=== design 1 ===
**Design 1: sizing map**

(6 px per um)
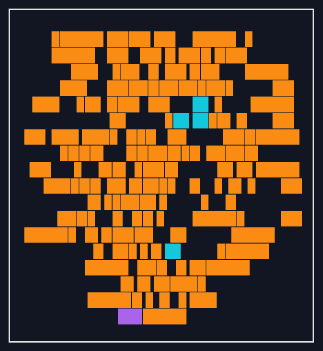

$ cat src/rtl/elevador_planificador.sv
// SCAN call scheduler and motion sequencer for a three-floor elevator.
// Latches floor calls, times motor travel per floor and door dwell per stop.
module elevador_planificador #(
  parameter int unsigned TRAVEL_CYCLES = 8,
  parameter int unsigned DOOR_CYCLES   = 4
) (
  input  logic       clk,
  input  logic       rst,
  input  logic [2:0] llamada,
  output logic       motorsubir,
  output logic       motorbajar,
  output logic       puerta,
  output logic [3:0] piso,
  output logic [2:0] pendientes,
  output logic       ocupado
);

  localparam int unsigned MaxCycles = (TRAVEL_CYCLES > DOOR_CYCLES) ? TRAVEL_CYCLES : DOOR_CYCLES;
  localparam int unsigned CntW      = $clog2(MaxCycles + 1);
  localparam logic [CntW-1:0] TravelLoad = CntW'(TRAVEL_CYCLES);
  localparam logic [CntW-1:0] DoorLoad   = CntW'(DOOR_CYCLES);
  localparam logic [CntW-1:0] CntOne     = CntW'(1);

  typedef enum logic [1:0] {StReposo, StSubiendo, StBajando, StPuerta} state_e;

  state_e          state_q, state_d;
  logic [1:0]      piso_q, piso_d;
  logic [2:0]      pend_q, pend_d;
  logic            dir_q, dir_d;
  logic [CntW-1:0] cnt_q, cnt_d;

  function automatic logic [2:0] floor_bit(input logic [1:0] f);
    case (f)
      2'd1:    return 3'b001;
      2'd2:    return 3'b010;
      2'd3:    return 3'b100;
      default: return 3'b000;
    endcase
  endfunction

  function automatic logic [2:0] above_mask(input logic [1:0] f);
    case (f)
      2'd1:    return 3'b110;
      2'd2:    return 3'b100;
      default: return 3'b000;
    endcase
  endfunction

  function automatic logic [2:0] below_mask(input logic [1:0] f);
    case (f)
      2'd2:    return 3'b001;
      2'd3:    return 3'b011;
      default: return 3'b000;
    endcase
  endfunction

  logic [2:0] here;
  logic [2:0] latch_mask;
  logic [2:0] clr;
  logic [1:0] nxt_up, nxt_dn;
  logic       any_above, any_below;

  always_comb begin
    state_d    = state_q;
    piso_d     = piso_q;
    dir_d      = dir_q;
    cnt_d      = cnt_q;
    clr        = 3'b000;
    here       = floor_bit(piso_q);
    nxt_up     = piso_q + 2'd1;
    nxt_dn     = piso_q - 2'd1;
    any_above  = |(pend_q & above_mask(piso_q));
    any_below  = |(pend_q & below_mask(piso_q));
    // A call for the open-door floor re-arms the door rather than queueing.
    latch_mask = (state_q == StPuerta) ? here : 3'b000;

    case (state_q)
      StReposo: begin
        if (|(pend_q & here)) begin
          state_d = StPuerta;
          clr     = here;
          cnt_d   = DoorLoad;
        end else if (dir_q) begin
          if (any_above) begin
            state_d = StSubiendo;
            cnt_d   = TravelLoad;
          end else if (any_below) begin
            state_d = StBajando;
            dir_d   = 1'b0;
            cnt_d   = TravelLoad;
          end
        end else begin
          if (any_below) begin
            state_d = StBajando;
            cnt_d   = TravelLoad;
          end else if (any_above) begin
            state_d = StSubiendo;
            dir_d   = 1'b1;
            cnt_d   = TravelLoad;
          end
        end
      end
      StSubiendo: begin
        if (piso_q >= 2'd3 || piso_q == 2'd0) begin
          state_d = StReposo;
        end else if (cnt_q > CntOne) begin
          cnt_d = cnt_q - CntOne;
        end else begin
          piso_d = nxt_up;
          if (|(pend_q & floor_bit(nxt_up))) begin
            state_d = StPuerta;
            clr     = floor_bit(nxt_up);
            cnt_d   = DoorLoad;
          end else if (|(pend_q & above_mask(nxt_up))) begin
            cnt_d = TravelLoad;
          end else begin
            state_d = StReposo;
          end
        end
      end
      StBajando: begin
        if (piso_q <= 2'd1) begin
          state_d = StReposo;
        end else if (cnt_q > CntOne) begin
          cnt_d = cnt_q - CntOne;
        end else begin
          piso_d = nxt_dn;
          if (|(pend_q & floor_bit(nxt_dn))) begin
            state_d = StPuerta;
            clr     = floor_bit(nxt_dn);
            cnt_d   = DoorLoad;
          end else if (|(pend_q & below_mask(nxt_dn))) begin
            cnt_d = TravelLoad;
          end else begin
            state_d = StReposo;
          end
        end
      end
      StPuerta: begin
        if (|(llamada & here)) begin
          cnt_d = DoorLoad;
        end else if (cnt_q > CntOne) begin
          cnt_d = cnt_q - CntOne;
        end else begin
          state_d = StReposo;
        end
      end
      default: state_d = StReposo;
    endcase

    // Clear wins over a same-cycle set of the same bit.
    pend_d = (pend_q | (llamada & ~latch_mask)) & ~clr;
  end

  always_ff @(posedge clk) begin
    if (rst) begin
      state_q    <= StReposo;
      piso_q     <= 2'd1;
      pend_q     <= 3'b000;
      dir_q      <= 1'b1;
      cnt_q      <= '0;
      motorsubir <= 1'b0;
      motorbajar <= 1'b0;
      puerta     <= 1'b0;
    end else begin
      state_q    <= state_d;
      piso_q     <= piso_d;
      pend_q     <= pend_d;
      dir_q      <= dir_d;
      cnt_q      <= cnt_d;
      motorsubir <= (state_d == StSubiendo);
      motorbajar <= (state_d == StBajando);
      puerta     <= (state_d == StPuerta);
    end
  end

  assign piso       = {2'b00, piso_q};
  assign pendientes = pend_q;
  assign ocupado    = (state_q != StReposo);

endmodule

$ cat config.mk
export PLATFORM = sky130hd
export DESIGN_NAME = elevador_planificador
export DESIGN_NICKNAME = d
export VERILOG_FILES = /design/src/rtl/elevador_planificador.sv
export SDC_FILE = /design/constraint.sdc
export NUM_CORES = 1
export LEC_CHECK = 0
export ABC_CLOCK_PERIOD_IN_PS = 4300
export CAP_MARGIN = 20
export CORE_ASPECT_RATIO = 1.1
export CORE_MARGIN = 1.5
export CORE_UTILIZATION = 45
export CTS_BUF_LIST = sky130_fd_sc_hd__clkbuf_4 sky130_fd_sc_hd__clkbuf_8
export CTS_CLUSTER_SIZE = 28
export DETAILED_ROUTE_END_ITERATION = 10
export PLACE_DENSITY = 0.68
export SLEW_MARGIN = 10
export SYNTH_ARGS = -nofsm -noshare
export SYNTH_HDL_FRONTEND = slang
export SYNTH_SLANG_ARGS = --single-unit
$ cat constraint.sdc
create_clock -name clk -period 4.3 [get_ports clk]
set_clock_uncertainty 0.2 [all_clocks]
set_input_delay 0.86 -clock clk [delete_from_list [all_inputs] [get_ports clk]]
set_output_delay 0.86 -clock clk [all_outputs]
set_load 0.03 [all_outputs]
=== design 2 ===
===== src/rtl/romem_arbiter.sv =====
// Round-robin arbiter sharing the instruction ROM between two read ports.
// Optional BUSY-cycle watchdog enabled by defining ROM_ARB_TIMEOUT_EN.
module romem_arbiter #(
  parameter int unsigned WORD_SIZE      = 32,
  parameter int unsigned ADDRESS_SIZE   = 16,
  parameter int unsigned TIMEOUT_CYCLES = 8
) (
  input  logic                    clk,
  input  logic                    rst,
  input  logic                    REQ0,
  input  logic                    REQ1,
  input  logic [ADDRESS_SIZE-1:0] ADDR0,
  input  logic [ADDRESS_SIZE-1:0] ADDR1,
  output logic                    GNT0,
  output logic                    GNT1,
  output logic [WORD_SIZE-1:0]    RDATA0,
  output logic [WORD_SIZE-1:0]    RDATA1,
  output logic                    RVALID0,
  output logic                    RVALID1,
  output logic                    ERROR,
  output logic                    MEM_ENABLE,
  output logic [ADDRESS_SIZE-1:0] MEM_ADDRESS,
  input  logic [WORD_SIZE-1:0]    MEM_DATA,
  input  logic                    MEM_DATA_READY
);

  typedef enum logic [1:0] {IDLE = 2'd0, BUSY = 2'd1, RESP = 2'd2} state_t;

  state_t               state;
  logic                 last_gnt;   // also identifies the owner of the read in flight
  logic                 first_busy;
  logic                 want0;
  logic                 want1;
  logic                 ready_ok;
  logic                 timeout;
  logic                 done;
  logic [WORD_SIZE-1:0] resp_data;

  if (TIMEOUT_CYCLES < 2) begin : g_timeout_check
    $error("TIMEOUT_CYCLES must be at least 2");
  end

  assign want0 = REQ0 & (~REQ1 | last_gnt);
  assign want1 = REQ1 & (~REQ0 | ~last_gnt);

  // The memory keeps ready high one cycle after ENABLE drops; skip it on BUSY entry.
  assign ready_ok  = MEM_DATA_READY & ~first_busy;
  assign done      = ready_ok | timeout;
  assign resp_data = ready_ok ? MEM_DATA : '0;

`ifdef ROM_ARB_TIMEOUT_EN
  localparam int unsigned CNT_W = $clog2(TIMEOUT_CYCLES);
  logic [CNT_W-1:0] busy_cnt;
  assign timeout = (busy_cnt == CNT_W'(TIMEOUT_CYCLES - 1));
`else
  assign timeout = 1'b0;
`endif

  always_ff @(posedge clk or negedge rst) begin
    if (!rst) begin
      state       <= IDLE;
      last_gnt    <= 1'b1;
      first_busy  <= 1'b0;
      GNT0        <= 1'b0;
      GNT1        <= 1'b0;
      RVALID0     <= 1'b0;
      RVALID1     <= 1'b0;
      ERROR       <= 1'b0;
      MEM_ENABLE  <= 1'b0;
      MEM_ADDRESS <= '0;
      RDATA0      <= '0;
      RDATA1      <= '0;
`ifdef ROM_ARB_TIMEOUT_EN
      busy_cnt    <= '0;
`endif
    end else begin
      GNT0    <= 1'b0;
      GNT1    <= 1'b0;
      RVALID0 <= 1'b0;
      RVALID1 <= 1'b0;
      ERROR   <= 1'b0;
      case (state)
        IDLE, RESP: begin
          if (want0 | want1) begin
            last_gnt    <= want1;
            MEM_ADDRESS <= want1 ? ADDR1 : ADDR0;
            GNT0        <= want0;
            GNT1        <= want1;
            MEM_ENABLE  <= 1'b1;
            first_busy  <= 1'b1;
`ifdef ROM_ARB_TIMEOUT_EN
            busy_cnt    <= '0;
`endif
            state       <= BUSY;
          end else begin
            state <= IDLE;
          end
        end
        BUSY: begin
          first_busy <= 1'b0;
          if (done) begin
            MEM_ENABLE <= 1'b0;
            ERROR      <= ~ready_ok;
            if (last_gnt) begin
              RDATA1  <= resp_data;
              RVALID1 <= 1'b1;
            end else begin
              RDATA0  <= resp_data;
              RVALID0 <= 1'b1;
            end
            state <= RESP;
          end
`ifdef ROM_ARB_TIMEOUT_EN
          else begin
            busy_cnt <= busy_cnt + 1'b1;
          end
`endif
        end
        default: state <= IDLE;
      endcase
    end
  end

endmodule


===== config.mk =====
export PLATFORM = sky130hd
export DESIGN_NAME = romem_arbiter
export DESIGN_NICKNAME = d
export VERILOG_FILES = /design/src/rtl/romem_arbiter.sv
export SDC_FILE = /design/constraint.sdc
export NUM_CORES = 1
export LEC_CHECK = 0
export CORE_MARGIN = 4
export CORE_UTILIZATION = 38
export CTS_CLUSTER_DIAMETER = 120
export DETAILED_ROUTE_END_ITERATION = 10
export GPL_TIMING_DRIVEN = 0
export HOLD_SLACK_MARGIN = 0.02
export PLACE_DENSITY_LB_ADDON = 0.12
export SLEW_MARGIN = 15
export SYNTH_ARGS = -nofsm -noshare
export SYNTH_HDL_FRONTEND = slang
export SYNTH_SLANG_ARGS = --single-unit

===== constraint.sdc =====
create_clock -name clk -period 1.3 [get_ports clk]
set_input_delay 0.13 -clock clk [delete_from_list [all_inputs] [get_ports clk]]
set_output_delay 0.13 -clock clk [all_outputs]
set_load 0.005 [all_outputs]

=== design 3 ===
--- src/rtl/execute_adder_pipe_pkg.sv ---
// Shared command codes and flag bundle for the pipelined execute-stage adder.
// ADC/SBC occupy previously unused 5-bit codes after the original set.
package execute_adder_pipe_pkg;

  typedef enum logic [4:0] {
    EXE_ADDER_ADD    = 5'h00,
    EXE_ADDER_SUB    = 5'h01,
    EXE_ADDER_NEG    = 5'h02,
    EXE_ADDER_COUT   = 5'h03,
    EXE_ADDER_SEXT8  = 5'h04,
    EXE_ADDER_SEXT16 = 5'h05,
    EXE_ADDER_MAX    = 5'h06,
    EXE_ADDER_MIN    = 5'h07,
    EXE_ADDER_UMAX   = 5'h08,
    EXE_ADDER_UMIN   = 5'h09,
    EXE_ADDER_ADC    = 5'h0A,
    EXE_ADDER_SBC    = 5'h0B
  } adderCmdE;

  typedef struct packed {
    logic sf;
    logic of;
    logic cf;
    logic pf;
    logic zf;
  } adderFlagsT;

  // Commands that run A + ~B + 1 through the chain (compares included).
  function automatic logic isSubtractCmd(input logic [4:0] cmd);
    return (cmd == EXE_ADDER_SUB)  || (cmd == EXE_ADDER_MAX)  ||
           (cmd == EXE_ADDER_MIN)  || (cmd == EXE_ADDER_UMAX) ||
           (cmd == EXE_ADDER_UMIN);
  endfunction

endpackage

--- src/rtl/execute_adder_pipe_seg.sv ---
// One carry segment of the adder pipeline: adds its slice with the incoming carry
// and registers the whole in-flight op, holding on stall and dropping valid on flush.
module execute_adder_pipe_seg #(
  parameter int P_N   = 32,
  parameter int P_SEG = 16,
  parameter int P_IDX = 0
) (
  input  logic           clk_i,
  input  logic           rst_ni,
  input  logic           stall_i,
  input  logic           flush_i,
  input  logic           valid_i,
  input  logic [4:0]     cmd_i,
  input  logic [P_N-1:0] a_i,
  input  logic [P_N-1:0] b_i,
  input  logic [P_N-1:0] sum_i,
  input  logic           carry_i,
  output logic           valid_o,
  output logic [4:0]     cmd_o,
  output logic [P_N-1:0] a_o,
  output logic [P_N-1:0] b_o,
  output logic [P_N-1:0] sum_o,
  output logic           carry_o
);

  localparam int LO = P_IDX * P_SEG;

  logic [P_SEG:0]   segSum;
  logic [P_N-1:0]   sum_d;
  logic             valid_q;
  logic [4:0]       cmd_q;
  logic [P_N-1:0]   a_q;
  logic [P_N-1:0]   b_q;
  logic [P_N-1:0]   sum_q;
  logic             carry_q;

  always_comb begin
    segSum = {1'b0, a_i[LO +: P_SEG]} + {1'b0, b_i[LO +: P_SEG]} + {{P_SEG{1'b0}}, carry_i};
    sum_d  = sum_i;
    sum_d[LO +: P_SEG] = segSum[P_SEG-1:0];
  end

  // Flush only kills the valid bit; payload is don't-care once invalid.
  always_ff @(posedge clk_i or negedge rst_ni) begin
    if (!rst_ni) begin
      valid_q <= 1'b0;
      cmd_q   <= '0;
      a_q     <= '0;
      b_q     <= '0;
      sum_q   <= '0;
      carry_q <= 1'b0;
    end else begin
      if (flush_i) begin
        valid_q <= 1'b0;
      end else if (!stall_i) begin
        valid_q <= valid_i;
      end
      if (!stall_i) begin
        cmd_q   <= cmd_i;
        a_q     <= a_i;
        b_q     <= b_i;
        sum_q   <= sum_d;
        carry_q <= segSum[P_SEG];
      end
    end
  end

  assign valid_o = valid_q;
  assign cmd_o   = cmd_q;
  assign a_o     = a_q;
  assign b_o     = b_q;
  assign sum_o   = sum_q;
  assign carry_o = carry_q;

endmodule

--- src/rtl/execute_adder_pipe.sv ---
// Pipelined execute-stage adder: carry chain split into P_STAGES registered segments,
// with ADC/SBC, NEG, SEXT and subtract-compare MAX/MIN selection in the final stage.
module execute_adder_pipe #(
  parameter int P_N      = 32,
  parameter int P_STAGES = 2
) (
  input  logic           iCLOCK,
  input  logic           inRESET,
  input  logic           iRESET_SYNC,
  input  logic           iPREV_VALID,
  output logic           oPREV_BUSY,
  input  logic [4:0]     iADDER_CMD,
  input  logic [P_N-1:0] iDATA_0,
  input  logic [P_N-1:0] iDATA_1,
  input  logic           iCF,
  output logic           oNEXT_VALID,
  input  logic           iNEXT_BUSY,
  output logic [P_N-1:0] oDATA,
  output logic           oSF,
  output logic           oOF,
  output logic           oCF,
  output logic           oPF,
  output logic           oZF
);

  import execute_adder_pipe_pkg::*;

  localparam int P_SEG = P_N / P_STAGES;
  localparam int MSB   = P_N - 1;

  logic             stall;
  logic [P_N-1:0]   aPre;
  logic [P_N-1:0]   bPre;
  logic             cinPre;

  logic             validS [P_STAGES+1];
  logic [4:0]       cmdS   [P_STAGES+1];
  logic [P_N-1:0]   aS     [P_STAGES+1];
  logic [P_N-1:0]   bS     [P_STAGES+1];
  logic [P_N-1:0]   sumS   [P_STAGES+1];
  logic             carryS [P_STAGES+1];

  logic             lastValid;
  logic [4:0]       lastCmd;
  logic [P_N-1:0]   lastA;
  logic [P_N-1:0]   lastB;
  logic [P_N-1:0]   lastSum;
  logic             lastCo;
  logic             ofArith;
  logic             ltS;
  logic             ltU;
  logic [P_N-1:0]   origB;
  adderFlagsT       arithFlags;
  logic [P_N-1:0]   resultData;
  adderFlagsT       resultFlags;

  assign stall      = lastValid && iNEXT_BUSY;
  assign oPREV_BUSY = stall;

  always_comb begin
    aPre   = iDATA_0;
    bPre   = iDATA_1;
    cinPre = 1'b0;
    case (iADDER_CMD)
      EXE_ADDER_ADC: cinPre = iCF;
      EXE_ADDER_SBC: begin
        bPre   = ~iDATA_1;
        cinPre = iCF;
      end
      EXE_ADDER_NEG: begin
        aPre   = '0;
        bPre   = ~iDATA_0;
        cinPre = 1'b1;
      end
      // Sign extension rides the chain as 0 + B so it lands on the same cycle.
      EXE_ADDER_SEXT8, EXE_ADDER_SEXT16: aPre = '0;
      default: begin
        if (isSubtractCmd(iADDER_CMD)) begin
          bPre   = ~iDATA_1;
          cinPre = 1'b1;
        end
      end
    endcase
  end

  assign validS[0] = iPREV_VALID;
  assign cmdS[0]   = iADDER_CMD;
  assign aS[0]     = aPre;
  assign bS[0]     = bPre;
  assign sumS[0]   = '0;
  assign carryS[0] = cinPre;

  for (genvar k = 0; k < P_STAGES; k++) begin : gSeg
    execute_adder_pipe_seg #(
      .P_N   (P_N),
      .P_SEG (P_SEG),
      .P_IDX (k)
    ) uSeg (
      .clk_i   (iCLOCK),
      .rst_ni  (inRESET),
      .stall_i (stall),
      .flush_i (iRESET_SYNC),
      .valid_i (validS[k]),
      .cmd_i   (cmdS[k]),
      .a_i     (aS[k]),
      .b_i     (bS[k]),
      .sum_i   (sumS[k]),
      .carry_i (carryS[k]),
      .valid_o (validS[k+1]),
      .cmd_o   (cmdS[k+1]),
      .a_o     (aS[k+1]),
      .b_o     (bS[k+1]),
      .sum_o   (sumS[k+1]),
      .carry_o (carryS[k+1])
    );
  end

  assign lastValid = validS[P_STAGES];
  assign lastCmd   = cmdS[P_STAGES];
  assign lastA     = aS[P_STAGES];
  assign lastB     = bS[P_STAGES];
  assign lastSum   = sumS[P_STAGES];
  assign lastCo    = carryS[P_STAGES];

  // B' is already inverted for subtracts, so one overflow rule covers both directions.
  always_comb begin
    ofArith       = (lastA[MSB] == lastB[MSB]) && (lastSum[MSB] != lastA[MSB]);
    ltS           = lastSum[MSB] ^ ofArith;
    ltU           = !lastCo;
    origB         = ~lastB;
    arithFlags.sf = lastSum[MSB];
    arithFlags.of = ofArith;
    arithFlags.cf = lastCo;
    arithFlags.pf = lastSum[0];
    arithFlags.zf = (lastSum == '0);
    resultData    = '0;
    resultFlags   = '0;
    case (lastCmd)
      EXE_ADDER_ADD, EXE_ADDER_ADC, EXE_ADDER_SUB, EXE_ADDER_SBC: begin
        resultData  = lastSum;
        resultFlags = arithFlags;
      end
      EXE_ADDER_COUT: begin
        resultData  = {{(P_N-1){1'b0}}, lastCo};
        resultFlags = arithFlags;
      end
      EXE_ADDER_NEG:    resultData = lastSum;
      EXE_ADDER_SEXT8:  resultData = {{(P_N-8){lastSum[7]}}, lastSum[7:0]};
      EXE_ADDER_SEXT16: resultData = {{(P_N-16){lastSum[15]}}, lastSum[15:0]};
      EXE_ADDER_MAX:    resultData = ltS ? origB : lastA;
      EXE_ADDER_MIN:    resultData = ltS ? lastA : origB;
      EXE_ADDER_UMAX:   resultData = ltU ? origB : lastA;
      EXE_ADDER_UMIN:   resultData = ltU ? lastA : origB;
      default: ;
    endcase
    if (!lastValid) begin
      resultData  = '0;
      resultFlags = '0;
    end
  end

  assign oNEXT_VALID = lastValid;
  assign oDATA       = resultData;
  assign oSF         = resultFlags.sf;
  assign oOF         = resultFlags.of;
  assign oCF         = resultFlags.cf;
  assign oPF         = resultFlags.pf;
  assign oZF         = resultFlags.zf;

endmodule

--- config.mk ---
export PLATFORM = sky130hd
export DESIGN_NAME = execute_adder_pipe
export DESIGN_NICKNAME = d
export VERILOG_FILES = /design/src/rtl/execute_adder_pipe_pkg.sv /design/src/rtl/execute_adder_pipe_seg.sv /design/src/rtl/execute_adder_pipe.sv
export SDC_FILE = /design/constraint.sdc
export NUM_CORES = 1
export LEC_CHECK = 0
export ABC_AREA = 1
export CAP_MARGIN = 20
export CELL_PAD_IN_SITES_DETAIL_PLACEMENT = 0
export CELL_PAD_IN_SITES_GLOBAL_PLACEMENT = 1
export CORE_ASPECT_RATIO = 1.4
export CORE_MARGIN = 2
export CORE_UTILIZATION = 45
export DETAILED_ROUTE_END_ITERATION = 6
export HOLD_SLACK_MARGIN = 0.08
export PLACE_DENSITY_LB_ADDON = 0.15
export SLEW_MARGIN = 15
export SYNTH_ARGS = -nofsm -noshare
export SYNTH_HDL_FRONTEND = slang
export SYNTH_HIERARCHICAL = 1
export SYNTH_SLANG_ARGS = --single-unit
--- constraint.sdc ---
create_clock -name iCLOCK -period 3.7 [get_ports iCLOCK]
set_input_delay 0.74 -clock iCLOCK [delete_from_list [all_inputs] [get_ports iCLOCK]]
set_output_delay 0.74 -clock iCLOCK [all_outputs]
set_load 0.05 [all_outputs]
=== design 4 ===
**src/rtl/smartflow_pkg.sv**
```systemverilog
// Shared types and constants for the intersection phase sequencer.
// State encodings double as the phase status code.
package smartflow_pkg;

    typedef enum logic [3:0] {
        IDLE_RED  = 4'd0,
        ALLRED_A  = 4'd1,
        NS_GREEN  = 4'd2,
        NS_YELLOW = 4'd3,
        ALLRED_B  = 4'd4,
        EW_GREEN  = 4'd5,
        EW_YELLOW = 4'd6,
        ALLRED_C  = 4'd7,
        PED_WALK  = 4'd8,
        EMG_CLEAR = 4'd9,
        EMG_GREEN = 4'd10
    } state_t;

    localparam logic [2:0] LAMP_RED = 3'b100;
    localparam logic [2:0] LAMP_YEL = 3'b010;
    localparam logic [2:0] LAMP_GRN = 3'b001;

    // IDLE_RED and EMG_GREEN are held by inputs, not by a timed dwell.
    function automatic logic needs_timer(input state_t s);
        return (s != IDLE_RED) && (s != EMG_GREEN);
    endfunction

    // States of the regular rotation, where an emergency request is remembered.
    function automatic logic is_normal(input state_t s);
        return (s >= ALLRED_A) && (s <= PED_WALK);
    endfunction

endpackage

```
**src/rtl/phase_lamp_decode.sv**
```systemverilog
// Combinational decode of a sequencer state into lamp and walk outputs.
module phase_lamp_decode
    import smartflow_pkg::*;
(
    input  logic [3:0] state,
    input  logic       emg_dir,
    output logic [2:0] ns_light,
    output logic [2:0] ew_light,
    output logic       walk
);

    state_t s;
    assign s = state_t'(state);

    always_comb begin
        ns_light = LAMP_RED;
        ew_light = LAMP_RED;
        walk     = 1'b0;
        case (s)
            NS_GREEN:  ns_light = LAMP_GRN;
            NS_YELLOW: ns_light = LAMP_YEL;
            EW_GREEN:  ew_light = LAMP_GRN;
            EW_YELLOW: ew_light = LAMP_YEL;
            PED_WALK:  walk     = 1'b1;
            EMG_GREEN: begin
                if (emg_dir) ew_light = LAMP_GRN;
                else         ns_light = LAMP_GRN;
            end
            default: ;
        endcase
    end

endmodule

```
**src/rtl/traffic_phase_ctrl.sv**
```systemverilog
// Two-approach intersection phase sequencer with pedestrian walk and
// emergency pre-emption; dwells are timed by an external timer.
module traffic_phase_ctrl
    import smartflow_pkg::*;
#(
    parameter int WIDTH   = 16,
    parameter int PHASE_W = 4
) (
    input  logic               clk,
    input  logic               reset,
    input  logic               enable,
    input  logic               ped_req,
    input  logic               emg_req,
    input  logic               emg_dir,
    input  logic [WIDTH-1:0]   cfg_green_ns,
    input  logic [WIDTH-1:0]   cfg_green_ew,
    input  logic [WIDTH-1:0]   cfg_yellow,
    input  logic [WIDTH-1:0]   cfg_allred,
    input  logic [WIDTH-1:0]   cfg_walk,
    input  logic               timer_done,
    input  logic               timer_running,
    output logic               timer_start,
    output logic [WIDTH-1:0]   timer_load,
    output logic [2:0]         ns_light,
    output logic [2:0]         ew_light,
    output logic               walk,
    output logic               ped_pending,
    output logic [PHASE_W-1:0] phase
);

    state_t           state, state_nxt;
    logic             emg_flag, emg_dir_q, dir_nxt;
    logic             done_eff, emg_any, start_nxt;
    logic [WIDTH-1:0] load_nxt;
    logic [2:0]       ns_dec, ew_dec;
    logic             walk_dec;
    logic             unused_timer_running;

    assign unused_timer_running = timer_running;

    // A done arriving while our start pulse is still out belongs to the old dwell.
    assign done_eff = timer_done && !timer_start;
    assign emg_any  = emg_req || emg_flag;

    always_ff @(posedge clk or posedge reset) begin
        if (reset) state <= IDLE_RED;
        else       state <= state_nxt;
    end

    always_comb begin
        state_nxt = state;
        if (!enable) begin
            case (state)
                NS_GREEN:  state_nxt = NS_YELLOW;
                EW_GREEN:  state_nxt = EW_YELLOW;
                EMG_GREEN: state_nxt = emg_dir_q ? EW_YELLOW : NS_YELLOW;
                NS_YELLOW, EW_YELLOW: if (done_eff) state_nxt = IDLE_RED;
                default:   state_nxt = IDLE_RED;
            endcase
        end else begin
            case (state)
                IDLE_RED:  state_nxt = ALLRED_A;
                ALLRED_A:  if (done_eff) state_nxt = emg_any ? EMG_CLEAR : NS_GREEN;
                NS_GREEN: begin
                    if (emg_req && emg_dir) state_nxt = NS_YELLOW;
                    else if (done_eff)      state_nxt = NS_YELLOW;
                end
                NS_YELLOW: if (done_eff) state_nxt = emg_any ? EMG_CLEAR : ALLRED_B;
                ALLRED_B:  if (done_eff) state_nxt = emg_any ? EMG_CLEAR : EW_GREEN;
                EW_GREEN: begin
                    if (emg_req && !emg_dir) state_nxt = EW_YELLOW;
                    else if (done_eff)       state_nxt = EW_YELLOW;
                end
                EW_YELLOW: if (done_eff) state_nxt = emg_any ? EMG_CLEAR : ALLRED_C;
                ALLRED_C: begin
                    if (done_eff) begin
                        if (emg_any)          state_nxt = EMG_CLEAR;
                        else if (ped_pending) state_nxt = PED_WALK;
                        else                  state_nxt = ALLRED_A;
                    end
                end
                PED_WALK:  if (done_eff) state_nxt = emg_any ? EMG_CLEAR : ALLRED_A;
                EMG_CLEAR: if (done_eff) state_nxt = EMG_GREEN;
                EMG_GREEN: if (!emg_req) state_nxt = emg_dir_q ? EW_YELLOW : NS_YELLOW;
                default:   state_nxt = IDLE_RED;
            endcase
        end
    end

    // Remembers a request seen mid-dwell (or an abort) so the dwell end diverts
    // to EMG_CLEAR even if emg_req has since dropped; a green finishing its
    // dwell still passes through its yellow first.
    always_ff @(posedge clk or posedge reset) begin
        if (reset)                                   emg_flag <= 1'b0;
        else if (!enable || state_nxt == EMG_CLEAR)  emg_flag <= 1'b0;
        else if (emg_req && is_normal(state))        emg_flag <= 1'b1;
    end

    assign dir_nxt = (state_nxt == EMG_CLEAR && state != EMG_CLEAR) ? emg_dir : emg_dir_q;

    always_ff @(posedge clk or posedge reset) begin
        if (reset) emg_dir_q <= 1'b0;
        else       emg_dir_q <= dir_nxt;
    end

    always_ff @(posedge clk or posedge reset) begin
        if (reset)                                          ped_pending <= 1'b0;
        else if (state_nxt == PED_WALK && state != PED_WALK) ped_pending <= 1'b0;
        else if (ped_req)                                   ped_pending <= 1'b1;
    end

    assign start_nxt = (state_nxt != state) && needs_timer(state_nxt);

    always_comb begin
        load_nxt = '0;
        case (state_nxt)
            ALLRED_A, ALLRED_B, ALLRED_C, EMG_CLEAR: load_nxt = cfg_allred;
            NS_GREEN:             load_nxt = cfg_green_ns;
            EW_GREEN:             load_nxt = cfg_green_ew;
            NS_YELLOW, EW_YELLOW: load_nxt = cfg_yellow;
            PED_WALK:             load_nxt = cfg_walk;
            default:              load_nxt = '0;
        endcase
    end

    phase_lamp_decode u_decode (
        .state    (state_nxt),
        .emg_dir  (dir_nxt),
        .ns_light (ns_dec),
        .ew_light (ew_dec),
        .walk     (walk_dec)
    );

    // Lamps and timer command are registered from the next state so they
    // change on the same edge as the state register.
    always_ff @(posedge clk or posedge reset) begin
        if (reset) begin
            ns_light    <= LAMP_RED;
            ew_light    <= LAMP_RED;
            walk        <= 1'b0;
            timer_start <= 1'b0;
            timer_load  <= '0;
        end else begin
            ns_light    <= ns_dec;
            ew_light    <= ew_dec;
            walk        <= walk_dec;
            timer_start <= start_nxt;
            timer_load  <= start_nxt ? load_nxt : '0;
        end
    end

    assign phase = PHASE_W'(state);

endmodule
```
**config.mk**
```make
export PLATFORM = sky130hd
export DESIGN_NAME = traffic_phase_ctrl
export DESIGN_NICKNAME = d
export VERILOG_FILES = /design/src/rtl/smartflow_pkg.sv /design/src/rtl/phase_lamp_decode.sv /design/src/rtl/traffic_phase_ctrl.sv
export SDC_FILE = /design/constraint.sdc
export NUM_CORES = 1
export LEC_CHECK = 0
export CORE_ASPECT_RATIO = 2
export CORE_MARGIN = 3
export CORE_UTILIZATION = 37
export CTS_BUF_LIST = sky130_fd_sc_hd__clkbuf_4 sky130_fd_sc_hd__clkbuf_8
export DETAILED_ROUTE_END_ITERATION = 6
export GPL_ROUTABILITY_DRIVEN = 0
export HOLD_SLACK_MARGIN = 0.12
export PLACE_DENSITY = 0.76
export SKIP_CTS_REPAIR_TIMING = 1
export SLEW_MARGIN = 20
export SYNTH_ARGS = -nofsm -noshare
export SYNTH_HDL_FRONTEND = slang
export SYNTH_SLANG_ARGS = --single-unit
```
**constraint.sdc**
```tcl
create_clock -name clk -period 2.6 [get_ports clk]
set_clock_uncertainty 0.05 [all_clocks]
set_input_delay 0.52 -clock clk [delete_from_list [all_inputs] [get_ports clk]]
set_output_delay 0.52 -clock clk [all_outputs]
set_load 0.005 [all_outputs]
```
**Design 3: the metal 3 layer**

(1.5 px per um) Cells faint in the background.
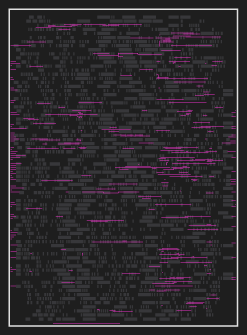
share of all routed wire: 5.4%
nets with wire on the layer: 204
longest straight run: 44.4 um
wire length on this layer: 2,210 um
via count of the routed design: 14,078
final routed wirelength across all metal layers: 41,000 um
met3 GRT Util: 2.60%

**Design 3: register map, names as in the netlist**

(2 px per um) Other sequential cells in the stronger gray, the rest of the logic in the fainter gray.
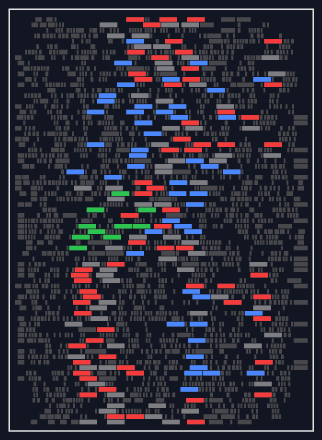
legend:
  gSeg.uSeg/b_o:
    color: red
    flops: 64
  gSeg.uSeg/cmd_o:
    color: green
    flops: 10
  gSeg.uSeg/sum_o:
    color: blue
    flops: 48
not colored: 68
Power Sequential: 2.86 mW
sequential portion of the cell area: 29.4%

==> impl_metrics.py, design 3 <==
# Flow results
metrics = {
    "outcome": {
        "outcome": "finished, final reports clean",
    },
    "routing": {
        "drtAntennaViolNets": 0,
        "wire_length_on_met1_um": 20300,
    },
    "die": {
        "die_y_um": 210,
        "ios": 114,
    },
    "logic_synthesis": {
        "post_synth_instance_area_um2": 13700,
        "syn-instance-count": 2250,
    },
    "finish": {
        "post-route-util_pct": 54.0,
        "final-instance-count-excl-fill": 2730,
    },
    "final_timing": {
        "period_minus_slack_ns": 3.38,
        "totalNegativeSetupSlack_ns": 0,
        "final-hold-violation-count": 0,
        "post-route-period-util_pct": 91.4,
    },
    "worst_setup_path": {
        "timing.critical_path.to": "oDATA[25]",
        "reg2regPathDepth": 9,
    },
    "cts": {
        "cts.sinks": 190,
    },
    "grt": {
        "grt_pass1_wl_um": 67400,
        "use_met2_pct": 39.8,
    },
}
## design 3: worst max-delay path, stage by stage, from the launching register on
cell,delay (ns)
sky130_fd_sc_hd__dfrtp_1,0.60
sky130_fd_sc_hd__inv_2,0.10
sky130_fd_sc_hd__nor2_2,0.13
sky130_fd_sc_hd__inv_1,0.08
sky130_fd_sc_hd__nor2_4,0.36
sky130_fd_sc_hd__buf_4,0.31
sky130_fd_sc_hd__nand3_1,0.10
sky130_fd_sc_hd__nand3_1,0.10
sky130_fd_sc_hd__nor2_1,0.07
sky130_fd_sc_hd__nor2_1,0.18
sky130_fd_sc_hd__buf_12,0.17
## design 3: cell type report
class | count | area [um2] | share of cell area, %
tap | 385 | 482 | 2.98
clock inverter | 12 | 134 | 0.829
multi-input combinational | 1746 | 7600 | 47.1
clock buffer | 20 | 457 | 2.83
inverter | 200 | 753 | 4.66
timing repair buffer | 177 | 1970 | 12.2
sequential | 190 | 4760 | 29.4
## design 3: power by group
part	total [mW]	switching, mW	internal, mW
sequential	2.86	0.417	2.45
clock	1.85	0.813	1.04
combinational	2.50	1.60	0.901
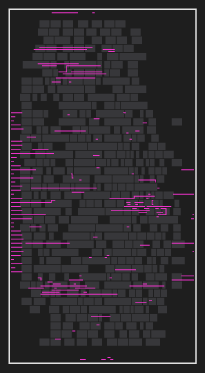
**Above:** design 4 (the metal 3 layer).
(3 px per um) Cells faint in the background.
nets with wire on the layer: 97
main direction: horizontal
wire length on this layer: 558 um

==> impl_metrics.py, design 4 <==
# Flow results
metrics = {
    "outcome": {
        "outcome": "complete, but fails checks",
        "failing_checks": "design-rule violations, negative setup slack",
    },
    "final_timing": {
        "period_minus_slack_ns": 2.74,
        "setup-violations-final": 21,
        "fin_ws_ns": -0.138,
    },
    "routing": {
        "drc": 5,
        "viasPerCell": 6.10,
        "drtAntennaViolNets": 0,
    },
    "finish": {
        "final_layout_size_suffix_gt1_share_pct": 27.0,
    },
    "logic_synthesis": {
        "yosys-stat-area_um2": 2300,
        "asyncSetResetFlopFracSynth_pct": 100,
        "synth_dominant_cell_count": "sky130_fd_sc_hd__nand3_1",
        "floorplan.nets": 334,
    },
    "pwr": {
        "clock_power_share_pct": 9.2,
        "net-switching-power_mw": 2.29,
    },
    "die": {
        "chipArea_um2": 7260,
        "ios": 117,
    },
    "worst_setup_path": {
        "path_depth": 10,
    },
    "place": {
        "dp_slack_ns": -0.740,
        "post-dp-hpwl_um": 7140,
    },
    "cts": {
        "cts_max_path_buffers": 2,
    },
}
design 4: cell usage in the layout (no fill, tap or decap), drive strengths merged, types with 2 or more instances in the layout:
cell type	netlist	layout
a21oi	11	11
a221oi	3	3
a222oi	15	15
a31oi	16	16
a32o	3	3
and2	3	3
and3	3	3
buf	20	68
clkbuf	1	8
clkdlybuf4s50	0	112
dfrtp	29	29
dfstp	2	2
dlymetal6s2s	0	3
inv	10	10
mux2	17	17
mux2i	2	2
nand2	7	7
nand2b	5	5
nand3	35	35
nor2	11	11
nor2b	5	5
nor3	4	4
nor4	3	3
o211a	2	2
o21a	2	2
o21ai	11	11
o22ai	2	2
o32ai	2	2
xnor2	4	4
design 4: layout make-up:
| type | count | area (um2) |
|---|---|---|
| clock buffers | 6 | 82.6 |
| clock inverters | 2 | 35.0 |
| fillers | 438 | 1720 |
| inverters | 10 | 37.5 |
| multi-input cells | 184 | 1480 |
| flip-flops and latches | 31 | 778 |
| well taps | 63 | 78.8 |
| repair buffers | 185 | 1800 |
design 4: state kept, by name, summed over array words and instances, names as in the netlist:
signal / cells
emg_dir_q: 1
emg_flag: 1
ew_light: 3
ns_light: 3
ped_pending: 1
phase: 4
timer_load: 16
timer_start: 1
walk: 1
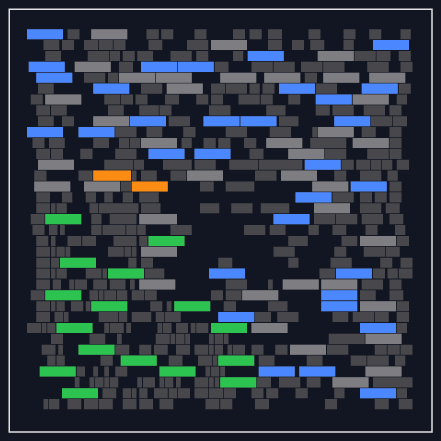
**Above:** design 2 (register map, names as in the netlist).
(4 px per um) Other sequential cells in the stronger gray, the rest of the logic in the fainter gray.
legend:
  MEM_ADDRESS:
    color: green
    flops: 16
  state:
    color: orange
    flops: 2
  RDATA0:
    color: blue
    flops: 32
    where: spread over the die
not colored: 39
sequential portion of the cell area: 37.9%
Power Sequential: 4.82 mW

**Design 2: the metal 3 layer**

(3 px per um) Cells faint in the background.
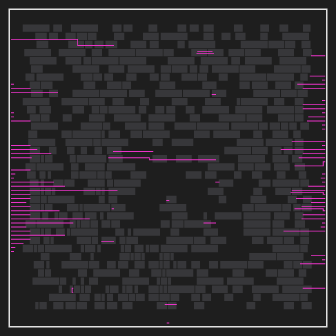
nets with wire on the layer: 76
main direction: horizontal
final routed wirelength across all metal layers: 9050 um
via count of the routed design: 2,633
met3 GRT Util: 4.35%

==> impl_metrics.py, design 2 <==
# Flow results
metrics = {
    "routing": {
        "number_of_drc_violations_after_detailed_routing_iteration_0": 69,
        "wire_length_on_met1_um": 3820,
    },
    "final_timing": {
        "setup-violations-final": 64,
        "fin_ws_ns": -0.231,
        "totalNegativeSetupSlack_ns": -10.85,
        "period_minus_slack_ns": 1.53,
    },
    "outcome": {
        "outcome": "complete, but fails checks",
        "failing_checks": "negative setup slack",
    },
    "cts": {
        "cts_tree": "built",
        "latest_clock_arrival_within_the_worst_skew_pair_ns": 0.35,
        "htree_levels": 3,
        "cts_max_path_buffers": 2,
    },
    "finish": {
        "finish.net_count": 515,
    },
    "pwr": {
        "power-top-group": "combinational logic",
        "comb_power_mw": 5.83,
        "design_power_total_mw": 12.6,
        "max-vdd-ir-drop_uv": 888,
        "internal_power_mw": 8.91,
    },
    "place": {
        "dp_slack_ns": -0.473,
    },
    "worst_setup_path": {
        "worst_ep_arrival_time_ns": 1.76,
        "reg2regPathDepth": 5,
    },
    "logic_synthesis": {
        "syn-instance-count": 252,
        "ys.warnings.count": 0,
        "post_synth_instance_area_um2": 3600,
    },
    "die": {
        "floorplan.core_util_pct": 39.0,
    },
}
## design 2: cell type report
class	instances	area [um2]
Clock buffer	11	141
Tap cell	129	161
Timing Repair Buffer	185	1740
Clock inverter	5	62.6
Multi-Input combinational cell	145	1360
Sequential cell	89	2230
Buffer	13	183
Fill cell	770	3360
Inverter	3	11.3
## design 2: worst max path at each step
stage                               startpoint                endpoint  slack [ns]  cells past startpoint
final                     state[1]$_DFFE_PN0P_  RDATA0[11]$_DFFE_PN0P_       -0.23                      5
after global routing      state[1]$_DFFE_PN0P_   RDATA0[6]$_DFFE_PN0P_       -0.29                      5
after CTS                 state[1]$_DFFE_PN0P_  RDATA0[17]$_DFFE_PN0P_       -0.22                      4
after detailed placement        MEM_DATA_READY  RDATA0[17]$_DFFE_PN0P_       -0.47                      5
after global placement                     rst  RDATA0[27]$_DFFE_PN0P_       -3.22                      1
after floorplan           state[1]$_DFFE_PN0P_  RDATA0[10]$_DFFE_PN0P_       -0.11                      4
## design 2: cells by family after synthesis
group                  after synthesis  share of synthesized area [%]
AND/OR/NAND/NOR                     56                           7.20
AND-OR/OR-AND                       24                           4.59
flip-flops                          89                           61.9
buffers and inverters               18                           3.16
other                                1                          0.104
multiplexers                        64                           23.0
**Design 1: placement view**

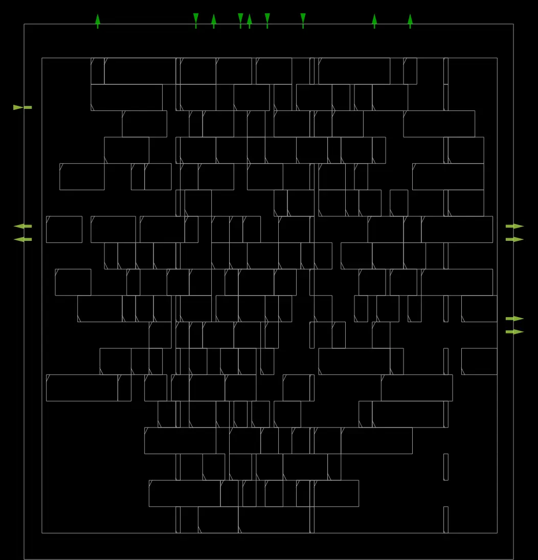
standard cell core area: 2300 um2
number of well taps: 30

About 'sizing map' of design 1:
legend:
  x1 and smaller:
    color: orange
    cells: 146
    most_used: dfxtp_1
  x3 and x4:
    color: cyan
    cells: 4
    most_used: clkbuf_4
  x2:
    color: purple
    cells: 1
    most_used: o221a_2
Layout Cell Area excl Fill: 1250 um2
number of buffers outside the clock class in the layout: 13
Area growth syn-to-layout: 12.2%
setup slack after layout: 1.33 ns

==> impl_metrics.py, design 1 <==
# Flow results
metrics = {
    "finish": {
        "n_clock_buffer": 4,
        "sequential_cell_total": 15,
    },
    "logic_synthesis": {
        "ys_seq_share_pct": 27.0,
        "post_synth.cell_area_avg_um2": 7.73,
        "synth-edff-count": 0,
        "ys.warnings.count": 0,
        "flip_flop_and_latch_count_after_synthesis": 15,
        "flop_cell": "sky130_fd_sc_hd__dfxtp_1",
        "synth_top_area_share_pct": 27.0,
    },
    "pwr": {
        "powerDensity_nw_per_um2": 781,
        "max-vdd-ir-drop_uv": 392,
    },
    "die": {
        "floorplan.core_util_pct": 48.5,
        "die_y_um": 55.2,
        "core.rowCount": 18,
    },
    "worst_setup_path": {
        "path_depth": 3,
    },
    "grt": {
        "globalRouteTotalUtil_pct": 19.9,
    },
    "flow_run": {
        "drv.max_cap_violation_count": 0,
    },
    "routing": {
        "routed-via-count": 1104,
    },
    "final_timing": {
        "grt_setup_unrepaired": "no",
    },
    "outcome": {
        "outcome": "finished, final reports clean",
    },
    "cts": {
        "cts_max_path_buffers": 2,
    },
}
==> design 1: layer usage <==
metal  vias up  share of wire (%)
li1        549                  -
met1       508                 46
met2        43                 46
met3         4                7.1
met4         0               0.98
met5         -                  0
==> design 1: registers in the layout (all words and copies together), names as in the netlist <==
name	flops
cnt_q	4
pendientes	3
piso_q	2
state_q	2
dir_q	1
motorbajar	1
motorsubir	1
puerta	1
==> design 1: placed cells by master (no fill, tap or decap), drive strengths merged, types with 3 or more instances in the layout <==
| master | instances |
|---|---|
| dfxtp | 15 |
| nand2 | 11 |
| a21oi | 7 |
| a211o | 3 |
| o21a | 3 |
| ha | 8 |
| o21ai | 8 |
| nor3 | 7 |
| clkdlybuf4s50 | 13 |
| nor2 | 13 |
| a22o | 4 |
| a222oi | 4 |
| a31oi | 3 |
| clkbuf | 4 |
| nand2b | 3 |
| inv | 8 |
| nand3 | 9 |
==> design 1: per-stage QoR <==
step	cells	setup slack (ns)	cell area, um2
2_1_floorplan	145	1.49	1120
5_1_grt	181	1.22	1250
3_3_place_gp	177	1.18	1220
6_report	181	1.33	1250
3_5_place_dp	177	1.15	1220
4_1_cts	181	1.34	1250

## Gallery

Cells colored by class.
image #1
(4 px per um)
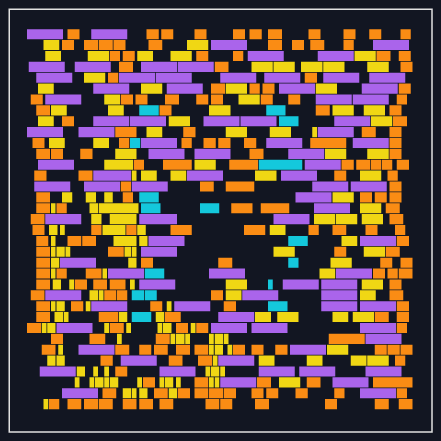
image #2
(2 px per um)
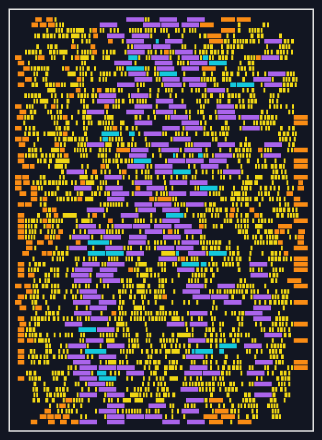
image #3
(8 px per um)
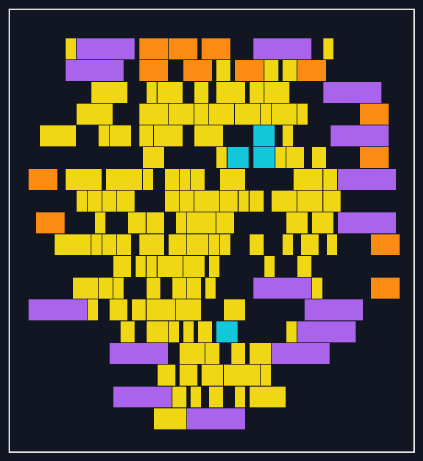
image #4
(6 px per um)
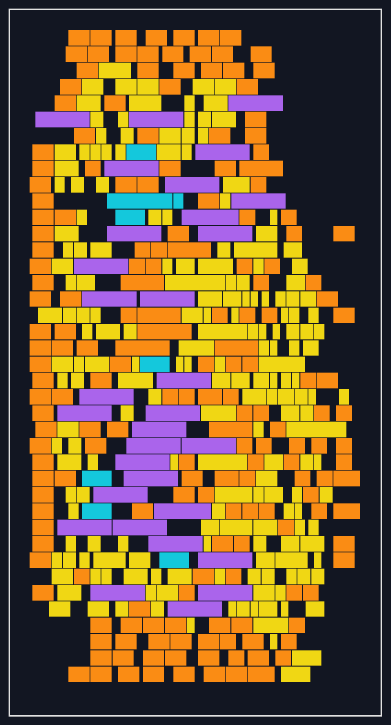
design 3 -> image #2
design 1 -> image #3
design 2 -> image #1
design 4 -> image #4

Key to image #1:
legend:
  remaining logic cells:
    color: yellow
    cells: 148
    share_of_their_area: 24%
  remaining buffers and delay cells:
    color: orange
    cells: 198
    share_of_their_area: 34%
  sequential cells:
    color: purple
    cells: 89
    share_of_their_area: 39%
  clock drivers and dummy loads:
    color: cyan
    cells: 16
    share_of_their_area: 3.6%


=== design 5 ===
**Design 5: register map, names as in the netlist**

(3 px per um) Other sequential cells in the stronger gray, the rest of the logic in the fainter gray.
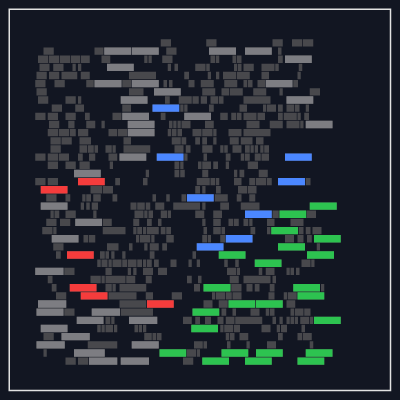

--- src/rtl/traffic_pkg.sv ---
// Shared types and constants for the two-road traffic phase sequencer:
// state codes, lamp encodings and the layout of the HPS configuration word.
package traffic_pkg;

  typedef enum logic [2:0] {
    StIdle    = 3'd0,
    StAllRedA = 3'd1,
    StNsGreen = 3'd2,
    StNsAmber = 3'd3,
    StAllRedB = 3'd4,
    StEwGreen = 3'd5,
    StEwAmber = 3'd6,
    StFlash   = 3'd7
  } state_e;

  // Lamp encoding is {red, amber, green}
  localparam logic [2:0] LampRed   = 3'b100;
  localparam logic [2:0] LampAmber = 3'b010;
  localparam logic [2:0] LampGreen = 3'b001;
  localparam logic [2:0] LampOff   = 3'b000;

  localparam int unsigned CfgRunBit      = 0;
  localparam int unsigned CfgFlashBit    = 1;
  localparam int unsigned CfgAllRedLsb   = 4;
  localparam int unsigned CfgGreenLsb    = 8;
  localparam int unsigned CfgAmberLsb    = 16;
  localparam int unsigned CfgMinGreenLsb = 24;

  function automatic logic [7:0] clamp_dur(input logic [7:0] t);
    return (t == 8'd0) ? 8'd1 : t;
  endfunction

  // Duration (in ticks) of a timed phase, sampled when the phase is entered.
  function automatic logic [7:0] phase_dur(input state_e     st,
                                           input logic [3:0] allred_t,
                                           input logic [7:0] green_t,
                                           input logic [7:0] amber_t);
    logic [7:0] raw;
    case (st)
      StAllRedA, StAllRedB: raw = {4'b0000, allred_t};
      StNsGreen, StEwGreen: raw = green_t;
      StNsAmber, StEwAmber: raw = amber_t;
      default:              raw = 8'd1;
    endcase
    return clamp_dur(raw);
  endfunction

endpackage

--- src/rtl/tick_prescaler.sv ---
// Free-running divider producing a one-clock tick pulse every TICK_DIV clocks.
module tick_prescaler #(
  parameter int unsigned TICK_DIV = 5000000
) (
  input  logic clk,
  input  logic rst_n,
  output logic tick
);

  localparam int unsigned CntW = (TICK_DIV > 1) ? $clog2(TICK_DIV) : 1;
  localparam logic [CntW-1:0] CntMax = CntW'(TICK_DIV - 1);

  logic [CntW-1:0] cnt_q, cnt_d;

  always_comb begin
    cnt_d = (cnt_q == CntMax) ? '0 : cnt_q + CntW'(1);
  end

  always_ff @(posedge clk or negedge rst_n) begin
    if (!rst_n) begin
      cnt_q <= '0;
    end else begin
      cnt_q <= cnt_d;
    end
  end

  assign tick = (cnt_q == CntMax);

endmodule

--- src/rtl/traffic_phase_sequencer.sv ---
// Two-road traffic light sequencer with pedestrian calls, driven by an HPS
// configuration word; all phase timing is counted in prescaler ticks.
module traffic_phase_sequencer #(
  parameter int unsigned TICK_DIV    = 5000000,
  parameter int unsigned FLASH_TICKS = 5
) (
  input  logic        clk_clk,
  input  logic        reset_reset_n,
  input  logic [31:0] cfg_word,
  input  logic [1:0]  ped_btn_n,
  output logic [2:0]  ns_light,
  output logic [2:0]  ew_light,
  output logic [1:0]  ped_walk,
  output logic [5:0]  status
);

  import traffic_pkg::*;

  localparam logic [7:0] FlashTicks = 8'(FLASH_TICKS);

  logic [1:0] rst_sync_q;
  logic       rst_n;
  logic       tick;

  logic [1:0] btn_meta_q, btn_sync_q, btn_samp_q, btn_low_q;
  logic [1:0] ped_fall;

  state_e     state_q, state_d, next_st;
  logic       enter;
  logic [7:0] elapsed_q, elapsed_d, elapsed_inc;
  logic [7:0] dur_q, dur_d, min_g_q, min_g_d;
  logic [1:0] req_q, req_d, req_pend;
  logic [1:0] walk_q, walk_d;
  logic       flash_on_q, flash_on_d;
  logic [2:0] ns_q, ns_d, ew_q, ew_d;
  logic [5:0] status_q, status_d;

  logic       run, flash, stop, done, short_ok;
  logic [3:0] allred_t;
  logic [7:0] green_t, amber_t, min_green_t;
  logic       unused_cfg;

  assign run         = cfg_word[CfgRunBit];
  assign flash       = cfg_word[CfgFlashBit];
  assign allred_t    = cfg_word[CfgAllRedLsb +: 4];
  assign green_t     = cfg_word[CfgGreenLsb +: 8];
  assign amber_t     = cfg_word[CfgAmberLsb +: 8];
  assign min_green_t = cfg_word[CfgMinGreenLsb +: 8];
  assign unused_cfg  = ^cfg_word[3:2];
  assign stop        = !run || flash;

  // Reset asserts asynchronously but releases only after two clean clocks
  always_ff @(posedge clk_clk or negedge reset_reset_n) begin
    if (!reset_reset_n) begin
      rst_sync_q <= 2'b00;
    end else begin
      rst_sync_q <= {rst_sync_q[0], 1'b1};
    end
  end
  assign rst_n = rst_sync_q[1];

  tick_prescaler #(
    .TICK_DIV(TICK_DIV)
  ) u_prescaler (
    .clk  (clk_clk),
    .rst_n(rst_n),
    .tick (tick)
  );

  // Buttons: 2-FF synchroniser, then tick-rate sampling; low on two
  // consecutive samples counts as pressed, and only the press edge registers.
  always_ff @(posedge clk_clk or negedge rst_n) begin
    if (!rst_n) begin
      btn_meta_q <= 2'b11;
      btn_sync_q <= 2'b11;
      btn_samp_q <= 2'b11;
      btn_low_q  <= 2'b00;
    end else begin
      btn_meta_q <= ped_btn_n;
      btn_sync_q <= btn_meta_q;
      if (tick) begin
        btn_samp_q <= btn_sync_q;
        btn_low_q  <= ~btn_samp_q & ~btn_sync_q;
      end
    end
  end

  assign ped_fall    = tick ? (~btn_samp_q & ~btn_sync_q & ~btn_low_q) : 2'b00;
  assign req_pend    = req_q | ped_fall;
  assign elapsed_inc = elapsed_q + 8'd1;
  assign done        = (elapsed_inc == dur_q);
  assign short_ok    = (min_g_q < dur_q) && (elapsed_inc >= min_g_q);

  always_comb begin
    state_d    = state_q;
    next_st    = state_q;
    enter      = 1'b0;
    elapsed_d  = elapsed_q;
    dur_d      = dur_q;
    min_g_d    = min_g_q;
    req_d      = req_pend;
    walk_d     = walk_q;
    flash_on_d = flash_on_q;

    if (tick) begin
      elapsed_d = elapsed_inc;
      case (state_q)
        StIdle: begin
          if (run) begin
            enter   = 1'b1;
            next_st = flash ? StFlash : StAllRedA;
          end
        end
        StAllRedA: begin
          if (done) begin
            enter   = 1'b1;
            next_st = !run ? StIdle : (flash ? StFlash : StNsGreen);
          end
        end
        StNsGreen: begin
          if (stop || done || (req_pend[0] && short_ok)) begin
            enter   = 1'b1;
            next_st = StNsAmber;
          end
        end
        StNsAmber: begin
          if (done) begin
            enter   = 1'b1;
            next_st = StAllRedB;
          end
        end
        StAllRedB: begin
          if (done) begin
            enter   = 1'b1;
            next_st = !run ? StIdle : (flash ? StFlash : StEwGreen);
          end
        end
        StEwGreen: begin
          if (stop || done || (req_pend[1] && short_ok)) begin
            enter   = 1'b1;
            next_st = StEwAmber;
          end
        end
        StEwAmber: begin
          if (done) begin
            enter   = 1'b1;
            next_st = StAllRedA;
          end
        end
        StFlash: begin
          if (!run) begin
            enter   = 1'b1;
            next_st = StIdle;
          end else if (!flash) begin
            enter   = 1'b1;
            next_st = StAllRedA;
          end else if (elapsed_inc == FlashTicks) begin
            elapsed_d  = 8'd0;
            flash_on_d = ~flash_on_q;
          end
        end
      endcase
    end

    if (enter) begin
      state_d    = next_st;
      elapsed_d  = 8'd0;
      dur_d      = phase_dur(next_st, allred_t, green_t, amber_t);
      min_g_d    = min_green_t;
      walk_d     = 2'b00;
      flash_on_d = (next_st == StFlash);
      // A call latched on the entry tick itself is still served by this green
      if (next_st == StNsGreen) begin
        walk_d[1] = req_pend[1];
        req_d[1]  = 1'b0;
      end
      if (next_st == StEwGreen) begin
        walk_d[0] = req_pend[0];
        req_d[0]  = 1'b0;
      end
    end
  end

  always_comb begin
    ns_d = LampRed;
    ew_d = LampRed;
    case (state_d)
      StNsGreen: ns_d = LampGreen;
      StNsAmber: ns_d = LampAmber;
      StEwGreen: ew_d = LampGreen;
      StEwAmber: ew_d = LampAmber;
      StFlash: begin
        ns_d = flash_on_d ? LampAmber : LampOff;
        ew_d = flash_on_d ? LampAmber : LampOff;
      end
      default: ;
    endcase
    status_d = {(state_d == StFlash) && flash_on_d, req_d, state_d};
  end

  always_ff @(posedge clk_clk or negedge rst_n) begin
    if (!rst_n) begin
      state_q    <= StIdle;
      elapsed_q  <= 8'd0;
      dur_q      <= 8'd0;
      min_g_q    <= 8'd0;
      req_q      <= 2'b00;
      walk_q     <= 2'b00;
      flash_on_q <= 1'b0;
      ns_q       <= LampRed;
      ew_q       <= LampRed;
      status_q   <= 6'd0;
    end else begin
      state_q    <= state_d;
      elapsed_q  <= elapsed_d;
      dur_q      <= dur_d;
      min_g_q    <= min_g_d;
      req_q      <= req_d;
      walk_q     <= walk_d;
      flash_on_q <= flash_on_d;
      ns_q       <= ns_d;
      ew_q       <= ew_d;
      status_q   <= status_d;
    end
  end

  assign ns_light = ns_q;
  assign ew_light = ew_q;
  assign ped_walk = walk_q;
  assign status   = status_q;

endmodule

--- config.mk ---
export PLATFORM = sky130hd
export DESIGN_NAME = traffic_phase_sequencer
export DESIGN_NICKNAME = d
export VERILOG_FILES = /design/src/rtl/traffic_pkg.sv /design/src/rtl/tick_prescaler.sv /design/src/rtl/traffic_phase_sequencer.sv
export SDC_FILE = /design/constraint.sdc
export NUM_CORES = 1
export LEC_CHECK = 0
export CAP_MARGIN = 20
export CORE_MARGIN = 8
export CORE_UTILIZATION = 34
export DETAILED_ROUTE_END_ITERATION = 16
export GPL_TIMING_DRIVEN = 0
export PLACE_DENSITY_LB_ADDON = 0.08
export SETUP_SLACK_MARGIN = 0.02
export SYNTH_ARGS = -nofsm -noshare
export SYNTH_HDL_FRONTEND = slang
export SYNTH_SLANG_ARGS = --single-unit
--- constraint.sdc ---
create_clock -name clk_clk -period 5.85 [get_ports clk_clk]
set_input_delay 1.755 -clock clk_clk [delete_from_list [all_inputs] [get_ports clk_clk]]
set_output_delay 1.755 -clock clk_clk [all_outputs]
set_load 0.01 [all_outputs]
=== design 6 ===
`config.mk`:
```
export PLATFORM = sky130hd
export DESIGN_NAME = param_loader
export DESIGN_NICKNAME = d
export VERILOG_FILES = /design/src/rtl/loader_pkg.sv /design/src/rtl/loader_addr_gen.sv /design/src/rtl/param_loader.sv
export SDC_FILE = /design/constraint.sdc
export NUM_CORES = 1
export LEC_CHECK = 0
export ABC_CLOCK_PERIOD_IN_PS = 5000
export CAP_MARGIN = 40
export CORE_MARGIN = 1.5
export CORE_UTILIZATION = 35
export CTS_BUF_LIST = sky130_fd_sc_hd__clkbuf_16
export DETAILED_ROUTE_END_ITERATION = 16
export SLEW_MARGIN = 10
export SYNTH_ARGS = -nofsm -noshare
export SYNTH_HDL_FRONTEND = slang
export SYNTH_HIERARCHICAL = 1
export SYNTH_SLANG_ARGS = --single-unit
```
`constraint.sdc`:
```
create_clock -name clk -period 5 [get_ports clk]
set_clock_uncertainty 0.1 [all_clocks]
set_input_delay 1.5 -clock clk [delete_from_list [all_inputs] [get_ports clk]]
set_output_delay 1.5 -clock clk [all_outputs]
set_load 0.05 [all_outputs]
```
`src/rtl/loader_pkg.sv`:
```
// Shared types and helpers for the parameter loader family.
package loader_pkg;

   typedef enum logic [1:0] {
      IDLE   = 2'd0,
      STREAM = 2'd1,
      DONE   = 2'd2
   } state_t;

   localparam int DEFAULT_DATA_W = 16;

   // Index width with a floor of one bit so single-entry dimensions still get a port.
   function automatic int idx_w(input int n);
      return (n <= 1) ? 1 : $clog2(n);
   endfunction

endpackage

```
`src/rtl/loader_addr_gen.sv`:
```
// Row-major row/col walker: clear, increment, and a flag marking the final element.
module loader_addr_gen
   import loader_pkg::*;
#(
   parameter  int ROWS  = 2,
   parameter  int COLS  = 4,
   localparam int ROW_W = idx_w(ROWS),
   localparam int COL_W = idx_w(COLS)
) (
   input  logic             clk,
   input  logic             reset_n,
   input  logic             clr,
   input  logic             inc,
   output logic [ROW_W-1:0] row,
   output logic [COL_W-1:0] col,
   output logic             last
);

   logic col_end;

   assign col_end = (col == COL_W'(COLS - 1));
   assign last    = col_end && (row == ROW_W'(ROWS - 1));

   // Wraps to (0,0) after the final element so the next burst starts clean.
   always_ff @(posedge clk or negedge reset_n) begin
      if (!reset_n) begin
         row <= '0;
         col <= '0;
      end else if (clr) begin
         row <= '0;
         col <= '0;
      end else if (inc) begin
         if (col_end) begin
            col <= '0;
            row <= last ? '0 : row + 1'b1;
         end else begin
            col <= col + 1'b1;
         end
      end
   end

endmodule

```
`src/rtl/param_loader.sv`:
```
// ROWS x COLS parameter store, filled by host writes or a row-major stream burst.
// Optional stream checksum built only when PARAM_LOADER_CHECKSUM_EN is defined.
//
// state  | meaning
// IDLE   | no burst since reset; host writes accepted
// STREAM | burst in flight; s_ready high, host writes dropped
// DONE   | burst complete; done high until next start
module param_loader
   import loader_pkg::*;
#(
   parameter  int ROWS   = 2,
   parameter  int COLS   = 4,
   parameter  int DATA_W = DEFAULT_DATA_W,
   localparam int ROW_W  = idx_w(ROWS),
   localparam int COL_W  = idx_w(COLS)
) (
   input  logic              clk,
   input  logic              reset_n,
   input  logic              write,
   input  logic [ROW_W-1:0]  seli,
   input  logic [COL_W-1:0]  selj,
   input  logic [DATA_W-1:0] param_in,
   input  logic              start,
   input  logic              s_valid,
   input  logic [DATA_W-1:0] s_data,
   output logic              s_ready,
   input  logic              rd_en,
   input  logic [ROW_W-1:0]  rd_row,
   input  logic [COL_W-1:0]  rd_col,
   output logic [DATA_W-1:0] rd_data,
   output logic              rd_valid,
   output logic              busy,
   output logic              done,
   output logic [DATA_W-1:0] checksum
);

   state_t            state, state_nxt;
   logic              clr, beat, last;
   logic [ROW_W-1:0]  row;
   logic [COL_W-1:0]  col;
   logic              wr_row_ok, wr_col_ok, rd_row_ok, rd_col_ok;
   logic [DATA_W-1:0] mem [ROWS][COLS];

   assign busy    = (state == STREAM);
   assign s_ready = busy;
   assign done    = (state == DONE);
   assign beat    = busy && s_valid;

   loader_addr_gen #(.ROWS(ROWS), .COLS(COLS)) u_addr (
      .clk     (clk),
      .reset_n (reset_n),
      .clr     (clr),
      .inc     (beat),
      .row     (row),
      .col     (col),
      .last    (last)
   );

   // A power-of-two dimension cannot be addressed out of range.
   generate
      if (ROWS == (1 << ROW_W)) begin : g_row_full
         assign wr_row_ok = 1'b1;
         assign rd_row_ok = 1'b1;
      end else begin : g_row_part
         assign wr_row_ok = (seli < ROW_W'(ROWS));
         assign rd_row_ok = (rd_row < ROW_W'(ROWS));
      end
      if (COLS == (1 << COL_W)) begin : g_col_full
         assign wr_col_ok = 1'b1;
         assign rd_col_ok = 1'b1;
      end else begin : g_col_part
         assign wr_col_ok = (selj < COL_W'(COLS));
         assign rd_col_ok = (rd_col < COL_W'(COLS));
      end
   endgenerate

   always_ff @(posedge clk or negedge reset_n) begin
      if (!reset_n) state <= IDLE;
      else          state <= state_nxt;
   end

   always_comb begin
      state_nxt = state;
      clr       = 1'b0;
      case (state)
         IDLE, DONE: begin
            if (start) begin
               state_nxt = STREAM;
               clr       = 1'b1;
            end
         end
         STREAM: begin
            if (beat && last) state_nxt = DONE;
         end
         default: state_nxt = IDLE;
      endcase
   end

   always_ff @(posedge clk or negedge reset_n) begin
      if (!reset_n) begin
         for (int r = 0; r < ROWS; r++)
            for (int c = 0; c < COLS; c++)
               mem[r][c] <= '0;
      end else if (beat) begin
         mem[row][col] <= s_data;
      end else if (write && !busy && wr_row_ok && wr_col_ok) begin
         mem[seli][selj] <= param_in;
      end
   end

   // Reads see the array before this cycle's write lands.
   always_ff @(posedge clk or negedge reset_n) begin
      if (!reset_n) begin
         rd_data  <= '0;
         rd_valid <= 1'b0;
      end else begin
         rd_valid <= rd_en;
         if (rd_en) rd_data <= (rd_row_ok && rd_col_ok) ? mem[rd_row][rd_col] : '0;
      end
   end

`ifdef PARAM_LOADER_CHECKSUM_EN
   logic [DATA_W-1:0] sum_q;

   always_ff @(posedge clk or negedge reset_n) begin
      if (!reset_n)  sum_q <= '0;
      else if (clr)  sum_q <= '0;
      else if (beat) sum_q <= sum_q + s_data;
   end

   assign checksum = sum_q;
`else
   assign checksum = '0;
`endif

endmodule

```
=== design 7 ===
===== src/rtl/regfile_writeback_ctrl.sv =====
// Register-file writeback controller: merges single-cycle ALU results with
// queued long-latency load results and tracks registers awaiting a load.

module regfile_wb_fifo #(
    parameter int DEPTH = 4,
    parameter int AW    = $clog2(DEPTH)
) (
    input  logic          clk,
    input  logic          rst_n,
    input  logic          push,
    input  logic          pop,
    input  logic [4:0]    pushRd,
    input  logic [31:0]   pushData,
    output logic [4:0]    headRd,
    output logic [31:0]   headData,
    output logic [AW:0]   count
);
    typedef struct packed {
        logic [4:0]  rd;
        logic [31:0] data;
    } wbEntry_t;

    localparam int CW = AW + 1;

    wbEntry_t [DEPTH-1:0] mem;
    logic [AW-1:0]        wrPtr;
    logic [AW-1:0]        rdPtr;

    assign headRd   = mem[rdPtr].rd;
    assign headData = mem[rdPtr].data;

    // Storage is not reset; only the pointers and occupancy define validity.
    always_ff @(posedge clk) begin
        if (push) begin
            mem[wrPtr] <= '{rd: pushRd, data: pushData};
        end
    end

    always_ff @(posedge clk) begin
        if (!rst_n) begin
            wrPtr <= '0;
            rdPtr <= '0;
            count <= '0;
        end else begin
            if (push) wrPtr <= wrPtr + AW'(1);
            if (pop)  rdPtr <= rdPtr + AW'(1);
            case ({push, pop})
                2'b10:   count <= count + CW'(1);
                2'b01:   count <= count - CW'(1);
                default: count <= count;
            endcase
        end
    end
endmodule

module regfile_writeback_ctrl #(
    parameter int DEPTH        = 4,
    parameter int STARVE_LIMIT = 3
) (
    input  logic                     clk,
    input  logic                     rst_n,
    input  logic                     alu_valid,
    input  logic [4:0]               alu_rd,
    input  logic [31:0]              alu_data,
    input  logic                     lsu_valid,
    output logic                     lsu_ready,
    input  logic [4:0]               lsu_rd,
    input  logic [31:0]              lsu_data,
    input  logic                     issue_valid,
    input  logic [4:0]               issue_rd,
    input  logic [4:0]               ReadRegister1,
    input  logic [4:0]               ReadRegister2,
    output logic                     hazard,
    output logic                     alu_stall,
    output logic [4:0]               WriteRegister,
    output logic [31:0]              WriteData,
    output logic                     RegWrite,
    output logic [$clog2(DEPTH):0]   fifo_count
);
    localparam int AW = $clog2(DEPTH);
    localparam int SW = $clog2(STARVE_LIMIT + 1);

    logic          fifoNonEmpty;
    logic          push;
    logic          pop;
    logic          aluTake;
    logic [4:0]    headRd;
    logic [31:0]   headData;
    logic [SW-1:0] starveCnt;
    logic [31:0]   pending;
    logic [31:0]   pendingNext;

    assign fifoNonEmpty = (fifo_count != '0);
    assign lsu_ready    = (fifo_count != (AW+1)'(DEPTH));
    assign push         = lsu_valid & lsu_ready;
    // A stalled ALU never wins: results offered during a stall are dropped.
    assign pop          = fifoNonEmpty & (alu_stall | ~alu_valid);
    assign aluTake      = alu_valid & ~alu_stall & ~pop;

    regfile_wb_fifo #(.DEPTH(DEPTH)) uFifo (
        .clk      (clk),
        .rst_n    (rst_n),
        .push     (push),
        .pop      (pop),
        .pushRd   (lsu_rd),
        .pushData (lsu_data),
        .headRd   (headRd),
        .headData (headData),
        .count    (fifo_count)
    );

    always_ff @(posedge clk) begin
        if (!rst_n) begin
            RegWrite      <= 1'b0;
            WriteRegister <= '0;
            WriteData     <= '0;
        end else begin
            RegWrite <= 1'b0;
            if (pop) begin
                WriteRegister <= headRd;
                WriteData     <= headData;
                RegWrite      <= (headRd != 5'd0);
            end else if (aluTake) begin
                WriteRegister <= alu_rd;
                WriteData     <= alu_data;
                RegWrite      <= (alu_rd != 5'd0);
            end
        end
    end

    // Once the stall is raised the ALU cannot win, so the counter never passes the limit.
    always_ff @(posedge clk) begin
        if (!rst_n) begin
            starveCnt <= '0;
            alu_stall <= 1'b0;
        end else begin
            if (pop || !fifoNonEmpty) starveCnt <= '0;
            else if (aluTake)         starveCnt <= starveCnt + SW'(1);

            if (pop)
                alu_stall <= 1'b0;
            else if (fifoNonEmpty && aluTake && starveCnt == SW'(STARVE_LIMIT - 1))
                alu_stall <= 1'b1;
        end
    end

    // Issue is applied after the pop clear so a newer instruction keeps its bit.
    always_comb begin
        pendingNext = pending;
        if (pop)         pendingNext[headRd]   = 1'b0;
        if (issue_valid) pendingNext[issue_rd] = 1'b1;
        pendingNext[0] = 1'b0;
    end

    always_ff @(posedge clk) begin
        if (!rst_n) pending <= '0;
        else        pending <= pendingNext;
    end

    assign hazard = pending[ReadRegister1] | pending[ReadRegister2];
endmodule

===== config.mk =====
export PLATFORM = sky130hd
export DESIGN_NAME = regfile_writeback_ctrl
export DESIGN_NICKNAME = d
export VERILOG_FILES = /design/src/rtl/regfile_writeback_ctrl.sv
export SDC_FILE = /design/constraint.sdc
export NUM_CORES = 1
export LEC_CHECK = 0
export ABC_AREA = 0
export CAP_MARGIN = 20
export CORE_UTILIZATION = 54
export CTS_CLUSTER_DIAMETER = 100
export DETAILED_ROUTE_END_ITERATION = 10
export PLACE_DENSITY = 0.8
export SYNTH_ARGS = -nofsm -noshare
export SYNTH_HDL_FRONTEND = slang
export SYNTH_SLANG_ARGS = --single-unit

===== constraint.sdc =====
create_clock -name clk -period 3 [get_ports clk]
set_input_delay 0.3 -clock clk [delete_from_list [all_inputs] [get_ports clk]]
set_output_delay 0.3 -clock clk [all_outputs]
set_load 0.01 [all_outputs]

=== design 8 ===
**src/rtl/accel_moving_average.sv**
```systemverilog
// -----------------------------------------------------------------------------
// accel_moving_average
//
// Per-axis sliding-window boxcar filter for the raw IMU accelerometer words.
// A rising edge on DataValid accepts one X/Y/Z sample. Each axis keeps a
// running sum over the last 2^LOG2_N samples. The smoothed averages appear
// exactly two cycles after the accepted edge, together with a one-cycle
// AvgValid pulse. The window starts zero-filled, so early averages still
// divide by N and are pulled toward zero until the window is full.
//
// Ports:
//   CLOCK_50   in   1       system clock; all state changes on its rising edge
//   RESET      in   1       synchronous reset, active high
//   AccelX/Y/Z in   DATA_W  raw signed samples; only need to be stable in the
//                           cycle in which the DataValid edge is seen
//   DataValid  in   1       new-sample level; only its rising edge is used
//   AvgX/Y/Z   out  DATA_W  signed windowed averages (floor of sum / N);
//                           held between pulses
//   AvgValid   out  1       one-cycle pulse when Avg* were just updated
//   Primed     out  1       high once N samples have entered since reset
// -----------------------------------------------------------------------------
module accel_moving_average #(
    parameter int DATA_W = 12,
    parameter int LOG2_N = 3
) (
    input  logic                     CLOCK_50,
    input  logic                     RESET,
    input  logic signed [DATA_W-1:0] AccelX,
    input  logic signed [DATA_W-1:0] AccelY,
    input  logic signed [DATA_W-1:0] AccelZ,
    input  logic                     DataValid,
    output logic signed [DATA_W-1:0] AvgX,
    output logic signed [DATA_W-1:0] AvgY,
    output logic signed [DATA_W-1:0] AvgZ,
    output logic                     AvgValid,
    output logic                     Primed
);

    localparam int N      = 1 << LOG2_N;
    localparam int SUM_W  = DATA_W + LOG2_N;
    localparam int N_AXIS = 3;

    typedef logic [LOG2_N-1:0] ptr_t;
    typedef logic [LOG2_N:0]   fill_t;

    localparam fill_t FILL_FULL = fill_t'(N);
    localparam fill_t FILL_LAST = fill_t'(N - 1);

    // Sign-extends a sample to the running-sum width.
    function automatic logic signed [SUM_W-1:0] sext_sample(
        input logic signed [DATA_W-1:0] v
    );
        return {{LOG2_N{v[DATA_W-1]}}, v};
    endfunction

    // Input edge detection
    logic                     dv_d_r;
    logic                     edge_s;

    // Stage 1: captured new sample and the sample leaving the window
    logic                     s1_valid_r;
    logic signed [DATA_W-1:0] new_r [N_AXIS];
    logic signed [DATA_W-1:0] old_r [N_AXIS];

    // Window state
    logic signed [DATA_W-1:0] buf_r [N_AXIS][N];
    logic signed [SUM_W-1:0]  sum_r [N_AXIS];
    logic signed [SUM_W-1:0]  sum_next_s [N_AXIS];
    ptr_t                     wr_ptr_r;
    fill_t                    fill_r;

    // Output registers
    logic signed [DATA_W-1:0] avg_r [N_AXIS];
    logic                     avg_valid_r;
    logic                     primed_r;

    // Raw inputs gathered per axis so the datapath can loop over axes
    logic signed [DATA_W-1:0] sample_s [N_AXIS];

    // Gather the three axis inputs into an indexable array.
    always_comb begin
        sample_s[0] = AccelX;
        sample_s[1] = AccelY;
        sample_s[2] = AccelZ;
    end

    // Only a low-to-high transition of the DataValid level is a new sample;
    // dv_d_r clears on reset so a high level right after reset counts.
    assign edge_s = DataValid & ~dv_d_r;

    // Running sum after the new sample enters and the oldest one leaves.
    // The sum holds at most N full-scale samples, so SUM_W bits never wrap.
    always_comb begin
        for (int a = 0; a < N_AXIS; a++) begin
            sum_next_s[a] = sum_r[a] + sext_sample(new_r[a]) - sext_sample(old_r[a]);
        end
    end

    // Edge detector and stage 1: capture the new sample and read the entry it replaces.
    always_ff @(posedge CLOCK_50) begin
        if (RESET) begin
            dv_d_r     <= 1'b0;
            s1_valid_r <= 1'b0;
            for (int a = 0; a < N_AXIS; a++) begin
                new_r[a] <= {DATA_W{1'b0}};
                old_r[a] <= {DATA_W{1'b0}};
            end
        end else begin
            dv_d_r     <= DataValid;
            s1_valid_r <= edge_s;
            if (edge_s) begin
                for (int a = 0; a < N_AXIS; a++) begin
                    new_r[a] <= sample_s[a];
                    // wr_ptr_r already reflects any stage-2 write of the
                    // previous sample, because edges are at least two cycles apart.
                    old_r[a] <= buf_r[a][wr_ptr_r];
                end
            end else begin
                for (int a = 0; a < N_AXIS; a++) begin
                    new_r[a] <= new_r[a];
                    old_r[a] <= old_r[a];
                end
            end
        end
    end

    // Stage 2: update sums, overwrite the oldest entry and advance the pointer.
    always_ff @(posedge CLOCK_50) begin
        if (RESET) begin
            wr_ptr_r <= ptr_t'(0);
            fill_r   <= fill_t'(0);
            for (int a = 0; a < N_AXIS; a++) begin
                sum_r[a] <= {SUM_W{1'b0}};
                for (int i = 0; i < N; i++) begin
                    buf_r[a][i] <= {DATA_W{1'b0}};
                end
            end
        end else if (s1_valid_r) begin
            // Pointer width equals LOG2_N, so the increment wraps modulo N.
            wr_ptr_r <= wr_ptr_r + ptr_t'(1);
            if (fill_r != FILL_FULL) begin
                fill_r <= fill_r + fill_t'(1);
            end else begin
                fill_r <= fill_r;
            end
            for (int a = 0; a < N_AXIS; a++) begin
                sum_r[a]              <= sum_next_s[a];
                buf_r[a][wr_ptr_r]    <= new_r[a];
            end
        end else begin
            wr_ptr_r <= wr_ptr_r;
            fill_r   <= fill_r;
        end
    end

    // Output stage: averages, valid pulse and primed flag, all registered.
    always_ff @(posedge CLOCK_50) begin
        if (RESET) begin
            avg_valid_r <= 1'b0;
            primed_r    <= 1'b0;
            for (int a = 0; a < N_AXIS; a++) begin
                avg_r[a] <= {DATA_W{1'b0}};
            end
        end else begin
            avg_valid_r <= s1_valid_r;
            if (s1_valid_r) begin
                // Dropping the low LOG2_N bits of a two's-complement sum is an
                // arithmetic shift, i.e. floor division by N.
                for (int a = 0; a < N_AXIS; a++) begin
                    avg_r[a] <= sum_next_s[a][SUM_W-1:LOG2_N];
                end
                // Rises together with the pulse of the Nth sample.
                if (fill_r >= FILL_LAST) begin
                    primed_r <= 1'b1;
                end else begin
                    primed_r <= primed_r;
                end
            end else begin
                primed_r <= primed_r;
                for (int a = 0; a < N_AXIS; a++) begin
                    avg_r[a] <= avg_r[a];
                end
            end
        end
    end

    assign AvgX     = avg_r[0];
    assign AvgY     = avg_r[1];
    assign AvgZ     = avg_r[2];
    assign AvgValid = avg_valid_r;
    assign Primed   = primed_r;

endmodule

```
**config.mk**
```make
export PLATFORM = sky130hd
export DESIGN_NAME = accel_moving_average
export DESIGN_NICKNAME = d
export VERILOG_FILES = /design/src/rtl/accel_moving_average.sv
export SDC_FILE = /design/constraint.sdc
export NUM_CORES = 1
export LEC_CHECK = 0
export CAP_MARGIN = 20
export CORE_MARGIN = 2
export CORE_UTILIZATION = 50
export CTS_CLUSTER_DIAMETER = 40
export DETAILED_ROUTE_END_ITERATION = 10
export GPL_ROUTABILITY_DRIVEN = 1
export PLACE_DENSITY = 0.78
export SLEW_MARGIN = 20
export SYNTH_ARGS = -nofsm -noshare
export SYNTH_HDL_FRONTEND = slang
export SYNTH_SLANG_ARGS = --single-unit
```
**constraint.sdc**
```tcl
create_clock -name CLOCK_50 -period 4.5 [get_ports CLOCK_50]
set_input_delay 1.125 -clock CLOCK_50 [delete_from_list [all_inputs] [get_ports CLOCK_50]]
set_output_delay 1.125 -clock CLOCK_50 [all_outputs]
set_load 0.05 [all_outputs]
```
**Design 6: placement view**

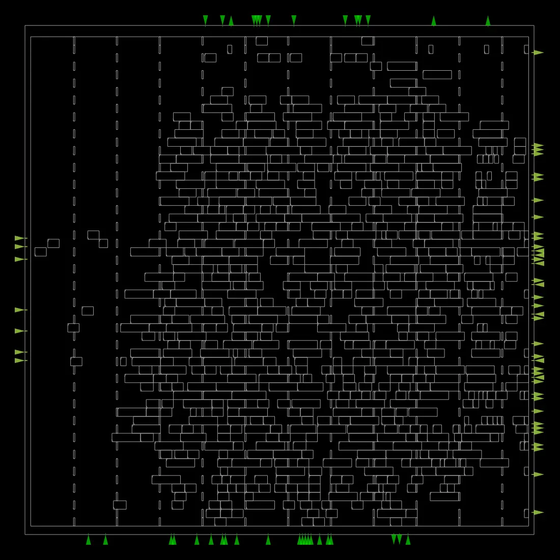
floorplan row count: 58
standard cell core area: 25,300 um2
sequential portion of the cell area: 36.3%
final cell utilization of the core: 40.9%
number of well taps: 330

==> impl_metrics.py, design 6 <==
# Flow results
metrics = {
    "outcome": {
        "outcome": "finished, final reports clean",
    },
    "pwr": {
        "leakage_nw": 4.41,
    },
    "routing": {
        "detail_route.wirelength_um": 27000,
        "drt-wirelength-per-cell_um": 26.4,
        "drt_pre_antenna_iters": 7,
    },
    "grt": {
        "number_of_global_route_vias_before_repair": 6693,
    },
    "finish": {
        "design_area_um2": 10300,
        "layout_top_cell_excl_fill_tap": "sky130_fd_sc_hd__dfrtp_1",
        "area_share_clock_buf_inv_pct": 5.90,
    },
    "cts": {
        "clock_tree.root_cell": "sky130_fd_sc_hd__clkbuf_16",
        "post_cts_buffers": 0,
        "cts_max_path_buffers": 2,
    },
    "logic_synthesis": {
        "synth_dominant_cell_count": "sky130_fd_sc_hd__dfrtp_1",
    },
    "die": {
        "chipArea_um2": 26900,
    },
    "flow_run": {
        "warnings": 26,
    },
}
[design 6: worst max-delay path: stages (launching register included)]
cell and delay, ns:
sky130_fd_sc_hd__dfrtp_1 0.36, sky130_fd_sc_hd__buf_4 0.20, sky130_fd_sc_hd__nand2b_1 0.38, sky130_fd_sc_hd__inv_1 0.16, sky130_fd_sc_hd__clkdlybuf4s50_1 0.81
[design 6: worst paths after layout]
path	start	endpoint	slack, ns
max in group asynchronous	reset_n	mem[10]$_DFFE_PN0P_	2.72
min in group asynchronous	reset_n	mem[82]$_DFFE_PN0P_	1.00
worst min-delay path	mem[50]$_DFFE_PN0P_	mem[50]$_DFFE_PN0P_	0.41
worst max-delay path	state[1]$_DFFE_PN0P_	busy	1.05
worst min register to register	mem[50]$_DFFE_PN0P_	mem[50]$_DFFE_PN0P_	0.41
worst max register to register	u_addr/col[0]$_DFFE_PN0P_	mem[64]$_DFFE_PN0P_	2.23
[design 6: flip-flops by register name, summed over array words and instances (netlist names)]
register	cells
u_addr/col	2
mem	128
rd_data	16
state	2
u_addr/row	1
rd_valid	1
[design 6: report_power, final]
part	internal [mW]	switching (mW)
Clock	0.829	0.527
Sequential	1.60	0.260
Combinational	0.897	0.968
**Design 7: sizing map**

(3 px per um)
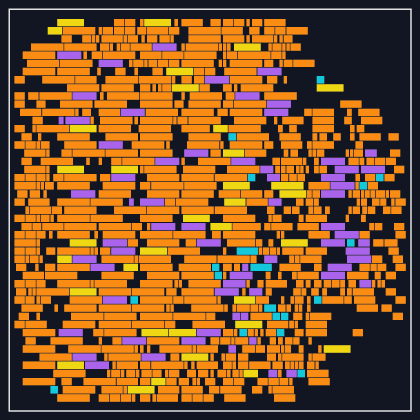
legend:
  x6 and larger:
    color: yellow
    cells: 34
    most_used: clkbuf_16
  x1 and smaller:
    color: orange
    cells: 688
    most_used: edfxtp_1
  x2:
    color: purple
    cells: 66
    most_used: mux4_2
  x3 and x4:
    color: cyan
    cells: 19
    most_used: buf_4

==> impl_metrics.py, design 7 <==
# Flow results
metrics = {
    "cts": {
        "cts_made_buffers": 23,
        "clk_pin_slew_ns": 0.06,
    },
    "worst_setup_path": {
        "cp_top_family": "buffers and inverters",
        "timing.critical_path.to": "hazard",
        "timing.setup.critical_path_class": "in -> out",
        "path_depth": 7,
        "cpMaxStageDelayCell": "sky130_fd_sc_hd__clkdlybuf4s50_1",
        "timing.critical_path.to_type": "primary output",
        "startpoint_class_of_the_critical_path": "input pin",
        "worstPathBufferInverterCount": 2,
    },
    "finish": {
        "n_clock_buffer": 36,
        "area_share_clock_buf_inv_pct": 6.31,
        "inverters": 11,
        "sequential_cell_total": 227,
        "buf_share_pct": 13.3,
        "layout.filler_cells": 1064,
    },
    "pwr": {
        "max-vdd-ir-drop_uv": 447,
        "powerDensity_nw_per_um2": 771,
    },
    "routing": {
        "detail_route.wirelength_um": 22900,
    },
    "logic_synthesis": {
        "syn-instance-count": 655,
        "synth_dominant_cell_count": "sky130_fd_sc_hd__edfxtp_1",
        "ys.warnings.count": 0,
        "synthTopCellsByCount": "sky130_fd_sc_hd__edfxtp_1, sky130_fd_sc_hd__nand2_1, sky130_fd_sc_hd__dfxtp_1",
        "floorplan.nets": 756,
        "yosys-stat-area_um2": 9320,
        "synth.largest_area_cell": "sky130_fd_sc_hd__edfxtp_1",
    },
    "outcome": {
        "outcome": "finished, final reports clean",
    },
    "die": {
        "core.rowCount": 47,
        "fp.coreArea_um2": 16700,
    },
    "final_timing": {
        "final-hold-violation-count": 0,
    },
}
[design 7: through the flow]
step | hold WS [ns] | cell area (um2) | utilization [%] | instances
after detailed placement | 0.419 | 11000 | 65.8 | 986
after floorplan | 0.393 | 9320 | - | 655
after global routing | 0.410 | 11700 | 70.2 | 1027
final | 0.398 | 11700 | 70.2 | 1027
after CTS | 0.378 | 11700 | 70.2 | 1027
after global placement | 0.402 | 11000 | 65.8 | 986
[design 7: per-layer routing]
layer / GRT usage (%) / share of wire [%]
met5: 0 / 0
met4: 11.4 / 3.3
met3: 5.21 / 7.1
met2: 45.3 / 51
met1: 32.5 / 38
[design 7: cells by family (layout without fill, tap and decap cells)]
group / count (synthesis) / after routing / synth area share [%]
AND-OR/OR-AND: 115 / 115 / 9.05
multiplexers: 58 / 58 / 13.1
adder cells (fa/ha/maj): 7 / 7 / 1.02
flip-flops: 227 / 227 / 64.6
buffers and inverters: 55 / 207 / 2.46
XOR/XNOR: 5 / 5 / 0.470
AND/OR/NAND/NOR: 188 / 188 / 9.27
[design 7: where the power goes]
group	internal [mW]	leakage (nW)	switching (mW)	total (mW)
clock network	1.66	0.362	1.13	2.78
logic	1.07	1.58	1.31	2.38
registers	3.70	2.01	0.180	3.88
**Design 5: placement view**

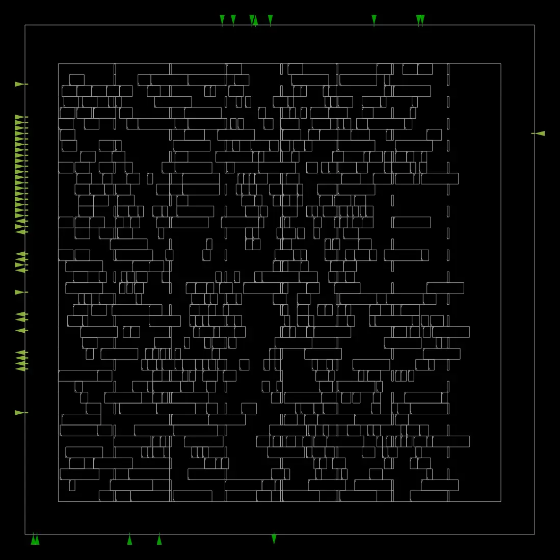
post-route insts no fill: 655
standard cell core area: 12,000 um2
sequential portion of the cell area: 35.3%

**Design 5: sizing map**

(3 px per um)
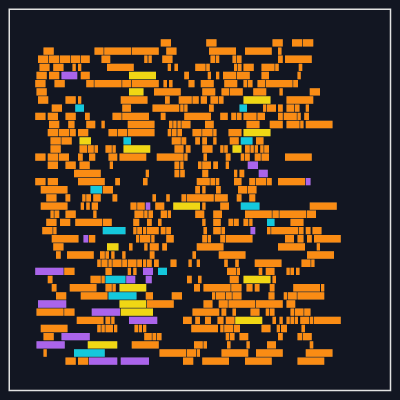
legend:
  x6 and larger:
    color: yellow
    cells: 15
    most_used: clkbuf_16
  x1 and smaller:
    color: orange
    cells: 463
    most_used: dfrtp_1
  x2:
    color: purple
    cells: 18
    most_used: dfstp_2
  x3 and x4:
    color: cyan
    cells: 12

About 'register map, names as in the netlist' of design 5:
legend:
  elapsed_q:
    color: blue
    flops: 8
    where: middle
  u_prescaler.cnt_q:
    color: green
    flops: 23
  status:
    color: red
    flops: 6
not colored: 35
Power Sequential: 0.505 mW
final cell utilization of the core: 43.0%

==> impl_metrics.py, design 5 <==
# Flow results
metrics = {
    "routing": {
        "drtAntennaViolNets": 0,
        "drt_pre_antenna_iters": 4,
    },
    "final_timing": {
        "setup-violations-final": 0,
        "grt_setup_unrepaired": "no",
    },
    "logic_synthesis": {
        "synth_adder_area_share_pct": 5.42,
    },
    "grt": {
        "globalRouteTotalUtil_pct": 14.7,
        "number_of_global_route_vias_before_repair": 3516,
    },
    "cts": {
        "htree_levels": 3,
    },
    "pwr": {
        "leakage_nw": 2.24,
    },
    "worst_setup_path": {
        "timing.critical_path.to": "dur_q[7]$_DFFE_PN0P_",
        "critical_path_peak_fanout": 9,
        "timing.setup.critical_path_class": "reg -> reg",
        "crit-reg2reg-capture": "dur_q[7]$_DFFE_PN0P_",
    },
    "outcome": {
        "outcome": "finished, final reports clean",
    },
    "place": {
        "post-dp-hpwl_um": 8520,
    },
}
==> design 5: layout make-up <==
class | count | share of cell area (%)
sequential | 72 | 35.3
inverter | 24 | 1.75
timing repair buffer | 49 | 9.77
buffer | 19 | 1.82
clock buffer | 12 | 4.79
tap | 147 | 3.57
multi-input combinational | 328 | 42.0
clock inverter | 4 | 1.05
==> design 5: registers in the layout, summed over array words and instances (netlist names), 3 cells and up <==
signal and count:
u_prescaler.cnt_q 23, dur_q 8, elapsed_q 8, min_g_q 8, status 6, ew_light 3
ns_light 3
==> design 5: power by group <==
part / switching, mW / total, mW / internal [mW] / leakage (nW)
combinational: 0.0167 / 0.0419 / 0.0252 / 1.20
clock: 0.212 / 0.556 / 0.344 / 0.139
sequential: 0.00366 / 0.505 / 0.502 / 0.900
==> design 5: metal layers <==
| layer | track usage, % | vias up | wire (um) | part of all wire (%) |
|---|---|---|---|---|
| met2 | 21.9 | 73 | 4830 | 43 |
| li1 | - | 1694 | - | - |
| met4 | 5.80 | 0 | 191 | 1.7 |
| met3 | 3.77 | 15 | 552 | 5.0 |
| met5 | 0 | - | 0 | 0 |
| met1 | 20.0 | 1616 | 5560 | 50 |
**Design 8: register map, names as in the netlist**

(2 px per um) Other sequential cells in the stronger gray, the rest of the logic in the fainter gray.
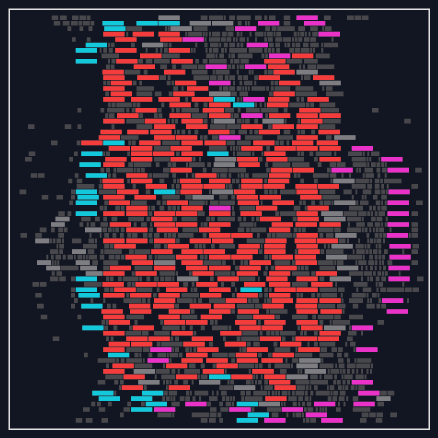
legend:
  new_r:
    color: cyan
    flops: 36
  buf_r:
    color: red
    flops: 288
  sum_r:
    color: magenta
    flops: 45
not colored: 47

**Design 8: placement view**

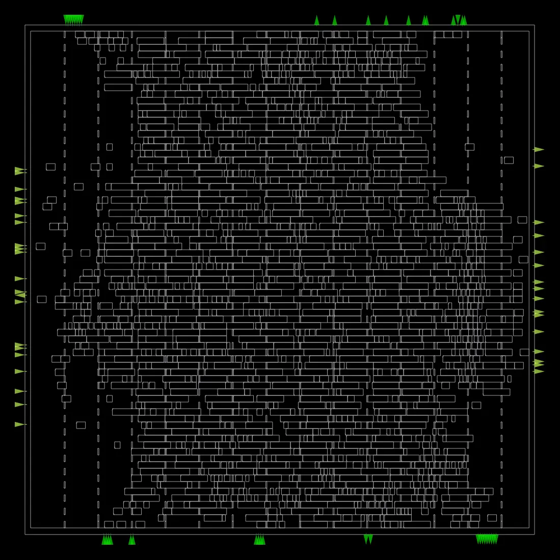
floorplan row count: 75
final cell utilization of the core: 56.9%
standard cell core area: 41,800 um2
number of fillers in the final layout: 3,155

==> impl_metrics.py, design 8 <==
# Flow results
metrics = {
    "outcome": {
        "outcome": "finished, final reports clean",
    },
    "pwr": {
        "leakage_nw": 8.43,
    },
    "place": {
        "dp_slack_ns": 0.709,
    },
    "final_timing": {
        "slew_headroom_pct": 24.5,
        "period_minus_slack_ns": 3.43,
        "fin_hold_ws_ns": 0.478,
    },
    "finish": {
        "seq_share_pct": 52.1,
        "finish.net_count": 1732,
        "seqCellArea_um2": 12400,
        "final.signal_buffer_count": 98,
        "sequential_cell_total": 416,
    },
    "routing": {
        "drt-wirelength-per-cell_um": 22.1,
    },
    "logic_synthesis": {
        "post_synth_instance_area_um2": 21100,
        "synth.area.mux_share_pct": 9.55,
        "ys.warnings.count": 0,
        "synth.largest_area_cell": "sky130_fd_sc_hd__edfxtp_1",
        "netlist_top_cells_area": "sky130_fd_sc_hd__edfxtp_1, sky130_fd_sc_hd__mux4_2, sky130_fd_sc_hd__fa_1",
    },
    "grt": {
        "overflow_after_grt": 0,
    },
    "worst_setup_path": {
        "cpMaxStageDelayCell": "sky130_fd_sc_hd__fa_1",
        "timing.setup.critical_path_class": "reg -> reg",
        "timing.critical_path.slowest_cell_delay_ns": 0.60,
    },
    "flow_run": {
        "warnings": 30,
    },
}
## design 8: power breakdown
group | internal (mW) | switching [mW] | leakage [nW]
clock network | 2.45 | 1.71 | 0.854
logic | 0.689 | 1.07 | 3.25
registers | 4.46 | 0.125 | 4.33
## design 8: final timing paths
| check | to | slack (ns) | from | depth (start not counted) |
|---|---|---|---|---|
| worst max-delay path | sum_r[0][14]$_SDFFCE_PN0P_ | 1.07 | new_r[0][2]$_SDFFCE_PN0P_ | 10 |
| worst min-delay path | Primed$_SDFFE_PP0P_ | 0.48 | Primed$_SDFFE_PP0P_ | 2 |
| worst max register to register | sum_r[0][14]$_SDFFCE_PN0P_ | 1.07 | new_r[0][2]$_SDFFCE_PN0P_ | 10 |
| worst min register to register | Primed$_SDFFE_PP0P_ | 0.48 | Primed$_SDFFE_PP0P_ | 2 |
## design 8: state kept, by name (all words and copies together) (netlist names), 3 cells and up
signal,flops
buf_r,288
sum_r,45
new_r,36
old_r,36
fill_r,4
wr_ptr_r,3
## design 8: routing by layer
layer	part of all wire [%]	global-route usage [%]
met1	41	30.4
met5	0	0
met4	2.0	6.13
met3	9.6	5.38
met2	48	36.0


==> screenshots <==
Sizing map.
shot_01.png
(2 px per um)
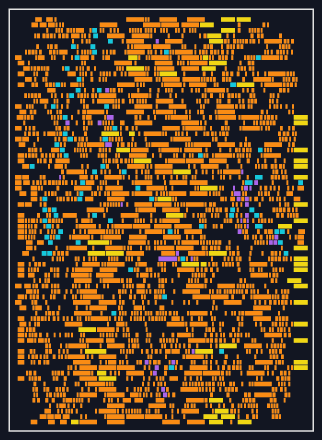
shot_02.png
(4 px per um)
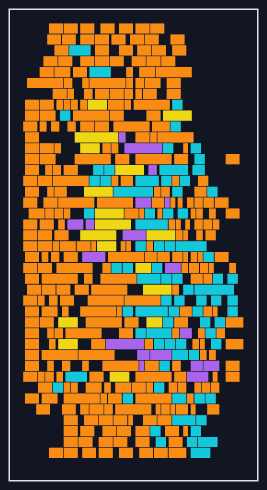
shot_03.png
(4 px per um)
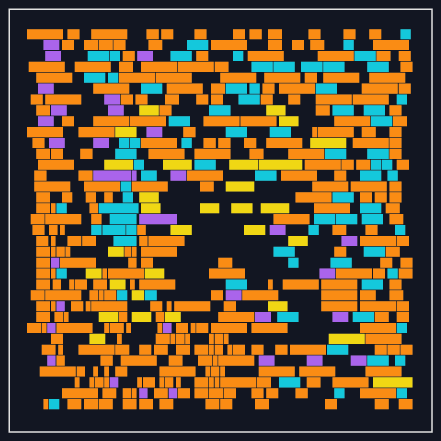
shot_04.png
(2 px per um)
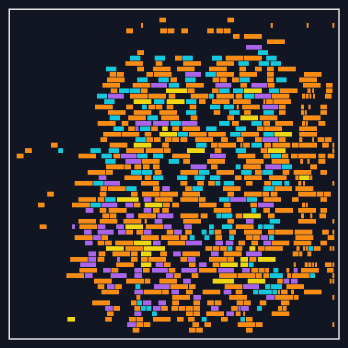
shot_05.png
(2 px per um)
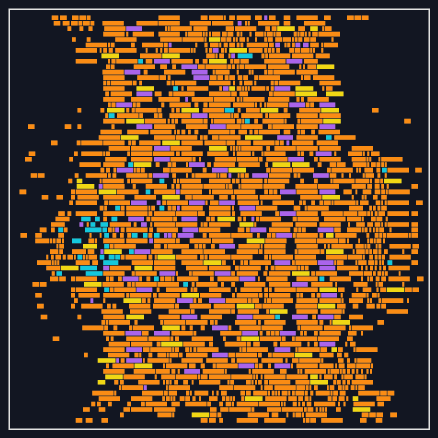
shot_05.png is design 8.
shot_03.png is design 2.
shot_01.png is design 3.
shot_02.png is design 4.
shot_04.png is design 6.
Of these, fewest cells: shot_02.png
Of these, most cells: shot_01.png

Key to shot_03.png:
legend:
  x2:
    color: purple
    cells: 32
    most_used: mux2_2
  x1 and smaller:
    color: orange
    cells: 311
    most_used: dfrtp_1
  x3 and x4:
    color: cyan
    cells: 78
    most_used: mux2_4
  x6 and larger:
    color: yellow
    cells: 30
    most_used: clkbuf_8


==> notes/layouts.md <==
Pictures saved along the way, in no particular order.

Placement view.
picture 1
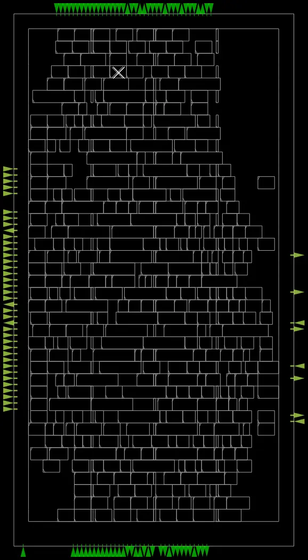
picture 2
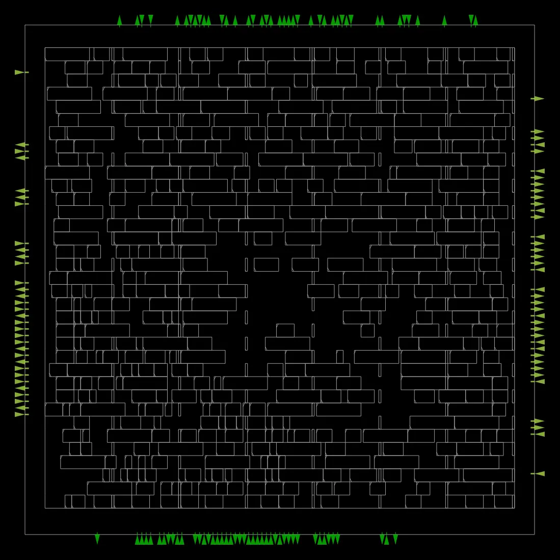
picture 3
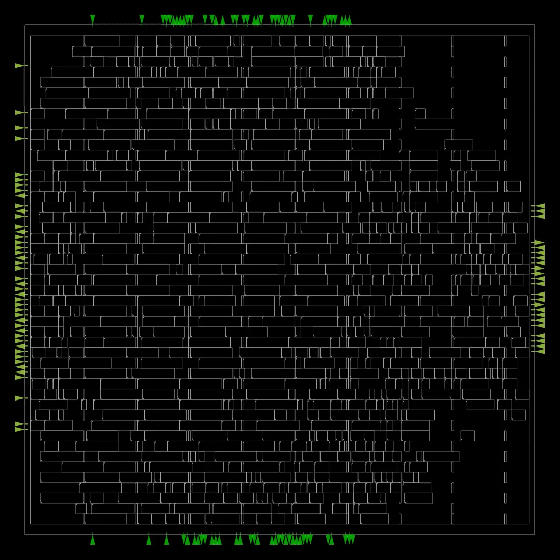
picture 4
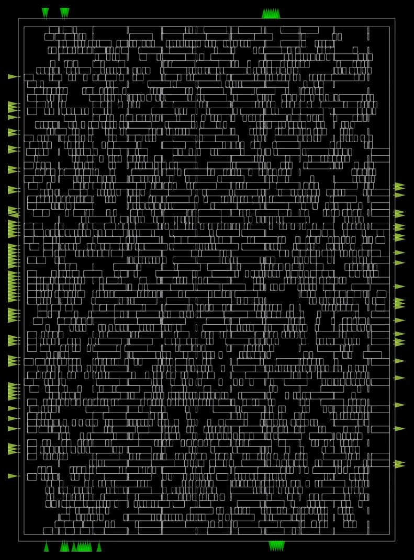
Design 3 is picture 4.
Design 4 is picture 1.
Design 2 is picture 2.
Design 7 is picture 3.
Of these, fewest sequential cells: picture 1
Of these, lowest utilization: picture 4

Power and IR drop assume default switching activity.
